# ---- run_length_detector_flat ----
File: src/rtl/run_length_detector_pkg.sv
// Shared definitions for the run-length detector: detect-mode encodings and
// the parameter legality check used at elaboration time.
package run_det_pkg;

   typedef enum logic [1:0] {
      MODE_OFF   = 2'b00,
      MODE_ONES  = 2'b01,
      MODE_ZEROS = 2'b10,
      MODE_BOTH  = 2'b11
   } mode_e;

   localparam int MIN_RUN_LEN = 2;

   // True when run_len is at least MIN_RUN_LEN and fits in a cnt_w-bit counter.
   function automatic bit run_len_fits(input int run_len, input int cnt_w);
      return (run_len >= MIN_RUN_LEN) &&
             (longint'(run_len) <= ((longint'(1) << cnt_w) - 1));
   endfunction

endpackage

File: src/rtl/run_length_detector_if.sv
// Serial-bit and observability bundle of the run-length detector.
// The master drives the qualified bit stream; the slave (the detector) answers.
interface run_length_detector_if #(
   parameter int CNT_W = 8
);
   logic             en;
   logic             w;
   logic [1:0]       mode;
   logic             clr_cnt;
   logic             z;
   logic             z_val;
   logic [CNT_W-1:0] run_len;
   logic [CNT_W-1:0] match_cnt;

   modport master (
      output en, w, mode, clr_cnt,
      input  z, z_val, run_len, match_cnt
   );

   modport slave (
      input  en, w, mode, clr_cnt,
      output z, z_val, run_len, match_cnt
   );
endinterface

File: src/rtl/run_length_detector_sat_counter.sv
// Saturating up-counter with synchronous reset and clear. When clear and
// increment coincide, the clear applies first and the increment still counts.
module sat_counter #(
   parameter int W = 8
) (
   input  logic         clke,
   input  logic         rst,
   input  logic         clr,
   input  logic         inc,
   output logic [W-1:0] q
);

   logic [W-1:0] q_q;
   logic [W-1:0] q_d;

   // NOTE: assign every always_comb output a default first so no path leaves it unassigned (latch).
   always_comb begin
      q_d = q_q;
      if (clr) begin
         q_d = '0;
      end
      if (inc && (q_d != '1)) begin
         q_d = q_d + W'(1);
      end
   end

   // NOTE: sequential state uses non-blocking assignments so every flop samples pre-edge values.
   always_ff @(posedge clke) begin
      if (rst) begin
         q_q <= '0;
      end else begin
         q_q <= q_d;
      end
   end

   assign q = q_q;

endmodule

File: src/rtl/run_length_detector.sv
// Mealy detector flagging every qualified bit that completes or extends a run of
// at least RUN_LEN equal bits, with run-length and saturating match-count outputs.
module run_length_detector
   import run_det_pkg::*;
#(
   parameter int RUN_LEN = 4,
   parameter int CNT_W   = 8
) (
   input  logic                  clke,
   input  logic                  rst,
   run_length_detector_if.slave  bus
);

   if (!run_len_fits(RUN_LEN, CNT_W)) begin : g_bad_run_len
      $fatal(1, "run_length_detector: RUN_LEN=%0d illegal for CNT_W=%0d", RUN_LEN, CNT_W);
   end
   if ($bits(bus.run_len) != CNT_W) begin : g_bad_bus_width
      $fatal(1, "run_length_detector: interface CNT_W does not match CNT_W=%0d", CNT_W);
   end

   localparam logic [CNT_W-1:0] RUN_ONE   = CNT_W'(1);
   localparam logic [CNT_W-1:0] CNT_MAX   = '1;
   localparam logic [CNT_W-1:0] RUN_LEN_C = CNT_W'(RUN_LEN);

   logic             have_prev_q, have_prev_d;
   logic             last_bit_q,  last_bit_d;
   logic [CNT_W-1:0] run_len_q,   run_len_d;
   logic [CNT_W-1:0] run_nxt;
   logic             pol_ok;
   logic             z_o;
   logic             match_inc;
   logic [CNT_W-1:0] match_cnt;

   always_comb begin
      // A first bit or a polarity change restarts the run; otherwise extend and saturate.
      run_nxt = RUN_ONE;
      if (have_prev_q && (bus.w == last_bit_q)) begin
         run_nxt = (run_len_q == CNT_MAX) ? CNT_MAX : run_len_q + RUN_ONE;
      end

      case (mode_e'(bus.mode))
         MODE_ONES:  pol_ok = bus.w;
         MODE_ZEROS: pol_ok = ~bus.w;
         MODE_BOTH:  pol_ok = 1'b1;
         default:    pol_ok = 1'b0;
      endcase

      z_o       = bus.en & pol_ok & (run_nxt >= RUN_LEN_C) & ~rst;
      match_inc = bus.en & pol_ok & (run_nxt == RUN_LEN_C);

      have_prev_d = have_prev_q;
      last_bit_d  = last_bit_q;
      run_len_d   = run_len_q;
      if (bus.en) begin
         have_prev_d = 1'b1;
         last_bit_d  = bus.w;
         run_len_d   = run_nxt;
      end
   end

   always_ff @(posedge clke) begin
      if (rst) begin
         have_prev_q <= 1'b0;
         last_bit_q  <= 1'b0;
         run_len_q   <= '0;
      end else begin
         have_prev_q <= have_prev_d;
         last_bit_q  <= last_bit_d;
         run_len_q   <= run_len_d;
      end
   end

   sat_counter #(
      .W (CNT_W)
   ) u_match_cnt (
      .clke (clke),
      .rst  (rst),
      .clr  (bus.clr_cnt),
      .inc  (match_inc),
      .q    (match_cnt)
   );

   assign bus.z         = z_o;
   assign bus.z_val     = z_o & bus.w;
   assign bus.run_len   = run_len_q;
   assign bus.match_cnt = match_cnt;

endmodule
File: src/flat_wrapper.sv
// flat-port wrapper written by rule: the top's interface ports become plain ports
module run_length_detector_flat import run_det_pkg::*;
#(
   parameter int RUN_LEN = 4,
   parameter int CNT_W   = 8
)
  (clke, rst, bus_en, bus_w, bus_mode, bus_clr_cnt, bus_z, bus_z_val, bus_run_len, bus_match_cnt);
  run_length_detector_if #(.CNT_W(CNT_W)) bus_i ();
  input  logic clke;
  input  logic rst;
  input wire logic [$bits(bus_i.en)-1:0] bus_en;
  input wire logic [$bits(bus_i.w)-1:0] bus_w;
  input wire logic [$bits(bus_i.mode)-1:0] bus_mode;
  input wire logic [$bits(bus_i.clr_cnt)-1:0] bus_clr_cnt;
  output wire logic [$bits(bus_i.z)-1:0] bus_z;
  output wire logic [$bits(bus_i.z_val)-1:0] bus_z_val;
  output wire logic [$bits(bus_i.run_len)-1:0] bus_run_len;
  output wire logic [$bits(bus_i.match_cnt)-1:0] bus_match_cnt;
  assign bus_i.en = bus_en;
  assign bus_i.w = bus_w;
  assign bus_i.mode = bus_mode;
  assign bus_i.clr_cnt = bus_clr_cnt;
  assign bus_z = bus_i.z;
  assign bus_z_val = bus_i.z_val;
  assign bus_run_len = bus_i.run_len;
  assign bus_match_cnt = bus_i.match_cnt;
  run_length_detector #(.RUN_LEN(RUN_LEN), .CNT_W(CNT_W)) u_core (.clke(clke), .rst(rst), .bus(bus_i));
endmodule
File: config.mk
export PLATFORM = sky130hd
export DESIGN_NAME = run_length_detector_flat
export DESIGN_NICKNAME = d
export VERILOG_FILES = /design/src/rtl/run_length_detector_pkg.sv /design/src/rtl/run_length_detector_if.sv /design/src/rtl/run_length_detector_sat_counter.sv /design/src/rtl/run_length_detector.sv /design/src/flat_wrapper.sv
export SDC_FILE = /design/constraint.sdc
export NUM_CORES = 1
export LEC_CHECK = 0
export CORE_MARGIN = 5
export CORE_UTILIZATION = 40
export CTS_BUF_LIST = sky130_fd_sc_hd__clkbuf_8
export CTS_CLUSTER_SIZE = 12
export DETAILED_ROUTE_END_ITERATION = 10
export PLACE_DENSITY = 0.77
export SETUP_SLACK_MARGIN = 0.5
export SLEW_MARGIN = 20
export SYNTH_ARGS = -nofsm -noshare
export SYNTH_HDL_FRONTEND = slang
export SYNTH_HIERARCHICAL = 1
export SYNTH_SLANG_ARGS = --single-unit
File: constraint.sdc
create_clock -name clke -period 5.2 [get_ports clke]
set_clock_uncertainty 0.2 [all_clocks]
set_input_delay 1.04 -clock clke [delete_from_list [all_inputs] [get_ports clke]]
set_output_delay 1.04 -clock clke [all_outputs]
set_load 0.03 [all_outputs]
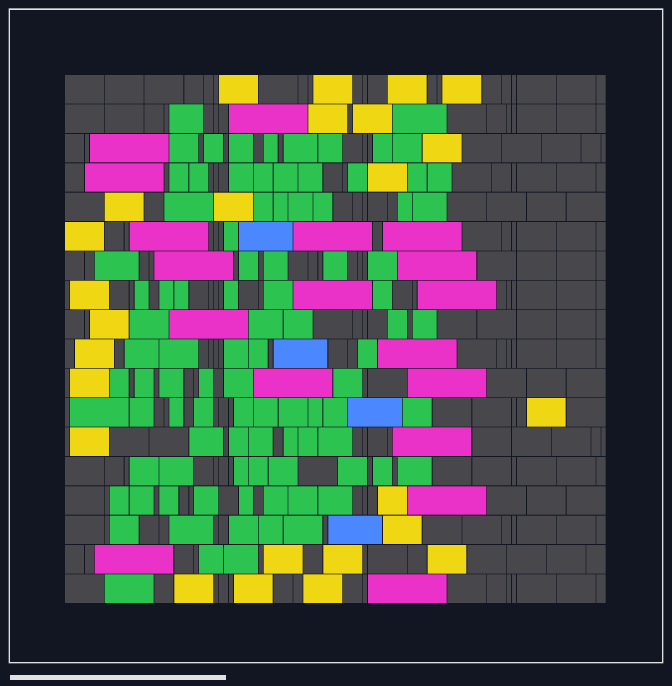
Run_length_detector_flat: placement by cell class
Scale bar: 20 um. Fill, decap, tap and diode cells in gray.
class	color	cells	share of their area
all other logic	green	94	48%
flip-flops	magenta	18	28%
other buffers and delay cells	yellow	25	19%
clock drivers and dummy loads	blue	4	4.3%
proportion of cell area occupied by registers: 27.3%
utilization after layout: 53.8%
post-layout instance area: 1320 um^2

==> COMMIT_EDITMSG <==
Update PnR metrics after Yosys + OpenROAD run

* Congestion Overflow GR: 0
* Number of enable flip-flop cells: 0
- Fillcell total: 226
* Maximum resistive drop on vdd: ~150 uV
- STA classifies the critical path startpoint as a primary input.
* Switching part of the total power: about 22%
* Yosys cell count: 119
* Cell chain of the critical path: clkdlybuf4s50_1 > xnor2_1 > and2_1 > nand3_1 > nor4b_2 > clkdlybuf4s50_1
* Global router's overall resource usage: between 10% and 20%
- The cell-mix breakdown from Yosys lists the XOR/XNOR area share as between 2 and 3%.
- Commonest non-fill, non-tap cell in the layout: sky130_fd_sc_hd__clkdlybuf4s50_1
* Achievable frequency: 228 MHz
- At the floorplan stage, the core utilization is reported as around two fifths.
- Post-synthesis mux area share: under 10%
* Half-perimeter wire length after detailed placement: 1920 um
- Along the worst path, the maximum fanout reaches 8.
- In this run the biggest area consumer among cell types represents between 30% and 40% of the synthesized area.
* Total routed wirelength: roughly 2600 um
- Pre-Repair DR Iteration Count: 4
- Logic area: a little over 600 um^2
- Register share after synthesis: 35.5%
- The final timing report lists a max-slew violation count of 0.
- Post-CTS resize count: 0
* Synth Instances: around 120
* Hold Vio Cnt, Final: 0
- The report lists the power per cell area as roughly 210 nW/um^2.
* Count of H-tree levels built during CTS: 1
* Commonest register cell after synthesis: sky130_fd_sc_hd__dfxtp_1
- X dimension of the die: ~60 um
* Fin worst setup slack: 0.819 ns
- Number of warnings in the stage logs: 26
- The number of setup buffers added after CTS is 0.
- Type of the worst min-delay path: reg2reg
* Synthesis-stage register bit count: 18
- Across the run, the number of max-cap violations was 0.
* Initial antenna violation count: 0
- Fin crit share: between 80% and 90%
- Run status: completed
* Largest net degree at the start of global routing: 19
- In this run the mean area of a mapped cell was about 8.5 um^2.
* Number of placed cells counting well taps: roughly 170
- For the pin with the worst max-slew slack, the measured transition is 1.02 ns.
* Clock transition at the register clock pins on the worst setup and hold paths after CTS: 0.06 ns
- The critical path's slowest stage uses the library cell sky130_fd_sc_hd__clkdlybuf4s50_1.
* Top cell type by instance count after synthesis: sky130_fd_sc_hd__dfxtp_1
## cell type report
| cell class | count | share of cell area, % |
|---|---|---|
| Clock buffer | 4 | 4.17 |
| Multi-Input combinational cell | 94 | 46.9 |
| Tap cell | 30 | 2.84 |
| Timing Repair Buffer | 25 | 18.8 |
| Sequential cell | 18 | 27.3 |
## state kept, by name (all words and copies together), names as in the netlist
| register | flops |
|---|---|
| u_core/last_bit_q | 1 |
| u_core/u_match_cnt/q | 8 |
| u_core/have_prev_q | 1 |
| u_core/bus.run_len | 8 |
## routing by layer
layer	track usage [%]	routed length, um	up-vias
li1	-	-	515
met1	20.8	1190	487
met2	24.5	1250	40
met3	2.77	172	4
met4	6.65	31	0
met5	0	0	-
## final timing paths
| path | cells after the start | start | to |
|---|---|---|---|
| setup / recovery | 6 | bus_w | bus_z_val |
| hold / removal | 2 | u_core/have_prev_q | u_core/have_prev_q |
| setup reg to reg | 8 | u_core/bus.run_len[0] | u_core/u_match_cnt/q[5] |
| hold reg to reg | 2 | u_core/have_prev_q | u_core/have_prev_q |
## critical path, delay by kind of cell
family | cells | cell delay (ns)
XOR/XNOR | 1 | 0.15
AND/OR/NAND/NOR | 3 | 0.71
buffers and inverters | 2 | 1.24

# ---- led_pattern_driver_flat ----
[src/rtl/led_pattern_driver_if.sv]
// Bundle of the value/mode/brightness controls and the LED-side outputs of
// led_pattern_driver. The master drives the controls and the slave is the driver.
interface led_pattern_driver_if #(
    parameter int BITS     = 4,
    parameter int PWM_BITS = 4
);
    logic [BITS-1:0]     value;
    logic                value_valid;
    logic [1:0]          mode;
    logic [PWM_BITS-1:0] brightness;
    logic                value_ack;
    logic                tick;
    logic [BITS-1:0]     led;

    modport master (
        output value, value_valid, mode, brightness,
        input  value_ack, tick, led
    );

    modport slave (
        input  value, value_valid, mode, brightness,
        output value_ack, tick, led
    );
endinterface

[src/rtl/led_pattern_driver.sv]
// LED pattern driver: turns the upstream counter value into direct, chase,
// bounce or blink patterns on the board LEDs, with PWM dimming.
// led[3] drives LD1 and led[0] drives LD4. Everything runs on clk, and a
// prescaler tick enable sets the pattern step rate.
module led_pattern_driver #(
    parameter int BITS      = 4,
    parameter int LOG2DELAY = 16,
    parameter int PWM_BITS  = 4
) (
    input logic                 clk,
    input logic                 rst,
    led_pattern_driver_if.slave bus
);

    typedef enum logic [1:0] {
        MODE_DIRECT = 2'd0,
        MODE_CHASE  = 2'd1,
        MODE_BOUNCE = 2'd2,
        MODE_BLINK  = 2'd3
    } mode_e;

    typedef enum logic {
        DIR_UP   = 1'b0,
        DIR_DOWN = 1'b1
    } dir_e;

    logic [BITS-1:0]      value_q, value_d;
    logic                 value_ack_q, value_ack_d;
    logic                 tick_q, tick_d;
    logic [BITS-1:0]      pattern_q, pattern_d;
    dir_e                 dir_q, dir_d;
    logic                 phase_q, phase_d;     // 1 = blink on-phase
    logic [LOG2DELAY-1:0] presc_q, presc_d;
    logic [PWM_BITS-1:0]  pwm_cnt_q, pwm_cnt_d;
    mode_e                mode_q, mode_d;
    logic [BITS-1:0]      led_q, led_d;

    logic                 mode_change;
    logic                 lit;
    logic [BITS-1:0]      display;
    logic [BITS-1:0]      shifted;

    // State register: synchronous active-high reset to the idle pattern.
    always_ff @(posedge clk) begin
        if (rst) begin
            // NOTE: sequential state uses non-blocking assignments so every flop
            // samples the pre-edge values, whatever order the statements are in.
            value_q     <= '0;
            value_ack_q <= 1'b0;
            tick_q      <= 1'b0;
            pattern_q   <= BITS'(1);
            dir_q       <= DIR_UP;
            phase_q     <= 1'b1;
            presc_q     <= '0;
            pwm_cnt_q   <= '0;
            mode_q      <= MODE_DIRECT;
            led_q       <= '0;
        end else begin
            value_q     <= value_d;
            value_ack_q <= value_ack_d;
            tick_q      <= tick_d;
            pattern_q   <= pattern_d;
            dir_q       <= dir_d;
            phase_q     <= phase_d;
            presc_q     <= presc_d;
            pwm_cnt_q   <= pwm_cnt_d;
            mode_q      <= mode_d;
            led_q       <= led_d;
        end
    end

    // Next-state logic: value load, prescaler, mode restart and pattern stepping.
    always_comb begin
        // NOTE: every variable gets a default first, so no path can leave one
        // unassigned and infer a latch.
        value_d     = value_q;
        value_ack_d = bus.value_valid;
        presc_d     = presc_q + 1'b1;
        pwm_cnt_d   = pwm_cnt_q + 1'b1;
        tick_d      = (presc_q == '1);
        pattern_d   = pattern_q;
        dir_d       = dir_q;
        phase_d     = phase_q;
        mode_d      = mode_q;
        shifted     = '0;
        mode_change = (mode_e'(bus.mode) != mode_q);

        // Latch the new value even on a tick or mode-change edge; the last strobe wins.
        if (bus.value_valid) begin
            value_d = bus.value;
        end

        if (mode_change) begin
            // A restart beats any pending tick, which is dropped without stepping.
            mode_d    = mode_e'(bus.mode);
            pattern_d = BITS'(1);
            dir_d     = DIR_UP;
            phase_d   = 1'b1;
            presc_d   = '0;
            tick_d    = 1'b0;
        end else if (tick_q) begin
            case (mode_q)
                MODE_CHASE: begin
                    pattern_d = {pattern_q[BITS-2:0], pattern_q[BITS-1]};
                end
                MODE_BOUNCE: begin
                    if (dir_q == DIR_UP) begin
                        shifted = pattern_q << 1;
                        if (shifted[BITS-1]) dir_d = DIR_DOWN;
                    end else begin
                        shifted = pattern_q >> 1;
                        if (shifted[0]) dir_d = DIR_UP;
                    end
                    pattern_d = shifted;
                end
                MODE_BLINK: begin
                    phase_d = ~phase_q;
                end
                default: ;
            endcase
        end
    end

    // Output path: pick the displayed pattern and gate it with the PWM duty.
    always_comb begin
        case (mode_q)
            MODE_DIRECT: display = value_q;
            MODE_BLINK:  display = phase_q ? value_q : '0;
            default:     display = pattern_q;
        endcase
        lit   = (bus.brightness == '1) || (pwm_cnt_q < bus.brightness);
        led_d = display & {BITS{lit}};
    end

    assign bus.value_ack = value_ack_q;
    assign bus.tick      = tick_q;
    assign bus.led       = led_q;

endmodule

[src/flat_wrapper.sv]
// flat-port wrapper written by rule: the top's interface ports become plain ports
module led_pattern_driver_flat 
#(
    parameter int BITS      = 4,
    parameter int LOG2DELAY = 16,
    parameter int PWM_BITS  = 4
)
  (clk, rst, bus_value, bus_value_valid, bus_mode, bus_brightness, bus_value_ack, bus_tick, bus_led);
  led_pattern_driver_if #(.BITS(BITS), .PWM_BITS(PWM_BITS)) bus_i ();
  input logic clk;
  input logic rst;
  input wire logic [$bits(bus_i.value)-1:0] bus_value;
  input wire logic [$bits(bus_i.value_valid)-1:0] bus_value_valid;
  input wire logic [$bits(bus_i.mode)-1:0] bus_mode;
  input wire logic [$bits(bus_i.brightness)-1:0] bus_brightness;
  output wire logic [$bits(bus_i.value_ack)-1:0] bus_value_ack;
  output wire logic [$bits(bus_i.tick)-1:0] bus_tick;
  output wire logic [$bits(bus_i.led)-1:0] bus_led;
  assign bus_i.value = bus_value;
  assign bus_i.value_valid = bus_value_valid;
  assign bus_i.mode = bus_mode;
  assign bus_i.brightness = bus_brightness;
  assign bus_value_ack = bus_i.value_ack;
  assign bus_tick = bus_i.tick;
  assign bus_led = bus_i.led;
  led_pattern_driver #(.BITS(BITS), .LOG2DELAY(LOG2DELAY), .PWM_BITS(PWM_BITS)) u_core (.clk(clk), .rst(rst), .bus(bus_i));
endmodule
[config.mk]
export PLATFORM = sky130hd
export DESIGN_NAME = led_pattern_driver_flat
export DESIGN_NICKNAME = d
export VERILOG_FILES = /design/src/rtl/led_pattern_driver_if.sv /design/src/rtl/led_pattern_driver.sv /design/src/flat_wrapper.sv
export SDC_FILE = /design/constraint.sdc
export NUM_CORES = 1
export LEC_CHECK = 0
export ABC_AREA = 0
export CAP_MARGIN = 5
export CORE_UTILIZATION = 35
export DETAILED_ROUTE_END_ITERATION = 8
export PLACE_DENSITY_LB_ADDON = 0.05
export RECOVER_POWER = 50
export SLEW_MARGIN = 20
export SYNTH_ARGS = -nofsm -noshare
export SYNTH_HDL_FRONTEND = slang
export SYNTH_SLANG_ARGS = --single-unit
[constraint.sdc]
create_clock -name clk -period 2.01 [get_ports clk]
set_input_delay 0.5025 -clock clk [delete_from_list [all_inputs] [get_ports clk]]
set_output_delay 0.5025 -clock clk [all_outputs]
set_load 0.01 [all_outputs]
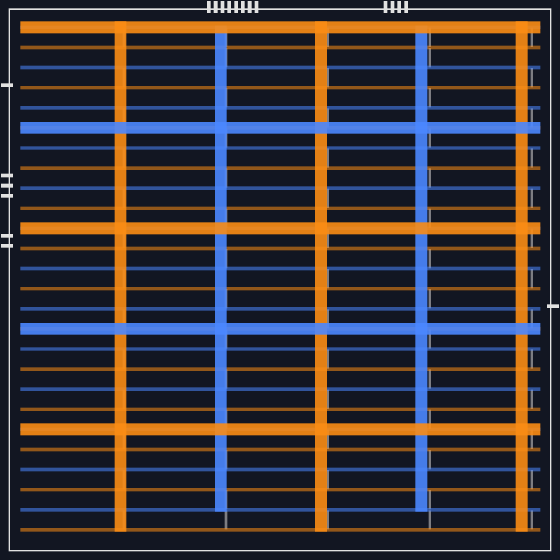
led_pattern_driver_flat: power grid
Pins as bars on the die edge. Tap cells in gray.
net	color
VSS	orange
VDD	blue
met5 straps	5
met1 rails	26

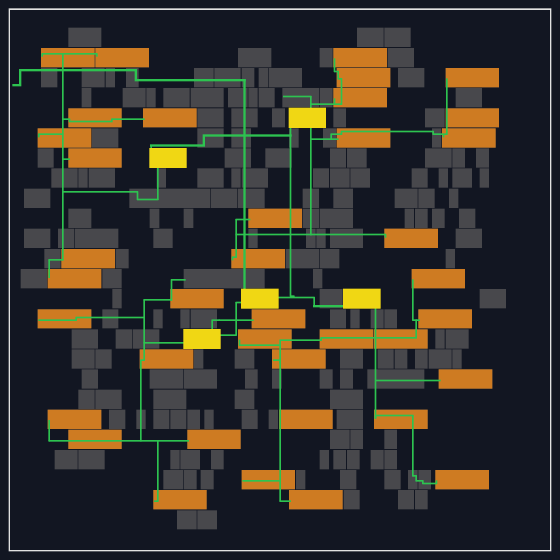
led_pattern_driver_flat: routed clock nets over the placement
[cells driving clock nets] yellow | count: 5
[flip-flops] orange | count: 38
[clock wires] green | length: 506 um
routed clock nets	6
flops lie	all over the die

==> COMMIT_EDITMSG <==
Update PnR metrics after Yosys + OpenROAD run

- Peak fanout along the critical path: 6
- The run finished with clean final reports.
- The cell area that synthesis handed to floorplanning was roughly 1800 um^2.
- Number of enable flip-flop cells: 0
- Setup TNS Final: 0 ns
- The critical path endpoint has a required time of between 1.5 and 2 ns.
* Top area cells in the synthesized netlist: sky130_fd_sc_hd__dfxtp_1 (43%), sky130_fd_sc_hd__ha_1 (5.7%), sky130_fd_sc_hd__mux2i_1 (5.7%)
- Clock tree synthesis inserted a total of 5 buffers.
- Looking at the max-slew report, the worst-margin pin has a slew of approximately 0.53 ns.
- Placed inst area: around 2000 um^2
- The die covers roughly 5300 um^2.
- Top-level I/O count: 19
* Worst Hold Path Cells: 1
- Counting only logic cells after layout, the most numerous master is sky130_fd_sc_hd__dfxtp_1.
* Std cell rows: 25
* Area added between synthesis and finish: 22.3%
- DRC violation count after routing: 0
- Endpoint of the worst hold-timing path: u_core.pwm_cnt_q[0]
- Measured along the x axis, the die boundary spans 73.1 um.
- The wire length recorded after detailed routing is roughly 3700 um.
==> kinds of logic (layout without fill, tap and decap cells) <==
kind of cell / after synthesis / count (layout) / synth area share [%]
and+or+nand+nor: 73 / 73 / 25.3
DFF: 38 / 38 / 43.0
AOI/OAI and AO/OA: 33 / 33 / 11.6
buffers and inverters: 16 / 43 / 3.89
muxes: 10 / 10 / 5.66
adders and majority gates: 8 / 8 / 5.66
xor gates and xnor gates: 8 / 8 / 4.81
==> layout make-up <==
type,count,area (um^2)
fillers,484,2620
multi-input cells,132,918
flip-flops and latches,38,761
repair buffers,24,215
well taps,67,83.8
clock buffers,6,82.6
clock inverters,2,60.1
inverters,11,41.3
==> metal layers <==
metal | track usage, % | up-vias | wire length, um
met5 | 0 | - | 0
met4 | 5.88 | 0 | 29
met3 | 4.56 | 2 | 93
met2 | 25.0 | 13 | 1710
met1 | 20.5 | 687 | 1870
li1 | - | 725 | -
==> report_power, final <==
part           total (mW)  switching, mW  internal [mW]
Clock               0.797          0.268          0.529
Combinational       0.138         0.0675         0.0703
Sequential          0.784         0.0137          0.771
Total                1.72          0.349           1.37

# ---- alu4_seq_flat ----
alu4_seq_flat, routed clock nets over the placement:
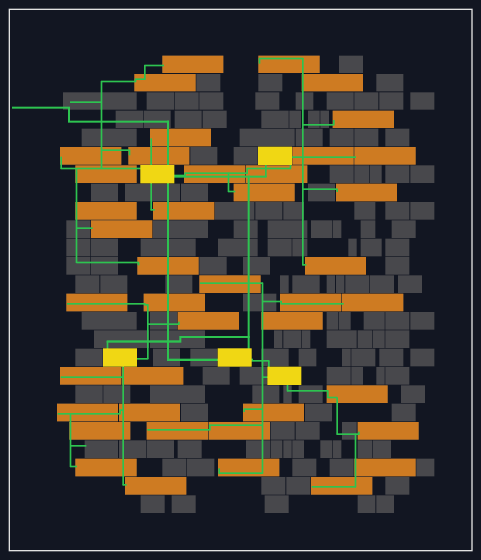
alu4_seq_flat, cell outlines without signal wires:
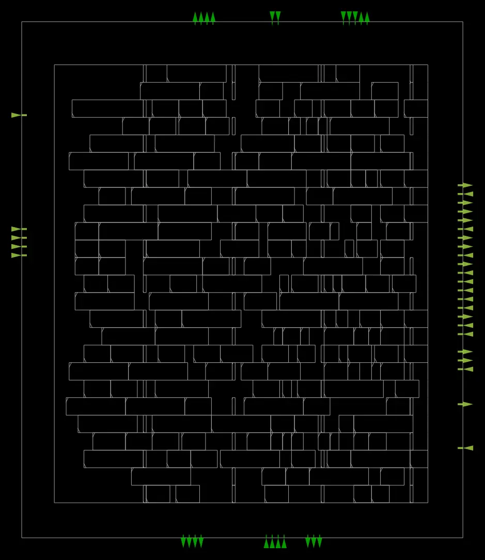
$ cat src/rtl/alu4_pkg.sv
// Shared definitions for the 4-bit ALU command sequencer: function codes, the
// load-immediate opcode bit, FSM states and flag-register bit positions.
package alu4_pkg;

  localparam logic [2:0] FN_ADD = 3'b000;
  localparam logic [2:0] FN_SUB = 3'b001;
  localparam logic [2:0] FN_AND = 3'b010;
  localparam logic [2:0] FN_OR  = 3'b011;
  localparam logic [2:0] FN_XOR = 3'b100;
  localparam logic [2:0] FN_NOT = 3'b101;
  localparam logic [2:0] FN_LT  = 3'b110;
  localparam logic [2:0] FN_EQ  = 3'b111;

  localparam int OP_LI_BIT = 3;

  localparam int FLG_Z = 0;
  localparam int FLG_O = 1;
  localparam int FLG_C = 2;
  localparam int FLG_S = 3;

  typedef enum logic [1:0] {
    ST_IDLE = 2'd0,
    ST_EXEC = 2'd1,
    ST_RESP = 2'd2
  } state_t;

  // Subtract and both compares run the ALU adder as a + ~b + 1.
  function automatic logic fn_uses_cin(input logic [2:0] fn);
    return (fn == FN_SUB) || (fn == FN_LT) || (fn == FN_EQ);
  endfunction

endpackage

$ cat src/rtl/alu4_seq_if.sv
// Command, ALU-drive and response signals of the sequencer, bundled with a
// master (sequencer) and slave (environment: command source, ALU, consumer) view.
interface alu4_seq_if #(
  parameter int WIDTH = 4,
  parameter int IDXW  = 2
);
  // Both cmd and rsp are valid/ready: a transfer happens on a rising edge where
  // valid and ready are both high; the offering side holds its payload until then.
  logic             cmd_valid;
  logic             cmd_ready;
  logic [3:0]       cmd_op;
  logic [IDXW-1:0]  cmd_rd;
  logic [IDXW-1:0]  cmd_rs1;
  logic [IDXW-1:0]  cmd_rs2;
  logic [WIDTH-1:0] cmd_imm;

  logic [WIDTH-1:0] alu_a;
  logic [WIDTH-1:0] alu_b;
  logic [2:0]       alu_c;
  logic             alu_cin;
  logic [WIDTH-1:0] alu_result;
  logic             alu_zero;
  logic             alu_overflow;
  logic             alu_carry;
  logic             alu_size;

  logic             rsp_valid;
  logic             rsp_ready;
  logic [WIDTH-1:0] rsp_data;
  logic [3:0]       rsp_flags;

  modport master (
    input  cmd_valid, cmd_op, cmd_rd, cmd_rs1, cmd_rs2, cmd_imm,
    input  alu_result, alu_zero, alu_overflow, alu_carry, alu_size,
    input  rsp_ready,
    output cmd_ready, alu_a, alu_b, alu_c, alu_cin,
    output rsp_valid, rsp_data, rsp_flags
  );

  modport slave (
    output cmd_valid, cmd_op, cmd_rd, cmd_rs1, cmd_rs2, cmd_imm,
    output alu_result, alu_zero, alu_overflow, alu_carry, alu_size,
    output rsp_ready,
    input  cmd_ready, alu_a, alu_b, alu_c, alu_cin,
    input  rsp_valid, rsp_data, rsp_flags
  );
endinterface

$ cat src/rtl/alu4_regfile.sv
// Operand register file: two asynchronous read ports, one synchronous write
// port, whole array cleared by the asynchronous reset.
module alu4_regfile #(
  parameter int WIDTH = 4,
  parameter int NREG  = 4,
  parameter int IW    = $clog2(NREG)
) (
  input  logic             clk,
  input  logic             rst_n,
  input  logic             i_we,
  input  logic [IW-1:0]    i_waddr,
  input  logic [WIDTH-1:0] i_wdata,
  input  logic [IW-1:0]    i_raddr1,
  input  logic [IW-1:0]    i_raddr2,
  output logic [WIDTH-1:0] o_rdata1,
  output logic [WIDTH-1:0] o_rdata2
);
  logic [WIDTH-1:0] r_mem [NREG];

  always_ff @(posedge clk or negedge rst_n) begin
    if (!rst_n) begin
      for (int i = 0; i < NREG; i++) r_mem[i] <= '0;
    end else if (i_we) begin
      r_mem[i_waddr] <= i_wdata;
    end
  end

  assign o_rdata1 = r_mem[i_raddr1];
  assign o_rdata2 = r_mem[i_raddr2];
endmodule

$ cat src/rtl/alu4_seq.sv
// Command sequencer in front of the 4-bit ALU: accepts register commands, holds
// the ALU operands for ALU_LAT cycles, writes the result back and responds.
module alu4_seq
  import alu4_pkg::*;
#(
  parameter int WIDTH   = 4,
  parameter int NREG    = 4,
  parameter int ALU_LAT = 1
) (
  input  logic       clk,
  input  logic       rst_n,
  alu4_seq_if.master bus,
  output state_t     o_state
);
  localparam int IW = $clog2(NREG);
  localparam int CW = (ALU_LAT > 1) ? $clog2(ALU_LAT) : 1;

  state_t           r_state;
  logic [WIDTH-1:0] r_a;
  logic [WIDTH-1:0] r_b;
  logic [2:0]       r_fn;
  logic [IW-1:0]    r_rd;
  logic             r_cin;
  logic [CW-1:0]    r_cnt;
  logic [3:0]       r_flags;
  logic [WIDTH-1:0] r_rsp_data;
  logic             r_rsp_valid;

  logic             w_accept;
  logic             w_is_li;
  logic             w_last;
  logic             w_is_cmp;
  logic             w_we;
  logic [IW-1:0]    w_waddr;
  logic [WIDTH-1:0] w_wdata;
  logic [WIDTH-1:0] w_rs1_data;
  logic [WIDTH-1:0] w_rs2_data;

  // Gated by rst_n so ready is low during reset yet high in the very first IDLE cycle.
  assign bus.cmd_ready = rst_n && (r_state == ST_IDLE);
  assign w_accept      = bus.cmd_valid && bus.cmd_ready;
  assign w_is_li       = bus.cmd_op[OP_LI_BIT];
  assign w_last        = (r_state == ST_EXEC) && (r_cnt == CW'(ALU_LAT - 1));
  assign w_is_cmp      = (r_fn == FN_LT) || (r_fn == FN_EQ);
  assign w_we          = (w_accept && w_is_li) || (w_last && !w_is_cmp);
  assign w_waddr       = (r_state == ST_IDLE) ? bus.cmd_rd  : r_rd;
  assign w_wdata       = (r_state == ST_IDLE) ? bus.cmd_imm : bus.alu_result;

  alu4_regfile #(.WIDTH(WIDTH), .NREG(NREG), .IW(IW)) u_regfile (
    .clk      (clk),
    .rst_n    (rst_n),
    .i_we     (w_we),
    .i_waddr  (w_waddr),
    .i_wdata  (w_wdata),
    .i_raddr1 (bus.cmd_rs1),
    .i_raddr2 (bus.cmd_rs2),
    .o_rdata1 (w_rs1_data),
    .o_rdata2 (w_rs2_data)
  );

  always_ff @(posedge clk or negedge rst_n) begin
    if (!rst_n) begin
      r_state     <= ST_IDLE;
      r_a         <= '0;
      r_b         <= '0;
      r_fn        <= '0;
      r_rd        <= '0;
      r_cin       <= 1'b0;
      r_cnt       <= '0;
      r_flags     <= '0;
      r_rsp_data  <= '0;
      r_rsp_valid <= 1'b0;
    end else begin
      case (r_state)
        ST_IDLE: begin
          if (w_accept) begin
            if (w_is_li) begin
              r_rsp_data  <= bus.cmd_imm;
              r_rsp_valid <= 1'b1;
              r_state     <= ST_RESP;
            end else begin
              r_a     <= w_rs1_data;
              r_b     <= w_rs2_data;
              r_fn    <= bus.cmd_op[2:0];
              r_rd    <= bus.cmd_rd;
              r_cin   <= fn_uses_cin(bus.cmd_op[2:0]);
              r_cnt   <= '0;
              r_state <= ST_EXEC;
            end
          end
        end
        ST_EXEC: begin
          if (w_last) begin
            r_rsp_data  <= bus.alu_result;
            r_rsp_valid <= 1'b1;
            r_state     <= ST_RESP;
            case (r_fn)
              FN_ADD, FN_SUB: begin
                r_flags[FLG_Z] <= bus.alu_zero;
                r_flags[FLG_O] <= bus.alu_overflow;
                r_flags[FLG_C] <= bus.alu_carry;
              end
              FN_LT, FN_EQ: begin
                r_flags[FLG_S] <= bus.alu_size;
                r_flags[FLG_Z] <= bus.alu_zero;
              end
              default: begin
                r_flags[FLG_Z] <= ~|bus.alu_result;
                r_flags[FLG_O] <= 1'b0;
                r_flags[FLG_C] <= 1'b0;
              end
            endcase
          end else begin
            r_cnt <= r_cnt + 1'b1;
          end
        end
        ST_RESP: begin
          if (bus.rsp_ready) begin
            r_rsp_valid <= 1'b0;
            r_state     <= ST_IDLE;
          end
        end
        default: r_state <= ST_IDLE;
      endcase
    end
  end

  assign bus.alu_a     = r_a;
  assign bus.alu_b     = r_b;
  assign bus.alu_c     = r_fn;
  assign bus.alu_cin   = r_cin;
  assign bus.rsp_valid = r_rsp_valid;
  assign bus.rsp_data  = r_rsp_data;
  assign bus.rsp_flags = r_flags;
  assign o_state       = r_state;
endmodule

$ cat src/flat_wrapper.sv
// flat-port wrapper written by rule: the top's interface ports become plain ports
module alu4_seq_flat import alu4_pkg::*;
#(
  parameter int WIDTH   = 4,
  parameter int NREG    = 4,
  parameter int ALU_LAT = 1
)
  (clk, rst_n, o_state, bus_cmd_valid, bus_cmd_op, bus_cmd_rd, bus_cmd_rs1, bus_cmd_rs2, bus_cmd_imm, bus_alu_result, bus_alu_zero, bus_alu_overflow, bus_alu_carry, bus_alu_size, bus_rsp_ready, bus_cmd_ready, bus_alu_a, bus_alu_b, bus_alu_c, bus_alu_cin, bus_rsp_valid, bus_rsp_data, bus_rsp_flags);
  alu4_seq_if #(.WIDTH(WIDTH), .IDXW(2)) bus_i ();
  input  logic clk;
  input  logic rst_n;
  output state_t o_state;
  input wire logic [$bits(bus_i.cmd_valid)-1:0] bus_cmd_valid;
  input wire logic [$bits(bus_i.cmd_op)-1:0] bus_cmd_op;
  input wire logic [$bits(bus_i.cmd_rd)-1:0] bus_cmd_rd;
  input wire logic [$bits(bus_i.cmd_rs1)-1:0] bus_cmd_rs1;
  input wire logic [$bits(bus_i.cmd_rs2)-1:0] bus_cmd_rs2;
  input wire logic [$bits(bus_i.cmd_imm)-1:0] bus_cmd_imm;
  input wire logic [$bits(bus_i.alu_result)-1:0] bus_alu_result;
  input wire logic [$bits(bus_i.alu_zero)-1:0] bus_alu_zero;
  input wire logic [$bits(bus_i.alu_overflow)-1:0] bus_alu_overflow;
  input wire logic [$bits(bus_i.alu_carry)-1:0] bus_alu_carry;
  input wire logic [$bits(bus_i.alu_size)-1:0] bus_alu_size;
  input wire logic [$bits(bus_i.rsp_ready)-1:0] bus_rsp_ready;
  output wire logic [$bits(bus_i.cmd_ready)-1:0] bus_cmd_ready;
  output wire logic [$bits(bus_i.alu_a)-1:0] bus_alu_a;
  output wire logic [$bits(bus_i.alu_b)-1:0] bus_alu_b;
  output wire logic [$bits(bus_i.alu_c)-1:0] bus_alu_c;
  output wire logic [$bits(bus_i.alu_cin)-1:0] bus_alu_cin;
  output wire logic [$bits(bus_i.rsp_valid)-1:0] bus_rsp_valid;
  output wire logic [$bits(bus_i.rsp_data)-1:0] bus_rsp_data;
  output wire logic [$bits(bus_i.rsp_flags)-1:0] bus_rsp_flags;
  assign bus_i.cmd_valid = bus_cmd_valid;
  assign bus_i.cmd_op = bus_cmd_op;
  assign bus_i.cmd_rd = bus_cmd_rd;
  assign bus_i.cmd_rs1 = bus_cmd_rs1;
  assign bus_i.cmd_rs2 = bus_cmd_rs2;
  assign bus_i.cmd_imm = bus_cmd_imm;
  assign bus_i.alu_result = bus_alu_result;
  assign bus_i.alu_zero = bus_alu_zero;
  assign bus_i.alu_overflow = bus_alu_overflow;
  assign bus_i.alu_carry = bus_alu_carry;
  assign bus_i.alu_size = bus_alu_size;
  assign bus_i.rsp_ready = bus_rsp_ready;
  assign bus_cmd_ready = bus_i.cmd_ready;
  assign bus_alu_a = bus_i.alu_a;
  assign bus_alu_b = bus_i.alu_b;
  assign bus_alu_c = bus_i.alu_c;
  assign bus_alu_cin = bus_i.alu_cin;
  assign bus_rsp_valid = bus_i.rsp_valid;
  assign bus_rsp_data = bus_i.rsp_data;
  assign bus_rsp_flags = bus_i.rsp_flags;
  alu4_seq #(.WIDTH(WIDTH), .NREG(NREG), .ALU_LAT(ALU_LAT)) u_core (.clk(clk), .rst_n(rst_n), .bus(bus_i), .o_state(o_state));
endmodule
$ cat config.mk
export PLATFORM = sky130hd
export DESIGN_NAME = alu4_seq_flat
export DESIGN_NICKNAME = d
export VERILOG_FILES = /design/src/rtl/alu4_pkg.sv /design/src/rtl/alu4_seq_if.sv /design/src/rtl/alu4_regfile.sv /design/src/rtl/alu4_seq.sv /design/src/flat_wrapper.sv
export SDC_FILE = /design/constraint.sdc
export NUM_CORES = 1
export LEC_CHECK = 0
export CORE_ASPECT_RATIO = 1.2
export CORE_MARGIN = 5
export CORE_UTILIZATION = 50
export CTS_CLUSTER_SIZE = 28
export DETAILED_ROUTE_END_ITERATION = 7
export PLACE_DENSITY = 0.78
export REMOVE_ABC_BUFFERS = 1
export SLEW_MARGIN = 20
export SYNTH_ARGS = -nofsm -noshare
export SYNTH_HDL_FRONTEND = slang
export SYNTH_SLANG_ARGS = --single-unit
$ cat constraint.sdc
create_clock -name clk -period 5.73 [get_ports clk]
set_clock_uncertainty 0.2 [all_clocks]
set_input_delay 0.8595 -clock clk [delete_from_list [all_inputs] [get_ports clk]]
set_output_delay 0.8595 -clock clk [all_outputs]
set_load 0.01 [all_outputs]
==> COMMIT_EDITMSG <==
Update PnR metrics after Yosys + OpenROAD run

- Fillcell total: approximately 310
- Per the layout area report, the register area comes to 1050 um^2.
- For the worst flop-to-flop path, the logic depth is 3.
* Classification of the worst setup path: reg2out
- Share of async-settable or async-resettable flops after synthesis: 100%
- The flow ran to the end, and the final reports show no timing, DRC or antenna violations.
- After detailed routing, the total wire length is ~4500 um.
* Worst Hold Path Cells: 1
- Max-slew headroom: a little under a third
* Congestion Overflow GR: 0
* Top-level I/O count: 50
* Setup crit end: bus_cmd_ready
* Number of enable flip-flop cells: 0
- Layout cells sized above 1: between 10% and 20%
* Worst Tran Pin Value: between 1 and 1.5 ns
* Combinational Power Share: roughly 37%
- Clock tree from TritonCTS: built
About 'routed clock nets over the placement' of alu4_seq_flat:
[clock wires] green | length: 520 um
[flip-flops] orange | count: 42
[cells driving clock nets] yellow | count: 5
routed clock nets	6

About 'cell outlines without signal wires' of alu4_seq_flat:
core box area: 3940 um^2
non-filler instance count after layout: 248
utilization after layout: 68.2%

routing by layer:
metal | up-vias | global-route usage, %
li1 | 633 | -
met1 | 698 | 22.6
met2 | 39 | 30.9
met3 | 9 | 4.48
met4 | 0 | 5.96
met5 | - | 0
power groups by stage:
stage	Sequential [mW]	Combinational (mW)	Clock [mW]
2_1_floorplan	0.530	0.202	0
5_1_grt	0.532	0.474	0.253
6_report	0.515	0.437	0.235
4_1_cts	0.514	0.445	0.242
3_5_place_dp	0.519	0.444	0
3_3_place_gp	0.505	0.429	0
cell families (layout without fill, tap and decap cells):
group / Yosys count / in the layout / share of synthesized area (%)
muxes: 49 / 49 / 31.7
buffers and inverters: 5 / 57 / 1.71
DFF: 42 / 42 / 51.3
AOI/OAI and AO/OA: 15 / 15 / 5.07
xor gates and xnor gates: 1 / 1 / 0.427
and+or+nand+nor: 30 / 30 / 9.77
sequential cells by signal (all words and copies together) (netlist names), 2 cells and up:
name	flops
u_core.u_regfile.r_mem	16
u_core.bus.alu_a	4
u_core.bus.alu_b	4
u_core.bus.rsp_data	4
u_core.bus.rsp_flags	4
u_core.bus.alu_c	3
u_core.o_state	2
u_core.r_rd	2

# ---- tick_meter ----
tick_meter, routed clock nets over the placement:
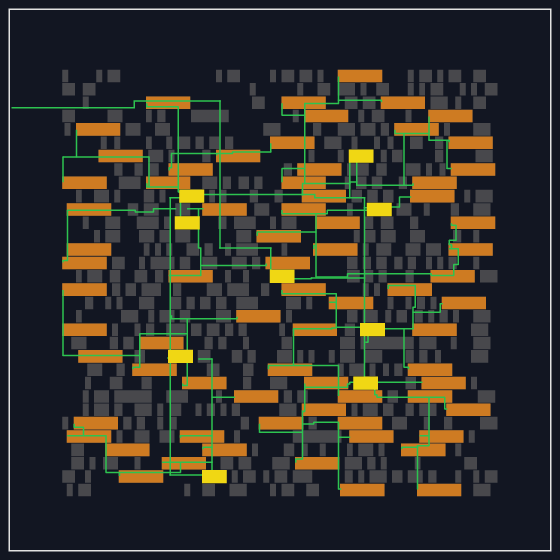
tick_meter, power grid:
Pins as bars on the die edge. Tap cells in gray.
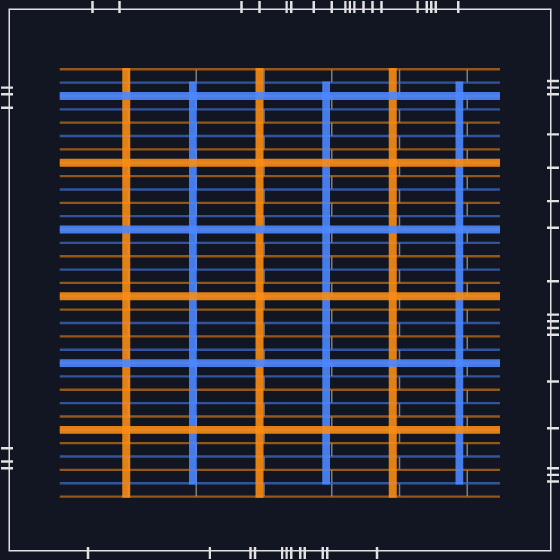
[config.mk]
export PLATFORM = sky130hd
export DESIGN_NAME = tick_meter
export DESIGN_NICKNAME = d
export VERILOG_FILES = /design/src/rtl/tick_meter.sv
export SDC_FILE = /design/constraint.sdc
export NUM_CORES = 1
export LEC_CHECK = 0
export CELL_PAD_IN_SITES_DETAIL_PLACEMENT = 1
export CELL_PAD_IN_SITES_GLOBAL_PLACEMENT = 1
export CORE_MARGIN = 10
export CORE_UTILIZATION = 45
export DETAILED_ROUTE_END_ITERATION = 12
export GPL_TIMING_DRIVEN = 0
export PLACE_DENSITY_LB_ADDON = 0.1
export SETUP_SLACK_MARGIN = 0.02
export SLEW_MARGIN = 15
export SYNTH_ARGS = -nofsm -noshare
export SYNTH_HDL_FRONTEND = slang
export SYNTH_SLANG_ARGS = --single-unit
[constraint.sdc]
create_clock -name iCLK -period 5.1 [get_ports iCLK]
set_clock_uncertainty 0.05 [all_clocks]
set_input_delay 1.02 -clock iCLK [delete_from_list [all_inputs] [get_ports iCLK]]
set_output_delay 1.02 -clock iCLK [all_outputs]
set_load 0.03 [all_outputs]
[src/rtl/tick_meter.sv]
// tick_meter: counts rising edges of an asynchronous tick over a fixed window of iCLK cycles.
// Defining TICK_METER_PERIOD_EN adds a measurement of the iCLK cycles between consecutive edges.
module tick_meter #(
  parameter int unsigned WINDOW = 32'd50000000,
  parameter int unsigned CNT_W  = 16
) (
  input  logic             iCLK,
  input  logic             iRST,
  input  logic             iTICK,
  input  logic             iENABLE,
  output logic [CNT_W-1:0] oCOUNT,
  output logic             oOVF,
  output logic             oVALID,
  output logic [31:0]      oPERIOD
);

  localparam logic             ST_IDLE  = 1'b0;
  localparam logic             ST_COUNT = 1'b1;
  localparam logic [31:0]      WIN_LAST = 32'(WINDOW - 32'd1);
  localparam logic [CNT_W-1:0] CNT_MAX  = '1;

  logic             s1_q, s1_d;
  logic             s2_q, s2_d;
  logic             s3_q, s3_d;
  logic             state_q, state_d;
  logic [31:0]      win_cnt_q, win_cnt_d;
  logic [CNT_W-1:0] edge_cnt_q, edge_cnt_d;
  logic             win_ovf_q, win_ovf_d;
  logic [CNT_W-1:0] count_q, count_d;
  logic             ovf_q, ovf_d;
  logic             valid_q, valid_d;

  logic tick_edge;
  logic win_end;
  logic edge_sat;

  assign tick_edge = s2_q & ~s3_q;
  assign win_end   = (win_cnt_q == WIN_LAST);
  assign edge_sat  = (edge_cnt_q == CNT_MAX);

  always_comb begin
    // NOTE: every signal driven here gets a default first, so no path can infer a latch.
    s1_d       = iTICK;
    s2_d       = s1_q;
    s3_d       = s2_q;
    state_d    = state_q;
    win_cnt_d  = win_cnt_q;
    edge_cnt_d = edge_cnt_q;
    win_ovf_d  = win_ovf_q;
    count_d    = count_q;
    ovf_d      = ovf_q;
    valid_d    = 1'b0;

    case (state_q)
      ST_IDLE: begin
        win_cnt_d  = '0;
        edge_cnt_d = '0;
        win_ovf_d  = 1'b0;
        if (iENABLE) state_d = ST_COUNT;
      end
      default: begin
        if (tick_edge && !edge_sat) edge_cnt_d = edge_cnt_q + 1'b1;
        win_ovf_d = win_ovf_q | (tick_edge & edge_sat);

        if (win_end) begin
          // The final cycle's edge is already folded into edge_cnt_d/win_ovf_d.
          count_d    = edge_cnt_d;
          ovf_d      = win_ovf_d;
          valid_d    = 1'b1;
          win_cnt_d  = '0;
          edge_cnt_d = '0;
          win_ovf_d  = 1'b0;
          state_d    = iENABLE ? ST_COUNT : ST_IDLE;
        end else if (!iENABLE) begin
          win_cnt_d  = '0;
          edge_cnt_d = '0;
          win_ovf_d  = 1'b0;
          state_d    = ST_IDLE;
        end else begin
          win_cnt_d = win_cnt_q + 32'd1;
        end
      end
    endcase
  end

  // NOTE: sequential state uses non-blocking assignments so every flop samples pre-edge values.
  always_ff @(posedge iCLK or posedge iRST) begin
    if (iRST) begin
      s1_q       <= 1'b0;
      s2_q       <= 1'b0;
      s3_q       <= 1'b0;
      state_q    <= ST_IDLE;
      win_cnt_q  <= '0;
      edge_cnt_q <= '0;
      win_ovf_q  <= 1'b0;
      count_q    <= '0;
      ovf_q      <= 1'b0;
      valid_q    <= 1'b0;
    end else begin
      s1_q       <= s1_d;
      s2_q       <= s2_d;
      s3_q       <= s3_d;
      state_q    <= state_d;
      win_cnt_q  <= win_cnt_d;
      edge_cnt_q <= edge_cnt_d;
      win_ovf_q  <= win_ovf_d;
      count_q    <= count_d;
      ovf_q      <= ovf_d;
      valid_q    <= valid_d;
    end
  end

  assign oCOUNT = count_q;
  assign oOVF   = ovf_q;
  assign oVALID = valid_q;

`ifdef TICK_METER_PERIOD_EN
  logic [31:0] per_cnt_q, per_cnt_d;
  logic [31:0] period_q, period_d;
  logic        skip_q, skip_d;

  // skip_q marks that no reference edge exists yet in this COUNT run.
  always_comb begin
    per_cnt_d = per_cnt_q;
    period_d  = period_q;
    skip_d    = skip_q;
    if (state_q == ST_IDLE) begin
      per_cnt_d = '0;
      skip_d    = 1'b1;
    end else if (tick_edge) begin
      if (!skip_q) period_d = (per_cnt_q == 32'hFFFF_FFFF) ? 32'hFFFF_FFFF : per_cnt_q + 32'd1;
      skip_d    = 1'b0;
      per_cnt_d = '0;
    end else if (per_cnt_q != 32'hFFFF_FFFF) begin
      per_cnt_d = per_cnt_q + 32'd1;
    end
  end

  always_ff @(posedge iCLK or posedge iRST) begin
    if (iRST) begin
      per_cnt_q <= '0;
      period_q  <= '0;
      skip_q    <= 1'b1;
    end else begin
      per_cnt_q <= per_cnt_d;
      period_q  <= period_d;
      skip_q    <= skip_d;
    end
  end

  assign oPERIOD = period_q;
`else
  assign oPERIOD = '0;
`endif

endmodule

==> COMMIT_EDITMSG <==
Update PnR metrics after Yosys + OpenROAD run

- Commonest non-fill, non-tap cell in the layout: sky130_fd_sc_hd__dfrtp_1
* Clock transition at the register clock pins on the worst setup and hold paths after CTS: about 0.08 ns
- Across the whole layout, storage elements make up ~40% of the cell area.
- Combinational Power Share: 7.3%
- The tightest min-delay check is of the reg2reg type.
- According to the timing report, the arrival time at the worst endpoint equals ~2.8 ns.
* Post-layout instance area: between 4000 and 5000 um^2
- After global routing the overflow that remains totals 0.
* Number of non-clock inverters: 8
- Number of port buffers: 21
* Root Buffer Master: sky130_fd_sc_hd__clkbuf_8
- Diodes inserted: 0
* Worst path max stage delay: just over 0.5 ns
* Kind of capture point of the worst setup path: flop
- Total routed wirelength: ~8900 um
* Yosys cell count: between 300 and 400
- Excluding fillers, the count of instances in the completed layout stands at 544.
- STA lists the maximum fanout along the critical path as 10.
- Per the log, the first TritonRoute iteration ended with a DRC count of 119.
- After layout, the worst setup slack is 2.46 ns.
- Clock sink total: between 70 and 80
* Init Core Util: between 40% and 50%
* Multi-input gate share of total cell area: 38.7%
* Maximum resistive drop on vdd: between 100 and 150 uV
- Layout cells sized above 1: 15.2%
* # Max-Cap Violations: 0
* Count of different cell masters after synthesis: about 43
* Cts bufs inserted: 9
* Fa+ha+maj area frac: less than 1%
* DRC violation count after routing: 0
* Run status: completed
- Top cell family by delay on the critical path: buffers and inverters
- Sequential fraction of design power: about half
- Largest contributor to cell area by class: flip-flops and latches
- The sequential power reported by the tool is 0.568 mW.
- Utilization after layout: 55.4%
* RePlAce Congestion: approximately 0.77
- The placement stage leaves a total instance area of slightly above 4000 um^2.
* Internal power: a little over 0.8 mW
* Achievable frequency: around 380 MHz
* Number of tap cells inserted: just over 100
- Max-slew headroom: a little over a third
- Initial antenna violation count: 0
About 'routed clock nets over the placement' of tick_meter:
[cells driving clock nets] yellow | count: 9
[flip-flops] orange | count: 71
[clock wires] green | length: 1060 um
routed clock nets	10
portion of total power attributed to the clock network: 41.8%
reported clock group power: 0.465 mW
Insertion Delay late pin: 0.35 ns

About 'power grid' of tick_meter:
net	color
VSS	orange
VDD	blue
met5 straps	6
signal pins	54
met4 straps	6
met1 rails	33
rows	32
core box area: 7810 um^2
x dimension of the die: 110 um

flip-flops by register name, indices dropped and copies added, names as in the netlist:
name and count:
oCOUNT 16, win_cnt_q 32, s1_q 1, state_q 1
oVALID 1, s2_q 1, s3_q 1, oOVF 1
win_ovf_q 1, edge_cnt_q 16
cell usage after synthesis (all sizes together) (3+ instances only):
| library cell | number | share of area [%] |
|---|---|---|
| nand4 | 12 | 2.9 |
| and3 | 8 | 1.4 |
| or3 | 5 | 0.86 |
| nor4 | 11 | 2.9 |
| or4 | 4 | 0.93 |
| nand2 | 33 | 3.4 |
| dfrtp | 71 | 49 |
| nor2 | 46 | 4.7 |
| inv | 8 | 0.82 |
| buf | 36 | 7.1 |
| a21oi | 7 | 0.96 |
| xor2 | 16 | 3.8 |
| and2 | 4 | 0.69 |
| o21ai | 21 | 2.9 |
| clkbuf | 5 | 0.51 |
| mux2i | 5 | 1.4 |
| xnor2 | 18 | 4.3 |
| nor3 | 10 | 1.4 |
| and4 | 8 | 2.0 |
| nand3 | 23 | 3.3 |
| nand2b | 3 | 0.51 |
per-layer routing:
layer  global-route usage [%]  part of all wire [%]
met1                     19.1                    42
met2                     26.4                    52
met3                     3.19                   4.0
met4                     6.23                   1.8
met5                        0                     0

# ---- cpu_sequencer_flat ----
[src/rtl/cpu_sequencer_if.sv]
`default_nettype none
// ============================================================================
// Module      : cpu_sequencer_if
// Description : Bundle of memory, decoder, ALU and register-file control
//               signals exchanged between cpu_sequencer and the CPU datapath.
// Revision    : 1.0 - initial release
// ============================================================================
interface cpu_sequencer_if #(
  parameter int PC_W = 32
);
  logic            imem_req;
  logic [PC_W-1:0] imem_addr;
  logic            imem_ack;
  logic [31:0]     imem_rdata;
  logic [31:0]     instr_reg;
  logic [10:0]     alu_code;
  logic [3:0]      cond_field;
  logic [23:0]     br_address;
  logic [3:0]      flags;
  logic            alu_en;
  logic            flags_we;
  logic            reg_we;
  logic            wb_sel;
  logic            lr_we;
  logic [PC_W-1:0] lr_data;
  logic            dmem_req;
  logic            dmem_we;
  logic            dmem_ack;
  logic [PC_W-1:0] pc;
  logic            retire;
  logic            illegal;

  // Sequencer side: drives control strobes, consumes acks and decoder fields.
  modport master (
    output imem_req, imem_addr, instr_reg, alu_en, flags_we, reg_we, wb_sel,
           lr_we, lr_data, dmem_req, dmem_we, pc, retire, illegal,
    input  imem_ack, imem_rdata, alu_code, cond_field, br_address, flags,
           dmem_ack
  );

  // Datapath / memory side.
  modport slave (
    input  imem_req, imem_addr, instr_reg, alu_en, flags_we, reg_we, wb_sel,
           lr_we, lr_data, dmem_req, dmem_we, pc, retire, illegal,
    output imem_ack, imem_rdata, alu_code, cond_field, br_address, flags,
           dmem_ack
  );
endinterface
`default_nettype wire

[src/rtl/cpu_sequencer.sv]
`default_nettype none
// ============================================================================
// Module      : cpu_sequencer
// Description : Multi-cycle control FSM for the ARM-subset CPU. Fetches into
//               the instruction register, evaluates the condition field
//               against NZCV and sequences ALU, data memory, write-back and
//               PC update.
// Revision    : 1.0 - initial release
// ============================================================================
module cpu_sequencer #(
  parameter int              PC_W     = 32,
  parameter logic [PC_W-1:0] RESET_PC = '0
) (
  input  logic          clk,
  input  logic          reset_n,
  cpu_sequencer_if.master bus
);

  typedef enum logic [2:0] {
    S_FETCH  = 3'd0,
    S_DECODE = 3'd1,
    S_EXEC   = 3'd2,
    S_WB     = 3'd3,
    S_MEM    = 3'd4,
    S_BRANCH = 3'd5
  } state_t;

  state_t          state_q, state_d;
  logic [PC_W-1:0] pc_q, pc_d;
  logic [31:0]     instr_q, instr_d;

  logic            w_imem_req, w_alu_en, w_flags_we, w_reg_we, w_wb_sel;
  logic            w_lr_we, w_dmem_req, w_dmem_we, w_retire, w_illegal;
  logic [PC_W-1:0] w_lr_data;

  // Instruction class decode from the decoder's ALU control code.
  logic w_is_dp, w_is_cmp, w_is_br, w_is_bl, w_is_ldr, w_is_str;
  assign w_is_dp  = (bus.alu_code <= 11'd11);
  assign w_is_cmp = (bus.alu_code == 11'd8) || (bus.alu_code == 11'd9) ||
                    (bus.alu_code == 11'd10);
  assign w_is_bl  = (bus.alu_code == 11'd32);
  assign w_is_br  = (bus.alu_code == 11'd31) || w_is_bl;
  assign w_is_ldr = (bus.alu_code == 11'd41);
  assign w_is_str = (bus.alu_code == 11'd42);

  // Branch target: offset is a signed word count relative to pc + 8.
  logic [31:0]     w_off32;
  logic [PC_W-1:0] w_off, w_pc_plus4, w_br_target;
  assign w_off32     = {{6{bus.br_address[23]}}, bus.br_address, 2'b00};
  assign w_off       = PC_W'($signed(w_off32));
  assign w_pc_plus4  = pc_q + PC_W'(4);
  assign w_br_target = pc_q + PC_W'(8) + w_off;

  function automatic logic cond_pass(input logic [3:0] c, input logic [3:0] f);
    logic n, z, cy, v;
    {n, z, cy, v} = f;
    case (c)
      4'd0:    cond_pass = z;
      4'd1:    cond_pass = !z;
      4'd2:    cond_pass = cy;
      4'd3:    cond_pass = !cy;
      4'd4:    cond_pass = n;
      4'd5:    cond_pass = !n;
      4'd6:    cond_pass = v;
      4'd7:    cond_pass = !v;
      4'd8:    cond_pass = cy && !z;
      4'd9:    cond_pass = !cy || z;
      4'd10:   cond_pass = (n == v);
      4'd11:   cond_pass = (n != v);
      4'd12:   cond_pass = !z && (n == v);
      4'd13:   cond_pass = z || (n != v);
      4'd14:   cond_pass = 1'b1;
      default: cond_pass = 1'b0;
    endcase
  endfunction

  // State, PC and instruction register.
  always_ff @(posedge clk or negedge reset_n) begin
    if (!reset_n) begin
      state_q <= S_FETCH;
      pc_q    <= RESET_PC;
      instr_q <= '0;
    end else begin
      state_q <= state_d;
      pc_q    <= pc_d;
      instr_q <= instr_d;
    end
  end

  // Next-state, PC update and per-state control strobes.
  always_comb begin
    state_d    = state_q;
    pc_d       = pc_q;
    instr_d    = instr_q;
    w_imem_req = 1'b0;
    w_alu_en   = 1'b0;
    w_flags_we = 1'b0;
    w_reg_we   = 1'b0;
    w_wb_sel   = 1'b0;
    w_lr_we    = 1'b0;
    w_lr_data  = '0;
    w_dmem_req = 1'b0;
    w_dmem_we  = 1'b0;
    w_retire   = 1'b0;
    w_illegal  = 1'b0;
    case (state_q)
      S_FETCH: begin
        w_imem_req = 1'b1;
        if (bus.imem_ack) begin
          instr_d = bus.imem_rdata;
          state_d = S_DECODE;
        end
      end
      S_DECODE: begin
        if (!cond_pass(bus.cond_field, bus.flags)) begin
          pc_d     = w_pc_plus4;
          w_retire = 1'b1;
          state_d  = S_FETCH;
        end else if (w_is_dp) begin
          state_d = S_EXEC;
        end else if (w_is_br) begin
          state_d = S_BRANCH;
        end else if (w_is_ldr || w_is_str) begin
          state_d = S_MEM;
        end else begin
          w_illegal = 1'b1;
          w_retire  = 1'b1;
          pc_d      = w_pc_plus4;
          state_d   = S_FETCH;
        end
      end
      S_EXEC: begin
        w_alu_en = 1'b1;
        state_d  = S_WB;
      end
      S_WB: begin
        if (w_is_ldr) begin
          w_reg_we = 1'b1;
          w_wb_sel = 1'b1;
        end else if (w_is_cmp) begin
          w_flags_we = 1'b1;
        end else begin
          w_reg_we = 1'b1;
        end
        pc_d     = w_pc_plus4;
        w_retire = 1'b1;
        state_d  = S_FETCH;
      end
      S_MEM: begin
        w_dmem_req = 1'b1;
        w_dmem_we  = w_is_str;
        if (bus.dmem_ack) begin
          if (w_is_ldr) begin
            state_d = S_WB;
          end else begin
            pc_d     = w_pc_plus4;
            w_retire = 1'b1;
            state_d  = S_FETCH;
          end
        end
      end
      S_BRANCH: begin
        pc_d = w_br_target;
        if (w_is_bl) begin
          w_lr_we   = 1'b1;
          w_lr_data = w_pc_plus4;
        end
        w_retire = 1'b1;
        state_d  = S_FETCH;
      end
      default: state_d = S_FETCH;
    endcase
  end

  // Fetch request is masked while reset is held so nothing is requested
  // before the sequencer is released.
  assign bus.imem_req  = w_imem_req & reset_n;
  assign bus.imem_addr = pc_q;
  assign bus.pc        = pc_q;
  assign bus.instr_reg = instr_q;
  assign bus.alu_en    = w_alu_en;
  assign bus.flags_we  = w_flags_we;
  assign bus.reg_we    = w_reg_we;
  assign bus.wb_sel    = w_wb_sel;
  assign bus.lr_we     = w_lr_we;
  assign bus.lr_data   = w_lr_data;
  assign bus.dmem_req  = w_dmem_req;
  assign bus.dmem_we   = w_dmem_we;
  assign bus.retire    = w_retire;
  assign bus.illegal   = w_illegal;

endmodule
`default_nettype wire

[src/flat_wrapper.sv]
// flat-port wrapper written by rule: the top's interface ports become plain ports
module cpu_sequencer_flat 
#(
  parameter int              PC_W     = 32,
  parameter logic [PC_W-1:0] RESET_PC = '0
)
  (clk, reset_n, bus_imem_req, bus_imem_addr, bus_instr_reg, bus_alu_en, bus_flags_we, bus_reg_we, bus_wb_sel, bus_lr_we, bus_lr_data, bus_dmem_req, bus_dmem_we, bus_pc, bus_retire, bus_illegal, bus_imem_ack, bus_imem_rdata, bus_alu_code, bus_cond_field, bus_br_address, bus_flags, bus_dmem_ack);
  cpu_sequencer_if #(.PC_W(PC_W)) bus_i ();
  input  logic clk;
  input  logic reset_n;
  output wire logic [$bits(bus_i.imem_req)-1:0] bus_imem_req;
  output wire logic [$bits(bus_i.imem_addr)-1:0] bus_imem_addr;
  output wire logic [$bits(bus_i.instr_reg)-1:0] bus_instr_reg;
  output wire logic [$bits(bus_i.alu_en)-1:0] bus_alu_en;
  output wire logic [$bits(bus_i.flags_we)-1:0] bus_flags_we;
  output wire logic [$bits(bus_i.reg_we)-1:0] bus_reg_we;
  output wire logic [$bits(bus_i.wb_sel)-1:0] bus_wb_sel;
  output wire logic [$bits(bus_i.lr_we)-1:0] bus_lr_we;
  output wire logic [$bits(bus_i.lr_data)-1:0] bus_lr_data;
  output wire logic [$bits(bus_i.dmem_req)-1:0] bus_dmem_req;
  output wire logic [$bits(bus_i.dmem_we)-1:0] bus_dmem_we;
  output wire logic [$bits(bus_i.pc)-1:0] bus_pc;
  output wire logic [$bits(bus_i.retire)-1:0] bus_retire;
  output wire logic [$bits(bus_i.illegal)-1:0] bus_illegal;
  input wire logic [$bits(bus_i.imem_ack)-1:0] bus_imem_ack;
  input wire logic [$bits(bus_i.imem_rdata)-1:0] bus_imem_rdata;
  input wire logic [$bits(bus_i.alu_code)-1:0] bus_alu_code;
  input wire logic [$bits(bus_i.cond_field)-1:0] bus_cond_field;
  input wire logic [$bits(bus_i.br_address)-1:0] bus_br_address;
  input wire logic [$bits(bus_i.flags)-1:0] bus_flags;
  input wire logic [$bits(bus_i.dmem_ack)-1:0] bus_dmem_ack;
  assign bus_imem_req = bus_i.imem_req;
  assign bus_imem_addr = bus_i.imem_addr;
  assign bus_instr_reg = bus_i.instr_reg;
  assign bus_alu_en = bus_i.alu_en;
  assign bus_flags_we = bus_i.flags_we;
  assign bus_reg_we = bus_i.reg_we;
  assign bus_wb_sel = bus_i.wb_sel;
  assign bus_lr_we = bus_i.lr_we;
  assign bus_lr_data = bus_i.lr_data;
  assign bus_dmem_req = bus_i.dmem_req;
  assign bus_dmem_we = bus_i.dmem_we;
  assign bus_pc = bus_i.pc;
  assign bus_retire = bus_i.retire;
  assign bus_illegal = bus_i.illegal;
  assign bus_i.imem_ack = bus_imem_ack;
  assign bus_i.imem_rdata = bus_imem_rdata;
  assign bus_i.alu_code = bus_alu_code;
  assign bus_i.cond_field = bus_cond_field;
  assign bus_i.br_address = bus_br_address;
  assign bus_i.flags = bus_flags;
  assign bus_i.dmem_ack = bus_dmem_ack;
  cpu_sequencer #(.PC_W(PC_W), .RESET_PC(RESET_PC)) u_core (.clk(clk), .reset_n(reset_n), .bus(bus_i));
endmodule
[config.mk]
export PLATFORM = sky130hd
export DESIGN_NAME = cpu_sequencer_flat
export DESIGN_NICKNAME = d
export VERILOG_FILES = /design/src/rtl/cpu_sequencer_if.sv /design/src/rtl/cpu_sequencer.sv /design/src/flat_wrapper.sv
export SDC_FILE = /design/constraint.sdc
export NUM_CORES = 1
export LEC_CHECK = 0
export CORE_ASPECT_RATIO = 1.25
export CORE_MARGIN = 1.5
export CORE_UTILIZATION = 51
export CTS_BUF_LIST = sky130_fd_sc_hd__clkbuf_4 sky130_fd_sc_hd__clkbuf_8
export CTS_CLUSTER_DIAMETER = 40
export DETAILED_ROUTE_END_ITERATION = 16
export PLACE_DENSITY = 0.95
export SYNTH_ARGS = -nofsm -noshare
export SYNTH_HDL_FRONTEND = slang
export SYNTH_SLANG_ARGS = --single-unit
[constraint.sdc]
create_clock -name clk -period 6.8 [get_ports clk]
set_input_delay 1.36 -clock clk [delete_from_list [all_inputs] [get_ports clk]]
set_output_delay 1.36 -clock clk [all_outputs]
set_load 0.05 [all_outputs]
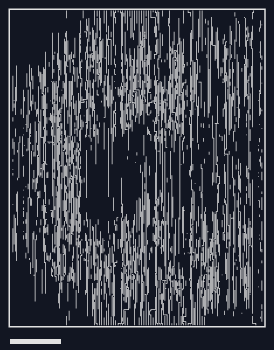
cpu_sequencer_flat: the metal 2 layer
Scale bar: 20 um.
nets with wire on the layer	887
wire length on this layer	8810 um

==> COMMIT_EDITMSG <==
Update PnR metrics after Yosys + OpenROAD run

* Non-clock buffer count in the final layout: roughly 220
- Detail-routed via count per cell: just under 6
- After its last routability iteration, the placer logged a weighted congestion of about 0.91.
- WL met3: ~1400 um
- The wire length recorded after detailed routing is ~17000 um.
* Area taken by flip-flops and latches: approximately 1600 um^2
- Top cell family by delay on the critical path: buffers and inverters
* Post-Syn Area per Cell: 8.51 um^2
- On met2, the global router reports a usage of approximately half.
* Initial antenna violation count: 1
- The tool warning count for the run is 26.
- In this run the vertical extent of the chip is ~120 um.
* Cell chain of the critical path: clkdlybuf4s50_1 > xnor2_1 > nor3_1 > o31a_1 > a211oi_2 > nor2_1 > o31a_1 > inv_2 > clkdlybuf4s50_1
* Number of enable flip-flop cells: 0
- Number of placed cells counting well taps: around 1000
- Worst setup timing slack at the placement stage: roughly 1.2 ns
- For this design, the CTS-stage hold fixing added 0 buffers.
- Final net count: a little over 1000
- Post-synthesis mux area share: 6.32%
- For reference, the top logic cell family by area is AND-OR/OR-AND gates.
* Run status: completed
* Post CTS Setup Buffer Count: 0
* Largest contributor to cell area by class: combinational gates
- The final max-slew violation count recorded for this run is 0.
- The routed design could run at a clock period as short as ~5.6 ns.
- Looking at the hold checks, the worst path lands on u_core.bus.instr_reg[24].
- Synth Instances: a little over 700
* Leak: 3.49 nW
* Cts bufs inserted: 9
- Overall power consumption after layout is estimated at roughly 3 mW.
* Met2 WL post-DR: just under 9000 um
- The final route contains 5918 vias.
- Setup TNS Final: 0 ns
* Multi-input gate share of total cell area: a little under half
* Area reported by Yosys stat: roughly 6000 um^2
- Looking at the clock tree report, the maximum root-to-sink buffer count equals 2.
- Cells with a size suffix above 1 make up between 8 and 9% of the layout.
- Among all cell types in the netlist, the one instantiated most often is sky130_fd_sc_hd__nor2_1.
- Post-route clock skew: 0.0124 ns
- Launching element of the worst setup path: bus_cond_field[0]
- Startpoint types: primary input
* Basic Gates by Area: 17.6%
- At the end of the flow the core is filled with cells to between 70% and 80%.
* Met3 routing resource usage after global routing: 5.84%
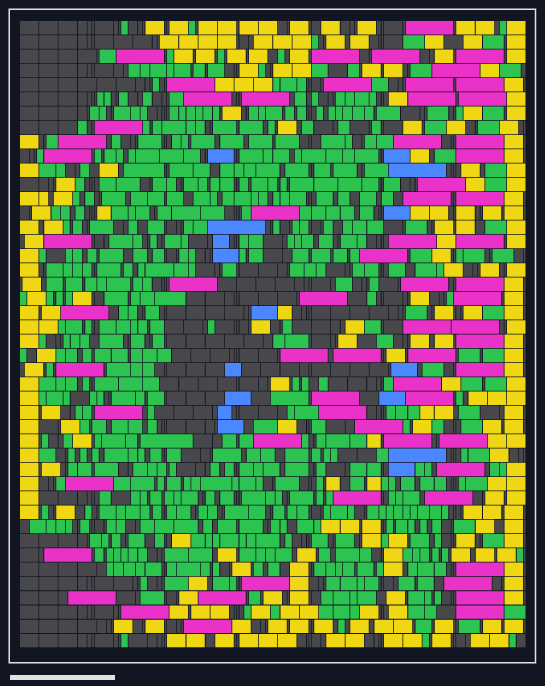
cpu_sequencer_flat: placement by cell class
Scale bar: 20 um. Fill, decap, tap and diode cells in gray.
class	color	cells	share of their area
flip-flops	magenta	65	20%
clock drivers and dummy loads	blue	16	3.1%
other buffers and delay cells	yellow	216	27%
all other logic	green	580	50%
core box area: 11600 um^2
proportion of cell area occupied by registers: 19.8%
post-layout instance area: 8200 um^2

## placed cells by master (no fill, tap or decap), types with 9 or more instances in the layout
master	count
sky130_fd_sc_hd__inv_1	21
sky130_fd_sc_hd__and3_1	9
sky130_fd_sc_hd__nand2_1	47
sky130_fd_sc_hd__dfrtp_1	65
sky130_fd_sc_hd__o22ai_1	12
sky130_fd_sc_hd__xnor2_1	34
sky130_fd_sc_hd__nand3_1	19
sky130_fd_sc_hd__o21ai_0	31
sky130_fd_sc_hd__mux2_2	32
sky130_fd_sc_hd__a211oi_1	10
sky130_fd_sc_hd__a21o_1	23
sky130_fd_sc_hd__xor2_1	22
sky130_fd_sc_hd__nor3_1	18
sky130_fd_sc_hd__ha_1	58
sky130_fd_sc_hd__clkdlybuf4s50_1	209
sky130_fd_sc_hd__nor2_1	77
sky130_fd_sc_hd__a21oi_1	61
sky130_fd_sc_hd__clkbuf_8	10
## power breakdown
| group | total (mW) | internal (mW) | switching, mW | leakage (nW) |
|---|---|---|---|---|
| logic | 1.88 | 0.698 | 1.18 | 2.60 |
| registers | 0.641 | 0.512 | 0.129 | 0.767 |
| clock network | 0.424 | 0.255 | 0.169 | 0.123 |

# ---- rnn_step_ctrl_flat ----
rnn_step_ctrl_flat, the metal 2 layer:
Scale bar: 50 um.
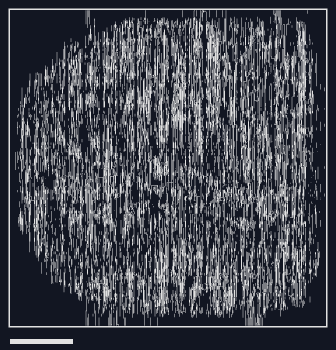
rnn_step_ctrl_flat, routed clock nets over the placement:
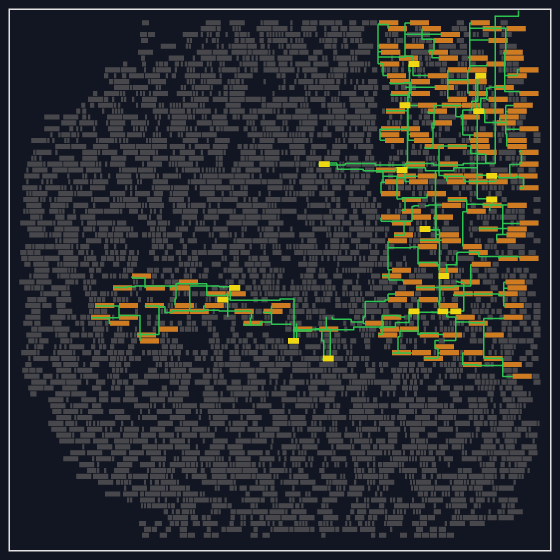
## config.mk

```make
export PLATFORM = sky130hd
export DESIGN_NAME = rnn_step_ctrl_flat
export DESIGN_NICKNAME = d
export VERILOG_FILES = /design/src/rtl/rnn_step_ctrl_if.sv /design/src/rtl/rnn_step_ctrl.sv /design/src/flat_wrapper.sv
export SDC_FILE = /design/constraint.sdc
export NUM_CORES = 2
export LEC_CHECK = 0
export CAP_MARGIN = 10
export CORE_MARGIN = 4
export CORE_UTILIZATION = 55
export CTS_BUF_LIST = sky130_fd_sc_hd__clkbuf_4 sky130_fd_sc_hd__clkbuf_8
export CTS_CLUSTER_SIZE = 16
export DETAILED_ROUTE_END_ITERATION = 10
export PLACE_DENSITY_LB_ADDON = 0.12
export SYNTH_ARGS = -nofsm -noshare
export SYNTH_HDL_FRONTEND = slang
export SYNTH_SLANG_ARGS = --single-unit
```

## constraint.sdc

```tcl
create_clock -name clk -period 10.45 [get_ports clk]
set_input_delay 2.09 -clock clk [delete_from_list [all_inputs] [get_ports clk]]
set_output_delay 2.09 -clock clk [all_outputs]
set_load 0.01 [all_outputs]
```

## src/rtl/rnn_step_ctrl_if.sv

```systemverilog
// Handshake and register-file bus between the RNN step sequencer and its environment.
// master drives requests and register-file data; slave is the sequencer.
interface rnn_step_ctrl_if #(
  parameter int unsigned IN_DIM  = 2,
  parameter int unsigned HID_DIM = 4,
  parameter int unsigned DATA_W  = 16
);
  localparam int unsigned MAX_DIM = (IN_DIM > HID_DIM) ? IN_DIM : HID_DIM;
  localparam int unsigned IDX_W   = (MAX_DIM > 1) ? $clog2(MAX_DIM) : 1;

  logic              start;
  logic              clear_h;
  logic              busy;
  logic              done;
  logic [IDX_W-1:0]  row_idx;
  logic [IDX_W-1:0]  col_idx;
  logic [DATA_W-1:0] x_data;
  logic [DATA_W-1:0] w_data;
  logic [DATA_W-1:0] u_data;
  logic [DATA_W-1:0] b_data;
  logic [IDX_W-1:0]  h_rd_idx;
  logic [DATA_W-1:0] h_rd_data;

  modport master (
    output start, clear_h, x_data, w_data, u_data, b_data, h_rd_idx,
    input  busy, done, row_idx, col_idx, h_rd_data
  );

  modport slave (
    input  start, clear_h, x_data, w_data, u_data, b_data, h_rd_idx,
    output busy, done, row_idx, col_idx, h_rd_data
  );
endinterface

```

## src/rtl/rnn_step_ctrl.sv

```systemverilog
// Sequencer for one RNN time step: h_new[j] = act(b[j] + sum x[i]*W[i][j] + sum h[k]*U[k][j]).
// Optional ReLU activation enabled by defining RNN_RELU_EN; identity activation otherwise.
module rnn_step_ctrl #(
  parameter int unsigned IN_DIM  = 2,
  parameter int unsigned HID_DIM = 4,
  parameter int unsigned DATA_W  = 16,
  parameter int unsigned ACC_W   = 40,
  parameter int unsigned FRAC    = 0
) (
  input logic             clk,
  input logic             rst_n,
  rnn_step_ctrl_if.slave  bus
);
  localparam int unsigned MAX_DIM = (IN_DIM > HID_DIM) ? IN_DIM : HID_DIM;
  localparam int unsigned IDX_W   = (MAX_DIM > 1) ? $clog2(MAX_DIM) : 1;
  localparam int unsigned PROD_W  = 2 * DATA_W;

  localparam logic [IDX_W-1:0] LAST_IN  = IDX_W'(IN_DIM - 1);
  localparam logic [IDX_W-1:0] LAST_HID = IDX_W'(HID_DIM - 1);

  localparam logic signed [ACC_W-1:0] SAT_HI = {{(ACC_W-DATA_W+1){1'b0}}, {(DATA_W-1){1'b1}}};
  localparam logic signed [ACC_W-1:0] SAT_LO = {{(ACC_W-DATA_W+1){1'b1}}, {(DATA_W-1){1'b0}}};

  localparam logic [2:0] S_IDLE   = 3'd0;
  localparam logic [2:0] S_BIAS   = 3'd1;
  localparam logic [2:0] S_MAC_X  = 3'd2;
  localparam logic [2:0] S_MAC_H  = 3'd3;
  localparam logic [2:0] S_WB     = 3'd4;
  localparam logic [2:0] S_COMMIT = 3'd5;
  localparam logic [2:0] S_DONE   = 3'd6;

  logic [2:0]               state_q, state_d;
  logic                     busy_q, busy_d;
  logic                     done_q, done_d;
  logic [IDX_W-1:0]         row_q, row_d;
  logic [IDX_W-1:0]         col_q, col_d;
  logic signed [ACC_W-1:0]  acc_q, acc_d;
  logic signed [DATA_W-1:0] h_q  [HID_DIM];
  logic signed [DATA_W-1:0] h_d  [HID_DIM];
  logic signed [DATA_W-1:0] hn_q [HID_DIM];
  logic signed [DATA_W-1:0] hn_d [HID_DIM];

  logic signed [DATA_W-1:0] h_sel;
  logic signed [PROD_W-1:0] prod_x;
  logic signed [PROD_W-1:0] prod_h;
  logic signed [ACC_W-1:0]  shifted;
  logic signed [ACC_W-1:0]  sat_acc;
  logic signed [DATA_W-1:0] sat_val;
  logic signed [DATA_W-1:0] act_val;
  logic [DATA_W-1:0]        h_rd;

  // Datapath: MAC products, old-h operand select, rescale, saturate, activate
  always_comb begin
    h_sel = '0;
    for (int k = 0; k < HID_DIM; k++) begin
      if (row_q == IDX_W'(k)) h_sel = h_q[k];
    end
    prod_x  = $signed(bus.x_data) * $signed(bus.w_data);
    prod_h  = h_sel * $signed(bus.u_data);
    shifted = acc_q >>> FRAC;
    if (shifted > SAT_HI)      sat_acc = SAT_HI;
    else if (shifted < SAT_LO) sat_acc = SAT_LO;
    else                       sat_acc = shifted;
    sat_val = DATA_W'(sat_acc);
`ifdef RNN_RELU_EN
    if (sat_val[DATA_W-1]) act_val = '0;
    else                   act_val = sat_val;
`else
    act_val = sat_val;
`endif
  end

  // Next-state and registered-output logic
  always_comb begin
    state_d = state_q;
    busy_d  = busy_q;
    done_d  = 1'b0;
    row_d   = row_q;
    col_d   = col_q;
    acc_d   = acc_q;
    h_d     = h_q;
    hn_d    = hn_q;
    case (state_q)
      S_IDLE: begin
        row_d = '0;
        col_d = '0;
        if (bus.clear_h) begin
          for (int k = 0; k < HID_DIM; k++) h_d[k] = '0;
        end
        if (bus.start) begin
          state_d = S_BIAS;
          busy_d  = 1'b1;
        end
      end
      S_BIAS: begin
        acc_d   = ACC_W'($signed(bus.b_data));
        row_d   = '0;
        state_d = S_MAC_X;
      end
      S_MAC_X: begin
        acc_d = acc_q + ACC_W'(prod_x);
        if (row_q == LAST_IN) begin
          row_d   = '0;
          state_d = S_MAC_H;
        end else begin
          row_d = row_q + IDX_W'(1);
        end
      end
      S_MAC_H: begin
        acc_d = acc_q + ACC_W'(prod_h);
        if (row_q == LAST_HID) begin
          row_d   = '0;
          state_d = S_WB;
        end else begin
          row_d = row_q + IDX_W'(1);
        end
      end
      S_WB: begin
        for (int k = 0; k < HID_DIM; k++) begin
          if (col_q == IDX_W'(k)) hn_d[k] = act_val;
        end
        if (col_q == LAST_HID) begin
          state_d = S_COMMIT;
        end else begin
          col_d   = col_q + IDX_W'(1);
          state_d = S_BIAS;
        end
      end
      S_COMMIT: begin
        h_d     = hn_q;
        busy_d  = 1'b0;
        done_d  = 1'b1;
        state_d = S_DONE;
      end
      S_DONE: begin
        state_d = S_IDLE;
      end
      default: begin
        busy_d  = 1'b0;
        state_d = S_IDLE;
      end
    endcase
  end

  always_ff @(posedge clk or negedge rst_n) begin
    if (!rst_n) begin
      state_q <= S_IDLE;
      busy_q  <= 1'b0;
      done_q  <= 1'b0;
      row_q   <= '0;
      col_q   <= '0;
      acc_q   <= '0;
      for (int k = 0; k < HID_DIM; k++) begin
        h_q[k]  <= '0;
        hn_q[k] <= '0;
      end
    end else begin
      state_q <= state_d;
      busy_q  <= busy_d;
      done_q  <= done_d;
      row_q   <= row_d;
      col_q   <= col_d;
      acc_q   <= acc_d;
      h_q     <= h_d;
      hn_q    <= hn_d;
    end
  end

  // Readback always sees the committed vector only
  always_comb begin
    h_rd = '0;
    for (int k = 0; k < HID_DIM; k++) begin
      if (bus.h_rd_idx == IDX_W'(k)) h_rd = h_q[k];
    end
  end

  assign bus.busy      = busy_q;
  assign bus.done      = done_q;
  assign bus.row_idx   = row_q;
  assign bus.col_idx   = col_q;
  assign bus.h_rd_data = h_rd;
endmodule

```

## src/flat_wrapper.sv

```systemverilog
// flat-port wrapper written by rule: the top's interface ports become plain ports
module rnn_step_ctrl_flat 
#(
  parameter int unsigned IN_DIM  = 2,
  parameter int unsigned HID_DIM = 4,
  parameter int unsigned DATA_W  = 16,
  parameter int unsigned ACC_W   = 40,
  parameter int unsigned FRAC    = 0
)
  (clk, rst_n, bus_start, bus_clear_h, bus_x_data, bus_w_data, bus_u_data, bus_b_data, bus_h_rd_idx, bus_busy, bus_done, bus_row_idx, bus_col_idx, bus_h_rd_data);
  rnn_step_ctrl_if #(.IN_DIM(IN_DIM), .HID_DIM(HID_DIM), .DATA_W(DATA_W)) bus_i ();
  input logic clk;
  input logic rst_n;
  input wire logic [$bits(bus_i.start)-1:0] bus_start;
  input wire logic [$bits(bus_i.clear_h)-1:0] bus_clear_h;
  input wire logic [$bits(bus_i.x_data)-1:0] bus_x_data;
  input wire logic [$bits(bus_i.w_data)-1:0] bus_w_data;
  input wire logic [$bits(bus_i.u_data)-1:0] bus_u_data;
  input wire logic [$bits(bus_i.b_data)-1:0] bus_b_data;
  input wire logic [$bits(bus_i.h_rd_idx)-1:0] bus_h_rd_idx;
  output wire logic [$bits(bus_i.busy)-1:0] bus_busy;
  output wire logic [$bits(bus_i.done)-1:0] bus_done;
  output wire logic [$bits(bus_i.row_idx)-1:0] bus_row_idx;
  output wire logic [$bits(bus_i.col_idx)-1:0] bus_col_idx;
  output wire logic [$bits(bus_i.h_rd_data)-1:0] bus_h_rd_data;
  assign bus_i.start = bus_start;
  assign bus_i.clear_h = bus_clear_h;
  assign bus_i.x_data = bus_x_data;
  assign bus_i.w_data = bus_w_data;
  assign bus_i.u_data = bus_u_data;
  assign bus_i.b_data = bus_b_data;
  assign bus_i.h_rd_idx = bus_h_rd_idx;
  assign bus_busy = bus_i.busy;
  assign bus_done = bus_i.done;
  assign bus_row_idx = bus_i.row_idx;
  assign bus_col_idx = bus_i.col_idx;
  assign bus_h_rd_data = bus_i.h_rd_data;
  rnn_step_ctrl #(.IN_DIM(IN_DIM), .HID_DIM(HID_DIM), .DATA_W(DATA_W), .ACC_W(ACC_W), .FRAC(FRAC)) u_core (.clk(clk), .rst_n(rst_n), .bus(bus_i));
endmodule
```

==> COMMIT_EDITMSG <==
Update PnR metrics after Yosys + OpenROAD run

* Layout multi-input combinational cell count: around 2300
- Run status: completed
- Top cell family by delay on the critical path: adder cells
- Hold Vio Cnt, Final: 0
* Top area cells in the synthesized netlist: sky130_fd_sc_hd__fa_1 (41%), sky130_fd_sc_hd__dfrtp_1 (14%), sky130_fd_sc_hd__ha_1 (9.3%)
- STA classifies the critical path endpoint as a flop.
- Met3 routing resource usage after global routing: under 10%
- STA classifies the critical path startpoint as a primary input.
* Cell chain of the critical path: clkdlybuf4s50_1 > nand2_1 > inv_1 > fa_1 > fa_1 > inv_1 > fa_1 > inv_1 > fa_1 > fa_1 > inv_1 > fa_1 > inv_1 > ha_1 > a21o_1 > a21o_1 > a21o_1 > o21ai_0 > o211ai_2 > a311o_1 > a2111oi_0 > o21bai_1 > xnor2_1 > o22ai_1
- The first global-routing pass estimated between 100000 and 150000 um of wire.
- Looking at the max-slew report, the worst-margin pin has a slew of around 1.1 ns.
- Number of enable flip-flop cells: 0
* Highest layer used for signal routing: met4
* Fraction of area in non-clock buffers: under 10%
- Count of H-tree levels built during CTS: 4
* Peak fanout along the critical path: 16
- Setup repair after global routing missed its margin: false
- Together, buffers and inverters on the worst path number 6.
- CP most frequent cell: sky130_fd_sc_hd__fa_1
- Post CTS Setup Buffer Count: 0
* Time the worst path needs with I/O delays and setup: approximately 9 ns
- At the placement stage, the worst setup path has a slack of roughly 0.9 ns.
* Most instantiated cells after synthesis: sky130_fd_sc_hd__inv_1 (721), sky130_fd_sc_hd__fa_1 (660), sky130_fd_sc_hd__nand2_1 (345)
- Largest contributor to cell area by class: combinational gates
* Die height: 249 um
- Area enclosed by the die boundary: approximately 62000 um^2
* Count of different cell masters after synthesis: about 66
About 'the metal 2 layer' of rnn_step_ctrl_flat:
main direction	vertical
longest straight run	102 um
nets with wire on the layer	3815
share of all routed wire	52%
wire length on this layer	40.8 mm
total routed wirelength: 79200 um
met2 Track Usage GR: 45.8%
via count: 23200

About 'routed clock nets over the placement' of rnn_step_ctrl_flat:
[cells driving clock nets] yellow | count: 17
[clock wires] green | length: 2360 um
[flip-flops] orange | count: 177
routed clock nets	18

[through the flow]
stage                     hold slack [ns]  utilization [%]
final                               0.502             59.3
after global routing                0.520             59.3
after CTS                           0.500             59.3
after detailed placement            0.484             58.5
after global placement              0.480             58.5
after floorplan                     0.469                -
[cells by family (layout without fill, tap and decap cells)]
group,Yosys count,after routing,share of synthesized area [%]
AND/OR/NAND/NOR,828,828,12.1
XOR/XNOR,81,81,2.21
adder cells (fa/ha/maj),899,899,50.6
multiplexers,28,28,1.52
flip-flops,177,177,13.8
buffers and inverters,854,891,10.0
AND-OR/OR-AND,476,476,9.75
[final timing paths]
path	startpoint	slack, ns	end	cells past startpoint
worst max-delay path	bus_u_data[1]	1.43	u_core.acc_q[38]	24
worst min-delay path	u_core.hn_q[9]	0.50	u_core.h_q[9]	1
worst max register to register	u_core.bus.row_idx[1]	1.56	u_core.acc_q[38]	32
worst min register to register	u_core.hn_q[9]	0.50	u_core.h_q[9]	1
max in group asynchronous	rst_n	7.20	u_core.h_q[12]	2
min in group asynchronous	rst_n	1.67	u_core.bus.busy	1

# ---- alu_arbiter ----
### src/rtl/cpu_types_pkg.sv
// Shared CPU types: ALU opcodes, data word and ALU arbiter helpers.
// Imported by the datapath and by the ALU arbiter slice.
package cpu_types_pkg;

  typedef logic [31:0] word_t;

  typedef enum logic [3:0] {
    ALU_ADD  = 4'd0,
    ALU_SUB  = 4'd1,
    ALU_AND  = 4'd2,
    ALU_OR   = 4'd3,
    ALU_XOR  = 4'd4,
    ALU_SLT  = 4'd5,
    ALU_SLTU = 4'd6,
    ALU_SLL  = 4'd7,
    ALU_SRL  = 4'd8,
    ALU_SRA  = 4'd9
  } aluop_t;

  typedef enum logic {
    REQ0 = 1'b0,
    REQ1 = 1'b1
  } alu_req_t;

  localparam int ALU_LOCK_W = 4;

endpackage

### src/rtl/alu_arb_pick.sv
// Combinational grant selection for the shared ALU.
// Lock hold first, then single request, then round-robin tie-break.
module alu_arb_pick
  import cpu_types_pkg::*;
#(
  parameter int unsigned MAX_LOCK = 4
) (
  input  logic                  req0,
  input  logic                  req1,
  input  logic                  lock_act,
  input  alu_req_t              lock_own,
  input  logic [ALU_LOCK_W-1:0] lock_cnt,
  input  alu_req_t              last_gnt,
  output logic                  gnt0,
  output logic                  gnt1
);

  localparam logic [ALU_LOCK_W-1:0] MAX_C =
    ALU_LOCK_W'(MAX_LOCK);

  logic own_req;
  logic oth_req;
  logic hold;

  assign own_req = (lock_own == REQ0) ? req0 : req1;
  assign oth_req = (lock_own == REQ0) ? req1 : req0;
  assign hold = lock_act && own_req &&
                !(lock_cnt >= MAX_C && oth_req);

  always_comb begin
    gnt0 = 1'b0;
    gnt1 = 1'b0;
    unique case (1'b1)
      hold: begin
        gnt0 = (lock_own == REQ0);
        gnt1 = (lock_own == REQ1);
      end
      !hold && req0 && !req1: gnt0 = 1'b1;
      !hold && !req0 && req1: gnt1 = 1'b1;
      !hold && req0 && req1: begin
        gnt0 = (last_gnt == REQ1);
        gnt1 = (last_gnt == REQ0);
      end
      default: ;
    endcase
  end

endmodule

### src/rtl/alu_arbiter.sv
// Shares one combinational ALU between two requesters with
// round-robin arbitration, bounded lock and per-requester results.
module alu_arbiter
  import cpu_types_pkg::*;
#(
  parameter int unsigned MAX_LOCK = 4
) (
  input  logic   CLK,
  input  logic   nRST,
  input  logic   req0,
  input  logic   lock0,
  input  aluop_t ops0,
  input  word_t  a0,
  input  word_t  b0,
  output logic   gnt0,
  output logic   done0,
  output word_t  out0,
  output logic   zero0,
  output logic   neg0,
  output logic   ovf0,
  input  logic   req1,
  input  logic   lock1,
  input  aluop_t ops1,
  input  word_t  a1,
  input  word_t  b1,
  output logic   gnt1,
  output logic   done1,
  output word_t  out1,
  output logic   zero1,
  output logic   neg1,
  output logic   ovf1,
  output aluop_t alu_ops,
  output word_t  alu_a,
  output word_t  alu_b,
  input  word_t  alu_out,
  input  logic   alu_zero,
  input  logic   alu_negative,
  input  logic   alu_overflow
);

  alu_req_t              last_gnt;
  alu_req_t              lock_own;
  logic                  lock_act;
  logic [ALU_LOCK_W-1:0] lock_cnt;

  logic     gnt_any;
  alu_req_t gnt_who;
  logic     gnt_lock;

  alu_arb_pick #(.MAX_LOCK(MAX_LOCK)) u_pick (
    .req0     (req0),
    .req1     (req1),
    .lock_act (lock_act),
    .lock_own (lock_own),
    .lock_cnt (lock_cnt),
    .last_gnt (last_gnt),
    .gnt0     (gnt0),
    .gnt1     (gnt1)
  );

  assign gnt_any  = gnt0 | gnt1;
  assign gnt_who  = gnt1 ? REQ1 : REQ0;
  assign gnt_lock = gnt1 ? lock1 : lock0;

  always_comb begin
    alu_ops = ALU_ADD;
    alu_a   = '0;
    alu_b   = '0;
    if (gnt0) begin
      alu_ops = ops0;
      alu_a   = a0;
      alu_b   = b0;
    end else if (gnt1) begin
      alu_ops = ops1;
      alu_a   = a1;
      alu_b   = b1;
    end
  end

  always_ff @(posedge CLK or negedge nRST) begin
    if (!nRST) begin
      done0    <= 1'b0;
      out0     <= '0;
      zero0    <= 1'b0;
      neg0     <= 1'b0;
      ovf0     <= 1'b0;
      done1    <= 1'b0;
      out1     <= '0;
      zero1    <= 1'b0;
      neg1     <= 1'b0;
      ovf1     <= 1'b0;
      last_gnt <= REQ1;
      lock_act <= 1'b0;
      lock_own <= REQ0;
      lock_cnt <= '0;
    end else begin
      done0 <= gnt0;
      done1 <= gnt1;
      if (gnt0) begin
        out0  <= alu_out;
        zero0 <= alu_zero;
        neg0  <= alu_negative;
        ovf0  <= alu_overflow;
      end
      if (gnt1) begin
        out1  <= alu_out;
        zero1 <= alu_zero;
        neg1  <= alu_negative;
        ovf1  <= alu_overflow;
      end
      if (gnt_any) begin
        last_gnt <= gnt_who;
      end
      if (gnt_any && gnt_lock) begin
        if (lock_act && lock_own == gnt_who) begin
          // saturate so a long idle-peer run never wraps
          if (lock_cnt != '1) begin
            lock_cnt <= lock_cnt + 1'b1;
          end
        end else begin
          lock_act <= 1'b1;
          lock_own <= gnt_who;
          lock_cnt <= ALU_LOCK_W'(1);
        end
      end else begin
        lock_act <= 1'b0;
        lock_cnt <= '0;
      end
    end
  end

endmodule

### config.mk
export PLATFORM = sky130hd
export DESIGN_NAME = alu_arbiter
export DESIGN_NICKNAME = d
export VERILOG_FILES = /design/src/rtl/cpu_types_pkg.sv /design/src/rtl/alu_arb_pick.sv /design/src/rtl/alu_arbiter.sv
export SDC_FILE = /design/constraint.sdc
export NUM_CORES = 1
export LEC_CHECK = 0
export ABC_AREA = 1
export CAP_MARGIN = 20
export CORE_AREA = 2 2 124 126
export CTS_BUF_LIST = sky130_fd_sc_hd__clkbuf_2
export CTS_CLUSTER_DIAMETER = 40
export DETAILED_ROUTE_END_ITERATION = 6
export DIE_AREA = 0 0 126 128
export HOLD_SLACK_MARGIN = 0.02
export PLACE_DENSITY_LB_ADDON = 0.3
export SYNTH_ARGS = -nofsm -noshare
export SYNTH_HDL_FRONTEND = slang
export SYNTH_SLANG_ARGS = --single-unit
### constraint.sdc
create_clock -name CLK -period 1.35 [get_ports CLK]
set_input_delay 0.135 -clock CLK [delete_from_list [all_inputs] [get_ports CLK]]
set_output_delay 0.135 -clock CLK [all_outputs]
set_load 0.02 [all_outputs]
==> COMMIT_EDITMSG <==
Update PnR metrics after Yosys + OpenROAD run

- The flow ran to the end, but the final reports show violations.
- The final reports fail on setup timing.
* Cell area after synthesis: 3850 um^2
- TritonCTS built the clock tree.
- The number of hold buffers added after CTS was 2.
- Yosys top cell area share: 50.7%
* Post CTS Setup Buffer Count: 13
- The layout report lists the multi-input gate area as 2150 um^2.
* Hold slack final: about 0.16 ns
- Per the final layout report, the fraction of cells sized above drive strength 1 comes to 45.7%.
* Achievable frequency: around 410 MHz
- Warnings reported by Yosys during synthesis add up to 0.
* Basic Gates by Area: about a tenth
* Setup Viol. Count Final: approximately 150
- Leak: 4.00 nW
- Peak fanout along the critical path: 6
* Fin worst setup slack: -1.08 ns
- According to the cell report, the number of logic gates is 248.
* Post-synthesis mux area share: less than 1%
- Once detail routing completed, the nets flagged for antenna violations numbered 0.
- Fraction of area in non-clock buffers: 44.9%
- Setup total negative slack on the finished layout was measured at -102.72 ns.
* Initial antenna violation count: 1
- Type of the worst min-delay path: in2reg
* Area taken by flip-flops and latches: 1980 um^2
- Fa+ha+maj area frac: less than 1%
- The horizontal die dimension reported for this design is approximately 130 um.
* Global-route wire length before repair: between 20000 and 30000 um
* Power consumption: 11.0 mW
* Clock network area share: around 1.2%
worst max-delay path: cells and delay by family, from the launching register on:
kind / cells / cell delay [ns]
buffers and inverters: 6 / 0.72
DFF: 1 / 0.45
and+or+nand+nor: 5 / 0.40
AOI/OAI and AO/OA: 1 / 0.22
where the power goes:
| part | total [mW] | switching [mW] | internal (mW) |
|---|---|---|---|
| Combinational | 6.51 | 3.26 | 3.25 |
| Sequential | 3.32 | 0.382 | 2.93 |
| Clock | 1.20 | 0.772 | 0.429 |
| Total | 11.0 | 4.41 | 6.61 |
worst max path at each step:
stage	slack [ns]	from	depth (start not counted)	to
global route	-1.27	lock_own	12	alu_ops[3]
finish	-1.08	lock_own	12	alu_ops[3]
global placement	-1.10	req0	11	alu_b[22]
floorplan	-0.21	lock_cnt[2]	9	alu_a[14]
CTS	-1.15	lock_own	12	alu_ops[3]
detailed placement	-1.18	req0	11	alu_a[2]
per-layer routing:
metal	vias up	GRT usage [%]	wire (um)
met1	2152	26.8	7600
li1	2153	-	-
met5	-	0	13
met4	2	2.78	76
met2	181	33.7	9010
met3	9	7.35	1420
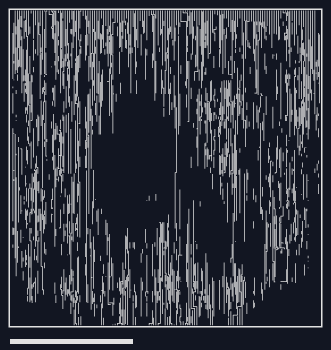
alu_arbiter: the metal 2 layer
Scale bar: 50 um.
wire length on this layer	9010 um
main direction	vertical
share of all routed wire	50%
nets with wire on the layer	844
total routed wirelength: 18100 um
via count: 4497


# ---- iq_mixer_decimator ----
iq_mixer_decimator, routed clock nets over the placement:
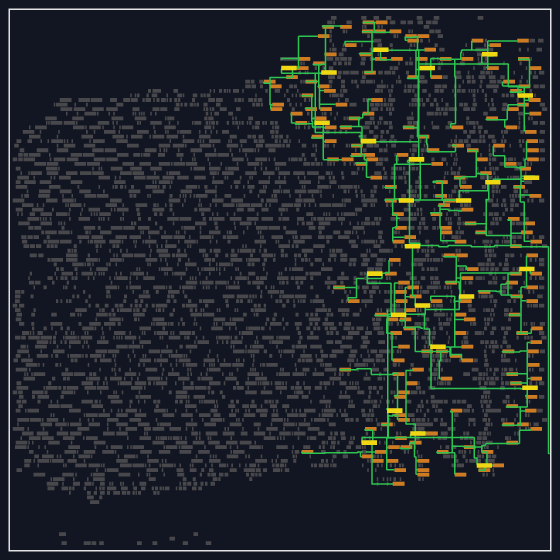
iq_mixer_decimator, the metal 2 layer:
Scale bar: 100 um.
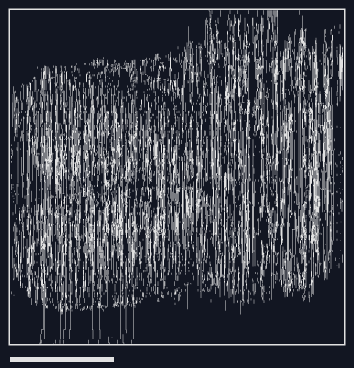
[src/rtl/iq_mixer_decimator.sv]
`default_nettype none
// ============================================================================
// iq_mixer_decimator : ADC x NCO I/Q mixer with integrate-and-dump decimation
// Optional build macro IQ_MIXER_DECIMATOR_ROUND_EN : round-half-up + saturate
// Revision: 1.0
// ============================================================================
module iq_mixer_decimator #(
  parameter int DECIM = 256,
  parameter int OUT_W = 24
) (
  input  logic                    clk_i,
  input  logic                    rst_ni,
  input  logic                    tick_i,
  input  logic                    en_i,
  input  logic                    clr_i,
  input  logic signed [15:0]      adc_i,
  input  logic signed [15:0]      lo_sin_i,
  input  logic signed [15:0]      lo_cos_i,
  output logic signed [OUT_W-1:0] i_o,
  output logic signed [OUT_W-1:0] q_o,
  output logic                    valid_o,
  input  logic                    ready_i,
  output logic                    overrun_o,
  output logic                    busy_o
);

  localparam int CNT_W = $clog2(DECIM);
  localparam int ACC_W = 32 + CNT_W;
  localparam int SHIFT = ACC_W - OUT_W;
  localparam logic [CNT_W-1:0] CNT_LAST = CNT_W'(DECIM - 1);

  typedef enum logic [0:0] {
    ST_IDLE = 1'b0,
    ST_RUN  = 1'b1
  } state_t;

  state_t                    state_q, state_d;
  logic signed [31:0]        p_i_q, p_i_d, p_q_q, p_q_d;
  logic                      pv_q, pv_d;
  logic signed [ACC_W-1:0]   acc_i_q, acc_i_d, acc_q_q, acc_q_d;
  logic [CNT_W-1:0]          cnt_q, cnt_d;
  logic signed [OUT_W-1:0]   i_q, i_d, q_q, q_d;
  logic                      valid_q, valid_d;
  logic                      overrun_q, overrun_d;

  logic signed [31:0]        prod_i, prod_q;
  logic signed [ACC_W-1:0]   sum_i, sum_q;
  logic signed [OUT_W-1:0]   res_i, res_q;
  logic                      run_ok;

  assign prod_i = adc_i * lo_sin_i;
  assign prod_q = adc_i * lo_cos_i;
  assign sum_i  = acc_i_q + {{CNT_W{p_i_q[31]}}, p_i_q};
  assign sum_q  = acc_q_q + {{CNT_W{p_q_q[31]}}, p_q_q};

`ifdef IQ_MIXER_DECIMATOR_ROUND_EN
  localparam logic [ACC_W:0] RND = (ACC_W + 1)'(1) << (SHIFT - 1);

  // Rounding only ever adds, so the only possible overflow is positive.
  function automatic logic [OUT_W-1:0] round_sat(input logic [ACC_W-1:0] s);
    logic [ACC_W:0] r;
    r = {s[ACC_W-1], s} + RND;
    if (!r[ACC_W] && r[ACC_W-1]) begin
      return {1'b0, {(OUT_W-1){1'b1}}};
    end
    return r[ACC_W-1 -: OUT_W];
  endfunction

  assign res_i = round_sat(sum_i);
  assign res_q = round_sat(sum_q);
`else
  assign res_i = sum_i[ACC_W-1 -: OUT_W];
  assign res_q = sum_q[ACC_W-1 -: OUT_W];

  if (SHIFT > 0) begin : g_trunc_lsb
    logic lsb_unused;
    assign lsb_unused = ^{sum_i[SHIFT-1:0], sum_q[SHIFT-1:0]};
  end
`endif

  assign run_ok = (state_q == ST_RUN) && en_i;

  always_comb begin
    state_d   = state_q;
    p_i_d     = p_i_q;
    p_q_d     = p_q_q;
    pv_d      = pv_q;
    acc_i_d   = acc_i_q;
    acc_q_d   = acc_q_q;
    cnt_d     = cnt_q;
    i_d       = i_q;
    q_d       = q_q;
    valid_d   = valid_q;
    overrun_d = overrun_q;

    case (state_q)
      ST_IDLE: if (en_i)  state_d = ST_RUN;
      ST_RUN:  if (!en_i) state_d = ST_IDLE;
      default: state_d = ST_IDLE;
    endcase

    if (valid_q && ready_i) valid_d = 1'b0;

    if (clr_i) begin
      acc_i_d   = '0;
      acc_q_d   = '0;
      cnt_d     = '0;
      pv_d      = 1'b0;
      overrun_d = 1'b0;
    end else if (!run_ok) begin
      // Idle or aborting: the partial block is dropped, output buffer kept.
      acc_i_d = '0;
      acc_q_d = '0;
      cnt_d   = '0;
      pv_d    = 1'b0;
    end else begin
      pv_d = tick_i;
      if (tick_i) begin
        p_i_d = prod_i;
        p_q_d = prod_q;
      end
      if (pv_q) begin
        if (cnt_q == CNT_LAST) begin
          i_d     = res_i;
          q_d     = res_q;
          valid_d = 1'b1;
          if (valid_q && !ready_i) overrun_d = 1'b1;
          acc_i_d = '0;
          acc_q_d = '0;
          cnt_d   = '0;
        end else begin
          acc_i_d = sum_i;
          acc_q_d = sum_q;
          cnt_d   = cnt_q + 1'b1;
        end
      end
    end
  end

  always_ff @(posedge clk_i) begin
    if (!rst_ni) begin
      state_q   <= ST_IDLE;
      p_i_q     <= '0;
      p_q_q     <= '0;
      pv_q      <= 1'b0;
      acc_i_q   <= '0;
      acc_q_q   <= '0;
      cnt_q     <= '0;
      i_q       <= '0;
      q_q       <= '0;
      valid_q   <= 1'b0;
      overrun_q <= 1'b0;
    end else begin
      state_q   <= state_d;
      p_i_q     <= p_i_d;
      p_q_q     <= p_q_d;
      pv_q      <= pv_d;
      acc_i_q   <= acc_i_d;
      acc_q_q   <= acc_q_d;
      cnt_q     <= cnt_d;
      i_q       <= i_d;
      q_q       <= q_d;
      valid_q   <= valid_d;
      overrun_q <= overrun_d;
    end
  end

  assign i_o       = i_q;
  assign q_o       = q_q;
  assign valid_o   = valid_q;
  assign overrun_o = overrun_q;
  assign busy_o    = (state_q == ST_RUN);

endmodule
`default_nettype wire

[config.mk]
export PLATFORM = sky130hd
export DESIGN_NAME = iq_mixer_decimator
export DESIGN_NICKNAME = d
export VERILOG_FILES = /design/src/rtl/iq_mixer_decimator.sv
export SDC_FILE = /design/constraint.sdc
export NUM_CORES = 2
export LEC_CHECK = 0
export CAP_MARGIN = 10
export CORE_UTILIZATION = 30
export DETAILED_ROUTE_END_ITERATION = 12
export GPL_TIMING_DRIVEN = 0
export MAX_ROUTING_LAYER = met4
export PLACE_DENSITY = 0.43
export SETUP_SLACK_MARGIN = 0.05
export SLEW_MARGIN = 20
export SYNTH_ARGS = -nofsm -noshare
export SYNTH_HDL_FRONTEND = slang
export SYNTH_SLANG_ARGS = --single-unit
[constraint.sdc]
create_clock -name clk_i -period 10 [get_ports clk_i]
set_input_delay 3 -clock clk_i [delete_from_list [all_inputs] [get_ports clk_i]]
set_output_delay 3 -clock clk_i [all_outputs]
set_load 0.03 [all_outputs]
==> COMMIT_EDITMSG <==
Update PnR metrics after Yosys + OpenROAD run

* Top area cells in the synthesized netlist: sky130_fd_sc_hd__fa_1 (34%), sky130_fd_sc_hd__dfxtp_1 (13%), sky130_fd_sc_hd__ha_1 (9.9%)
- Register share after synthesis: between 10% and 20%
- Area reported by Yosys stat: 30600 um^2
- The routed layout reports a DRC error count of 0.
- Hold Vio Cnt, Final: 0
* Worst Tran Pin Value: between 1 and 1.5 ns
* Pre-Repair DR Iteration Count: 6
- For this run, combinational gates with multiple inputs come to approximately 2500.
- STA on the placed design reports a worst setup slack of -1.03 ns.
* Number of placed cells counting well taps: between 4000 and 5000
- # hold bufs at CTS: 0
- Cell area after synthesis: approximately 31000 um^2
* Layout cells sized above 1: under 10%
- For this run, global-route usage on met3 was measured as less than 1%.
- The netlist uses ~86 different library cells.
- In this run the remaining antenna-violating nets after routing total 0.
- Per the log, the first TritonRoute iteration ended with a DRC count of 1407.
* Share of async-settable or async-resettable flops after synthesis: 0%
* Setup Viol. Count Final: 0
* Placed inst area: approximately 33000 um^2
- The fraction of cell area in multi-input combinational cells is reported as around 70%.
- After synthesis the netlist holds a flip-flop and latch count of roughly 200.
- Before placement the cells fill 30.4% of the core.
- Summed over all failing endpoints, the final setup total negative slack is 0 ns.
- Run status: completed
* Number of warnings in the stage logs: 27
* Peak fanout along the critical path: 10
- Clock transition at the register clock pins on the worst setup and hold paths after CTS: approximately 0.060 ns
- The via count of the first global-routing pass is 25000.
- In this run the tightest slew margin relative to its limit is between 30% and 40%.
* Synth Instances: about 3500
- Summed over all layers, the global routing overflow is 0.
- Looking at the reg2reg group, the worst path starts from p_i_q[0].
- TritonRoute output was used to compute an average wire per cell of about 20 um.
* Std cell rows: about 120
- Of all the cell area in the finished design, the clock network holds between 2 and 3%.
- Time the worst path needs with I/O delays and setup: between 9 and 10 ns
- As logged by OpenROAD, the buffers inserted on ports number 104.
## Picture notes: 'routed clock nets over the placement' of iq_mixer_decimator
[flip-flops] orange | count: 204
[clock wires] green | length: 3610 um
[cells driving clock nets] yellow | count: 25
routed clock nets	26

## Picture notes: 'the metal 2 layer' of iq_mixer_decimator
nets with wire on the layer	3761
wire length on this layer	47.8 mm
share of all routed wire	48%
longest straight run	124 um
via count: 23800
total routed wirelength: 99500 um
met2 Track Usage GR: 33.8%

[cells by family after synthesis]
group	share of synthesized area, %
AND-OR/OR-AND	12.2
XOR/XNOR	4.12
adder cells (fa/ha/maj)	44.3
buffers and inverters	9.48
flip-flops	13.3
multiplexers	0.163
AND/OR/NAND/NOR	16.4
[worst max-delay path, delay by kind of cell]
kind / cells / cell delay [ns]
adders and majority gates: 7 / 3.31
buffers and inverters: 7 / 1.36
and+or+nand+nor: 2 / 0.37
AOI/OAI and AO/OA: 8 / 1.67
xor gates and xnor gates: 1 / 0.49
[worst paths after layout]
kind / to / slack, ns / depth (start not counted)
worst max register to register: i_o[16] / 6.56 / 13
worst min-delay path: q_o[18] / 0.45 / 2
worst max-delay path: p_i_q[30] / 0.17 / 25
worst min register to register: q_o[18] / 0.45 / 2
[layer usage]
layer  wire length [um]  vias to the layer above  share of wire (%)
met1              47000                    12000                 47
met2              47800                      425                 48
li1                   -                    11300                  -
met4               1650                        0                1.7
met5                  0                        -                  0
met3               3120                       78                3.1

# ---- final_ctrl_fsm ----
$ cat config.mk
export PLATFORM = sky130hd
export DESIGN_NAME = final_ctrl_fsm
export DESIGN_NICKNAME = d
export VERILOG_FILES = /design/src/rtl/final_ctrl_fsm.sv
export SDC_FILE = /design/constraint.sdc
export NUM_CORES = 1
export LEC_CHECK = 0
export CORE_MARGIN = 2
export CORE_UTILIZATION = 50
export DETAILED_ROUTE_END_ITERATION = 10
export GPL_TIMING_DRIVEN = 0
export PLACE_DENSITY_LB_ADDON = 0.08
export SYNTH_ARGS = -nofsm -noshare
export SYNTH_HDL_FRONTEND = slang
export SYNTH_SLANG_ARGS = --single-unit
$ cat constraint.sdc
create_clock -name clk -period 2.65 [get_ports clk]
set_input_delay 0.53 -clock clk [delete_from_list [all_inputs] [get_ports clk]]
set_output_delay 0.53 -clock clk [all_outputs]
set_load 0.005 [all_outputs]
$ cat src/rtl/final_ctrl_fsm.sv
// +------------------------------------------------------------------------+
// | final_ctrl_fsm : job sequencer issuing op indices over valid/ready;     |
// | optional abort support with FINAL_CTRL_ABORT_EN. Revision: 1.0          |
// +------------------------------------------------------------------------+
`default_nettype none

module final_ctrl_fsm #(
  parameter int CNT_WIDTH = 8
) (
  input  logic                 clk,
  input  logic                 rst_n,
  input  logic                 start_i,
  input  logic [CNT_WIDTH-1:0] num_cnt_i,
  input  logic                 op_ready_i,
`ifdef FINAL_CTRL_ABORT_EN
  input  logic                 abort_i,
  output logic                 aborted_o,
`endif
  output logic                 op_valid_o,
  output logic [CNT_WIDTH-1:0] op_idx_o,
  output logic                 idle_o,
  output logic                 run_o,
  output logic                 done_o
);

  localparam logic [1:0] S_IDLE = 2'd0;
  localparam logic [1:0] S_RUN  = 2'd1;
  localparam logic [1:0] S_DONE = 2'd2;

  localparam logic [CNT_WIDTH-1:0] C_ZERO = '0;
  localparam logic [CNT_WIDTH-1:0] C_ONE  = {{(CNT_WIDTH-1){1'b0}}, 1'b1};

  logic [1:0]           state_q, state_d;
  logic [CNT_WIDTH-1:0] num_q, num_d;
  logic [CNT_WIDTH-1:0] cnt_q, cnt_d;
  logic                 w_last;
  logic                 w_abort;

  // num is never 0 while in RUN, so num-1 cannot underflow here
  assign w_last = (cnt_q == (num_q - C_ONE));

`ifdef FINAL_CTRL_ABORT_EN
  assign w_abort = abort_i;
`else
  assign w_abort = 1'b0;
`endif

  always_comb begin
    state_d = state_q;
    num_d   = num_q;
    cnt_d   = cnt_q;
    case (state_q)
      S_IDLE: begin
        if (start_i) begin
          num_d   = num_cnt_i;
          cnt_d   = C_ZERO;
          state_d = (num_cnt_i == C_ZERO) ? S_DONE : S_RUN;
        end
      end
      S_RUN: begin
        // Abort wins over normal completion; cnt cleared so op_idx_o idles at 0
        if (w_abort) begin
          state_d = S_DONE;
          cnt_d   = C_ZERO;
        end else if (op_ready_i) begin
          if (w_last) begin
            state_d = S_DONE;
            cnt_d   = C_ZERO;
          end else begin
            cnt_d = cnt_q + C_ONE;
          end
        end
      end
      S_DONE: begin
        state_d = S_IDLE;
      end
      default: begin
        state_d = S_IDLE;
        cnt_d   = C_ZERO;
      end
    endcase
  end

  always_ff @(posedge clk or negedge rst_n) begin
    if (!rst_n) begin
      state_q <= S_IDLE;
      num_q   <= C_ZERO;
      cnt_q   <= C_ZERO;
    end else begin
      state_q <= state_d;
      num_q   <= num_d;
      cnt_q   <= cnt_d;
    end
  end

`ifdef FINAL_CTRL_ABORT_EN
  logic aborted_q, aborted_d;

  always_comb begin
    aborted_d = (state_q == S_RUN) && abort_i;
  end

  always_ff @(posedge clk or negedge rst_n) begin
    if (!rst_n) begin
      aborted_q <= 1'b0;
    end else begin
      aborted_q <= aborted_d;
    end
  end

  assign aborted_o = aborted_q;
`endif

  assign idle_o     = (state_q == S_IDLE);
  assign run_o      = (state_q == S_RUN);
  assign done_o     = (state_q == S_DONE);
  assign op_valid_o = (state_q == S_RUN);
  assign op_idx_o   = cnt_q;

endmodule

`default_nettype wire
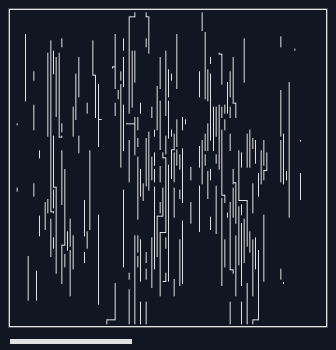
final_ctrl_fsm: the metal 2 layer
Scale bar: 20 um.
main direction	vertical
wire length on this layer	1110 um

==> COMMIT_EDITMSG <==
Update PnR metrics after Yosys + OpenROAD run

- Post-DRT Antenna Nets: 0
- Diodes inserted: 0
* Run status: completed
* Setup Viol. Count Final: 0
- The via count of the first global-routing pass was approximately 940.
- R2R Setup Slk: about 0.34 ns
- In this run the biggest area consumer among cell types represents 39.4% of the synthesized area.
- Per Yosys stat, the portion of area used by sequential elements is about two fifths.
* Detail-routed via count per cell: approximately 5.4
- Number of port buffers: 23
- Signal nets in the final route climb as high as met4.
* Fin crit share: between 80% and 90%
- Setup repair after global routing missed its margin: false
- Dominant combinational family: simple AND/OR/NAND/NOR gates
* Count of H-tree levels built during CTS: 1
- Recorded from the global router log, the overflow total was 0.
* Post-CTS resize count: 0
- Among all stages on the critical path, the maximum delay recorded is 0.49 ns.
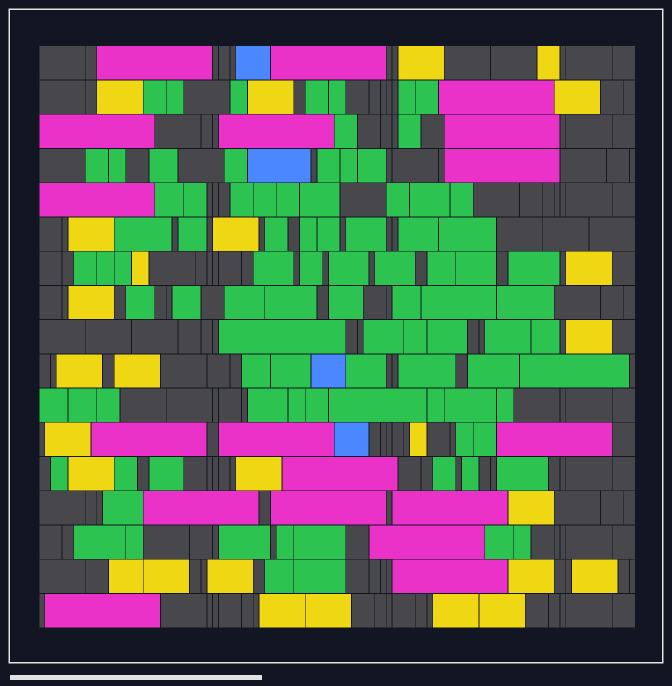
final_ctrl_fsm: placement by cell class
Scale bar: 20 um. Fill, decap, tap and diode cells in gray.
class	color	cells	share of their area
flip-flops	magenta	18	32%
clock drivers and dummy loads	blue	4	2.6%
other buffers and delay cells	yellow	27	18%
all other logic	green	91	48%
post-layout instance area: 1440 um^2
std cell rows: 17
utilization after layout: 65.9%

[report_power, final]
group	total (mW)	internal, mW	switching (mW)
sequential	0.587	0.392	0.195
clock	0.169	0.0839	0.0850
combinational	0.837	0.452	0.385
total	1.59	0.928	0.664
[layout make-up]
class	instances	area, um^2
buffer	4	20.0
clock buffer	4	36.3
fill	173	747
inverter	3	11.3
multi-input combinational	88	661
sequential	18	450
tap	28	35.0
timing repair buffer	23	230
[state kept, by name, indices dropped and copies added, names as in the netlist]
signal / count
num_q: 8
op_idx_o: 8
state_q: 2
[logic make-up after synthesis]
| logic type | Yosys count |
|---|---|
| AND-OR/OR-AND | 24 |
| AND/OR/NAND/NOR | 43 |
| XOR/XNOR | 13 |
| flip-flops | 18 |
| buffers and inverters | 7 |
| adder cells (fa/ha/maj) | 2 |
| multiplexers | 6 |
[path summary, 6_finish.rpt]
kind / endpoint / cells past startpoint
max: op_idx_o[7] / 7
min: state_q[0] / 1
max reg2reg: op_idx_o[4] / 7
min reg2reg: state_q[0] / 1
max in group asynchronous: op_idx_o[2] / 1
min in group asynchronous: num_q[6] / 1

# ---- scan_chain_ctrl ----
<file path="config.mk">
export PLATFORM = sky130hd
export DESIGN_NAME = scan_chain_ctrl
export DESIGN_NICKNAME = d
export VERILOG_FILES = /design/src/rtl/scan_ctrl_pkg.sv /design/src/rtl/scan_shreg.sv /design/src/rtl/scan_chain_ctrl.sv
export SDC_FILE = /design/constraint.sdc
export NUM_CORES = 1
export LEC_CHECK = 0
export CAP_MARGIN = 20
export CELL_PAD_IN_SITES_DETAIL_PLACEMENT = 1
export CELL_PAD_IN_SITES_GLOBAL_PLACEMENT = 1
export CORE_UTILIZATION = 33
export CTS_CLUSTER_DIAMETER = 80
export CTS_CLUSTER_SIZE = 14
export DETAILED_ROUTE_END_ITERATION = 10
export PLACE_DENSITY = 0.79
export SETUP_SLACK_MARGIN = 0.2
export SLEW_MARGIN = 20
export SYNTH_ARGS = -nofsm -noshare
export SYNTH_HDL_FRONTEND = slang
export SYNTH_SLANG_ARGS = --single-unit
</file>
<file path="constraint.sdc">
create_clock -name CK -period 1.6 [get_ports CK]
set_clock_uncertainty 0.15 [all_clocks]
set_input_delay 0.24 -clock CK [delete_from_list [all_inputs] [get_ports CK]]
set_output_delay 0.24 -clock CK [all_outputs]
set_load 0.02 [all_outputs]
</file>
<file path="src/rtl/scan_ctrl_pkg.sv">
// scan_ctrl_pkg -- shared types and constants for the scan chain controller.
//   state_e        : controller FSM states
//   CHAIN_LEN_DEF  : default number of flops in the driven scan chain
package scan_ctrl_pkg;

  localparam int CHAIN_LEN_DEF = 8;

  typedef enum logic [2:0] {
    ST_IDLE,
    ST_LOAD,
    ST_CAPTURE,
    ST_UNLOAD,
    ST_FINISH
  } state_e;

endpackage

</file>
<file path="src/rtl/scan_shreg.sv">
// scan_shreg -- PISO/SIPO shift register used for both pattern load and
// response unload. Parallel load has priority over shift; a shift moves
// every bit one place toward the MSB and takes sin into the LSB, so the
// MSB is the serial output.
//   clk, rst : clock, synchronous active-high reset (clears contents)
//   load/din : parallel load of din
//   shift    : shift toward MSB, sin enters at LSB
//   q        : current register contents (q[W-1] is the serial output)
module scan_shreg #(
  parameter int W = 8
) (
  input  logic         clk,
  input  logic         rst,
  input  logic         load,
  input  logic [W-1:0] din,
  input  logic         shift,
  input  logic         sin,
  output logic [W-1:0] q
);

  logic [W-1:0] sh_d, sh_q;

  always_comb begin
    sh_d = sh_q;
    if (load)       sh_d = din;
    else if (shift) sh_d = {sh_q[W-2:0], sin};
  end

  always_ff @(posedge clk) begin
    if (rst) sh_q <= '0;
    else     sh_q <= sh_d;
  end

  assign q = sh_q;

endmodule

</file>
<file path="src/rtl/scan_chain_ctrl.sv">
// scan_chain_ctrl -- drives one load / capture / unload sequence into an
// external scan chain of CHAIN_LEN flops.
//   CK, RST  : clock, synchronous active-high reset
//   START    : request a sequence (taken in IDLE only)
//   PATTERN  : vector to load, bit k lands in chain flop k
//   SO       : chain tail serial output
//   SE, SI   : scan enable / serial data into chain flop 0
//   RESP     : captured response, bit k = value captured in flop k
//   BUSY     : high outside IDLE
//   DONE     : one-cycle pulse in FINISH; RESP valid from then on
module scan_chain_ctrl
  import scan_ctrl_pkg::*;
#(
  parameter int CHAIN_LEN = CHAIN_LEN_DEF
) (
  input  logic                 CK,
  input  logic                 RST,
  input  logic                 START,
  input  logic [CHAIN_LEN-1:0] PATTERN,
  input  logic                 SO,
  output logic                 SE,
  output logic                 SI,
  output logic [CHAIN_LEN-1:0] RESP,
  output logic                 BUSY,
  output logic                 DONE
);

  localparam int             CW   = $clog2(CHAIN_LEN) + 1;
  localparam logic [CW-1:0]  LAST = CW'(CHAIN_LEN - 1);

  state_e                 state_d, state_q;
  logic [CW-1:0]          cnt_d, cnt_q;
  logic [CHAIN_LEN-1:0]   resp_d, resp_q;
  logic                   se_d, se_q;
  logic                   busy_d, busy_q;
  logic                   done_d, done_q;

  logic                   sh_load, sh_shift, sh_sin;
  logic [CHAIN_LEN-1:0]   sh_q;

  // One register serves both directions: the pattern leaves from the MSB
  // during LOAD while zeros fill in, then SO samples fill in at the LSB
  // during UNLOAD so the first sample ends up in the MSB.
  scan_shreg #(.W(CHAIN_LEN)) u_shreg (
    .clk   (CK),
    .rst   (RST),
    .load  (sh_load),
    .din   (PATTERN),
    .shift (sh_shift),
    .sin   (sh_sin),
    .q     (sh_q)
  );

  assign sh_load  = (state_q == ST_IDLE) && START;
  assign sh_shift = (state_q == ST_LOAD) || (state_q == ST_UNLOAD);
  assign sh_sin   = (state_q == ST_UNLOAD) && SO;

  always_comb begin
    state_d = state_q;
    cnt_d   = cnt_q;
    resp_d  = resp_q;
    unique case (state_q)
      ST_IDLE: begin
        if (START) begin
          state_d = ST_LOAD;
          cnt_d   = '0;
        end
      end
      ST_LOAD: begin
        if (cnt_q == LAST) begin
          state_d = ST_CAPTURE;
          cnt_d   = '0;
        end else begin
          cnt_d = cnt_q + CW'(1);
        end
      end
      ST_CAPTURE: begin
        state_d = ST_UNLOAD;
        cnt_d   = '0;
      end
      ST_UNLOAD: begin
        if (cnt_q == LAST) begin
          state_d = ST_FINISH;
          cnt_d   = '0;
          // Last sample is taken straight from SO on this edge, so RESP
          // is complete in the FINISH cycle when DONE rises.
          resp_d  = {sh_q[CHAIN_LEN-2:0], SO};
        end else begin
          cnt_d = cnt_q + CW'(1);
        end
      end
      ST_FINISH: state_d = ST_IDLE;
      default:   state_d = ST_IDLE;
    endcase

    // Outputs are decoded from the next state and registered, so they
    // line up with state_q and never see an input combinationally.
    se_d   = (state_d == ST_LOAD) || (state_d == ST_UNLOAD);
    busy_d = (state_d != ST_IDLE);
    done_d = (state_d == ST_FINISH);
  end

  always_ff @(posedge CK) begin
    if (RST) begin
      state_q <= ST_IDLE;
      cnt_q   <= '0;
      resp_q  <= '0;
      se_q    <= 1'b0;
      busy_q  <= 1'b0;
      done_q  <= 1'b0;
    end else begin
      state_q <= state_d;
      cnt_q   <= cnt_d;
      resp_q  <= resp_d;
      se_q    <= se_d;
      busy_q  <= busy_d;
      done_q  <= done_d;
    end
  end

  // SI is the shift register MSB gated by the registered LOAD state; both
  // are flops, so there is still no path from any input.
  assign SI   = (state_q == ST_LOAD) && sh_q[CHAIN_LEN-1];
  assign SE   = se_q;
  assign BUSY = busy_q;
  assign DONE = done_q;
  assign RESP = resp_q;

endmodule

</file>
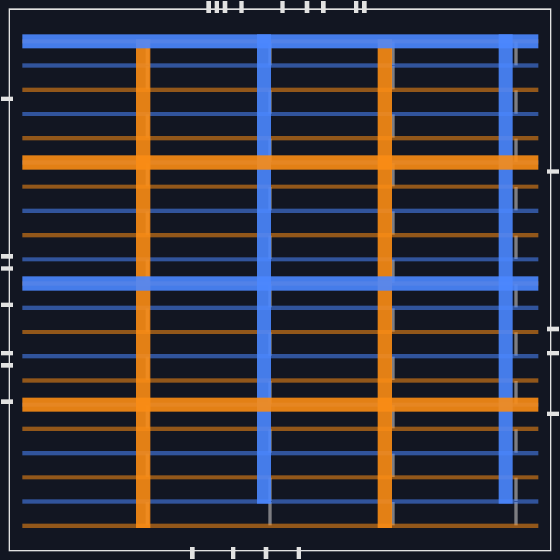
scan_chain_ctrl: power grid
Pins as bars on the die edge. Tap cells in gray.
net	color
VSS	orange
VDD	blue
met4 straps	4
tap cells	44
met5 straps	4
maximum resistive drop on vdd: 337 uV
core box area: 3150 um^2
x dimension of the die: 60.6 um
die height: 60.6 um

==> COMMIT_EDITMSG <==
Update PnR metrics after Yosys + OpenROAD run

* Std cell rows: 20
* Commonest non-fill, non-tap cell in the layout: sky130_fd_sc_hd__dfxtp_1
- Commonest register cell after synthesis: sky130_fd_sc_hd__dfxtp_1
- At the end of routability-driven placement, the weighted congestion stood at about 0.75.
* Fin crit share: 106%
- For the worst flop-to-flop path, the logic depth is 4.
- The checks that failed: setup timing.
- Layout cells sized above 1: between 50% and 60%
- Dominant combinational family: simple AND/OR/NAND/NOR gates
- Insertion Delay late pin: 0.33 ns
- Cell area after synthesis: about 1100 um^2
- The via count of the first global-routing pass is 1170.
* Cts bufs inserted: 3
- Of the post-synthesis cell area, the part taken by muxes is 0%.
- According to the hold report, the worst path is of the reg2reg type.
- Global routing consumed, on the met1 layer, about a quarter of the routing resources.
- Global-route wire length before repair: around 5600 um
* Post-DR wirelength/cell: 17.8 um
* Setup Viol. Count Final: 8
- Largest net degree at the start of global routing: 27
- The analysis attributes to cell leakage a power of 0.643 nW.
- Per the synthesis report, the simple-gate share of the synthesized area is between 20% and 30%.
- Diodes inserted: 0
* Slowest cell on the critical path: sky130_fd_sc_hd__or4b_4
* Top area cells in the synthesized netlist: sky130_fd_sc_hd__dfxtp_1 (46%), sky130_fd_sc_hd__a311oi_2 (7.9%), sky130_fd_sc_hd__a21oi_1 (5.3%)
- Setup slack on the critical path of the routed design comes to -0.0940 ns.
* Share of async-settable or async-resettable flops after synthesis: 0%
- Per the detail_route report, the via count comes to roughly 1200.
* Worst Tran Pin Value: between 0.3 and 0.4 ns
- Setup crit end: u_shreg.q[2]
- Run status: finished with violations
* R2R Path End: u_shreg.q[2]
* Met3 routing resource usage after global routing: 1.92%
sequential cells by signal, indices dropped and copies added (netlist names):
| signal | flops |
|---|---|
| BUSY | 1 |
| DONE | 1 |
| RESP | 8 |
| SE | 1 |
| cnt_q | 4 |
| state_q | 3 |
| u_shreg.q | 8 |
area by class of cell:
| class | instances | area, um^2 |
|---|---|---|
| Clock inverter | 1 | 30.0 |
| Tap cell | 44 | 55.1 |
| Sequential cell | 26 | 532 |
| Clock buffer | 3 | 22.5 |
| Fill cell | 347 | 1280 |
| Timing Repair Buffer | 47 | 449 |
| Multi-Input combinational cell | 89 | 778 |
| Inverter | 1 | 3.75 |
power by group:
part	internal, mW	switching (mW)	leakage [nW]
Sequential	0.672	0.0247	0.216
Combinational	0.127	0.111	0.399
Clock	0.254	0.211	0.0279
Total	1.05	0.346	0.643
worst register-to-register path, stage by stage (launching register included):
cell and delay, ns:
sky130_fd_sc_hd__dfxtp_2 0.36, sky130_fd_sc_hd__buf_6 0.11, sky130_fd_sc_hd__or4b_4 0.58, sky130_fd_sc_hd__buf_12 0.17, sky130_fd_sc_hd__a311oi_2 0.23


==> layout pictures side by side <==
Power grid.
Pins as bars on the die edge. Tap cells in gray.
panel A
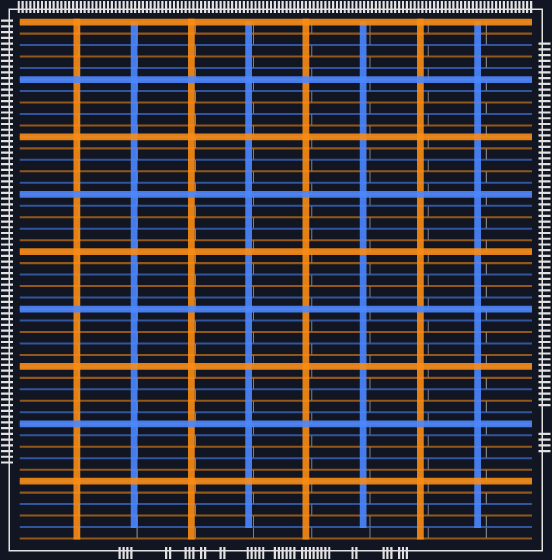
panel B
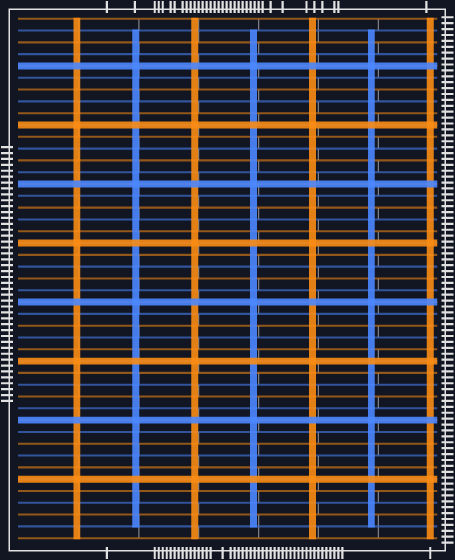
panel C
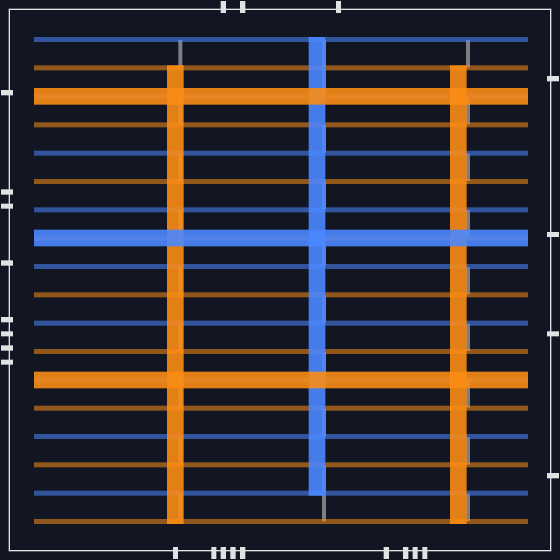
panel D
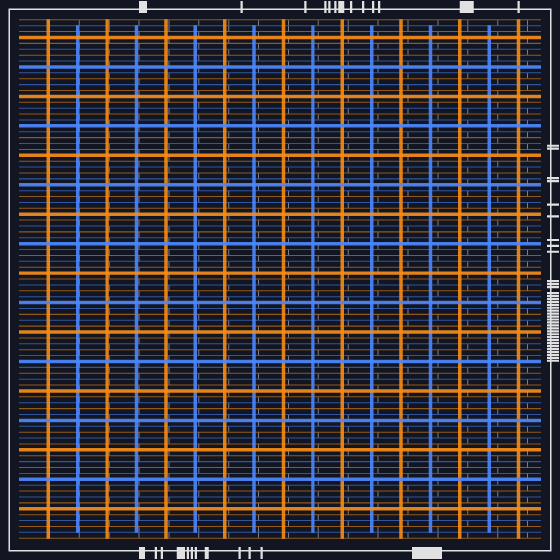
panel E
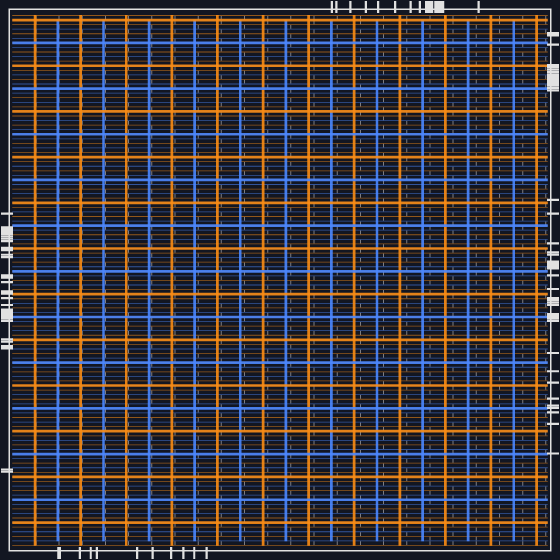
panel F
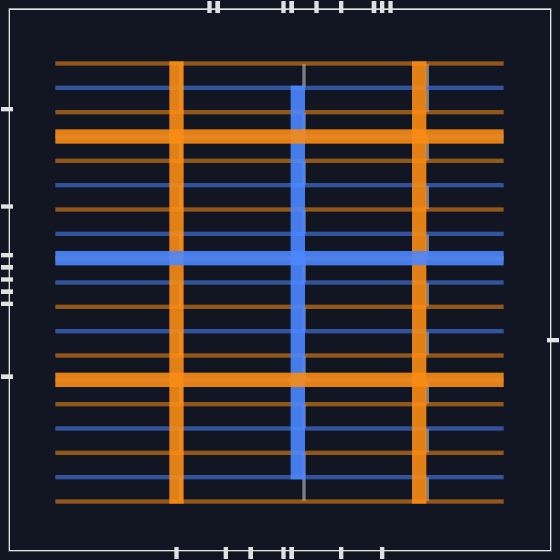
- alu_arbiter = panel A
- iq_mixer_decimator = panel E
- cpu_sequencer_flat = panel B
- final_ctrl_fsm = panel C
- run_length_detector_flat = panel F
- rnn_step_ctrl_flat = panel D
- smallest die: panel C
- largest die: panel E

Key to panel B:
net	color
VDD	blue
VSS	orange
signal pins	217
rows	44
tap cells	138


==> notes/layouts.md <==
Pictures saved along the way, in no particular order.

Cell outlines without signal wires.
image #1
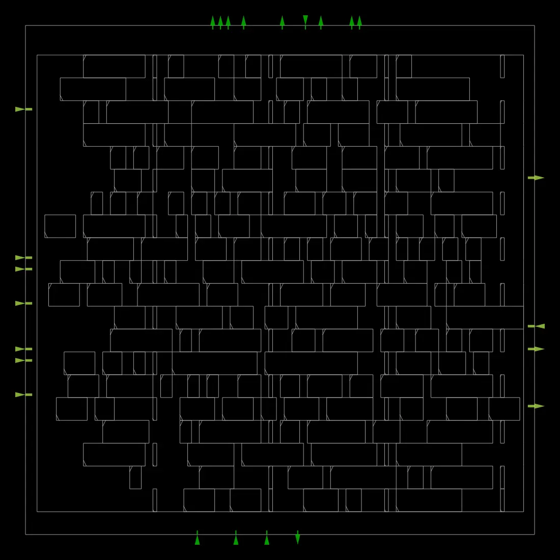
image #2
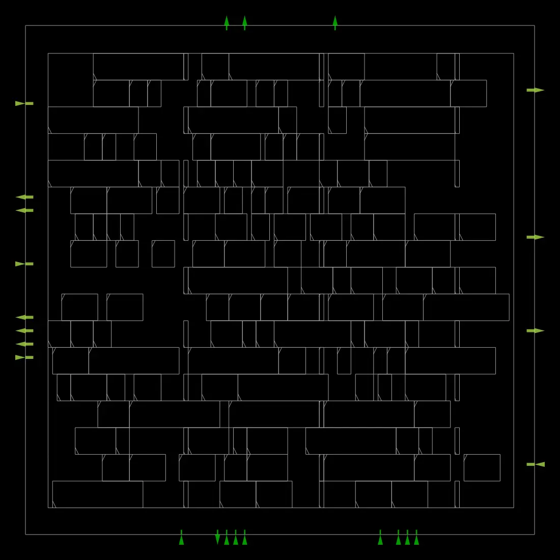
image #3
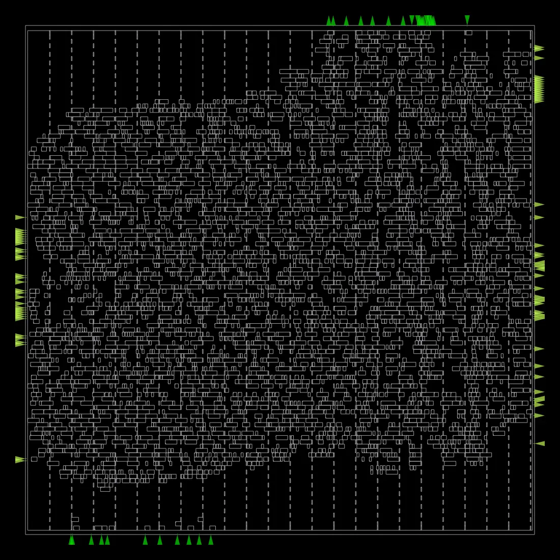
image #4
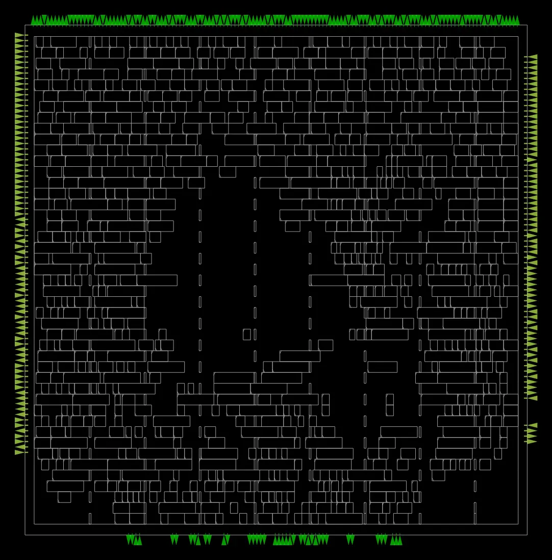
image #5
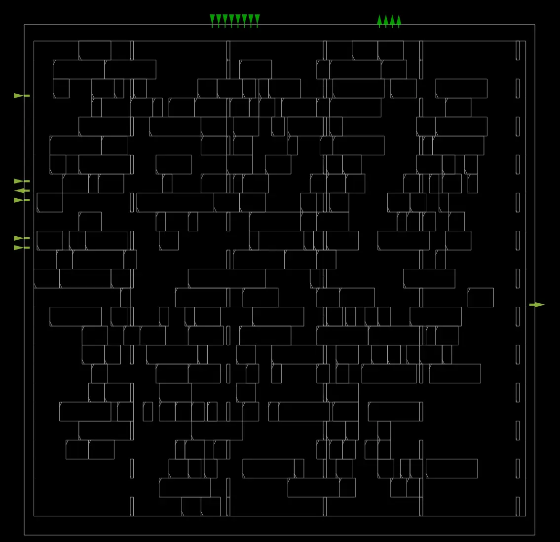
| from | picture |
|---|---|
| iq_mixer_decimator | image #3 |
| final_ctrl_fsm | image #2 |
| alu_arbiter | image #4 |
| led_pattern_driver_flat | image #5 |
| scan_chain_ctrl | image #1 |

Power and IR drop assume default switching activity.
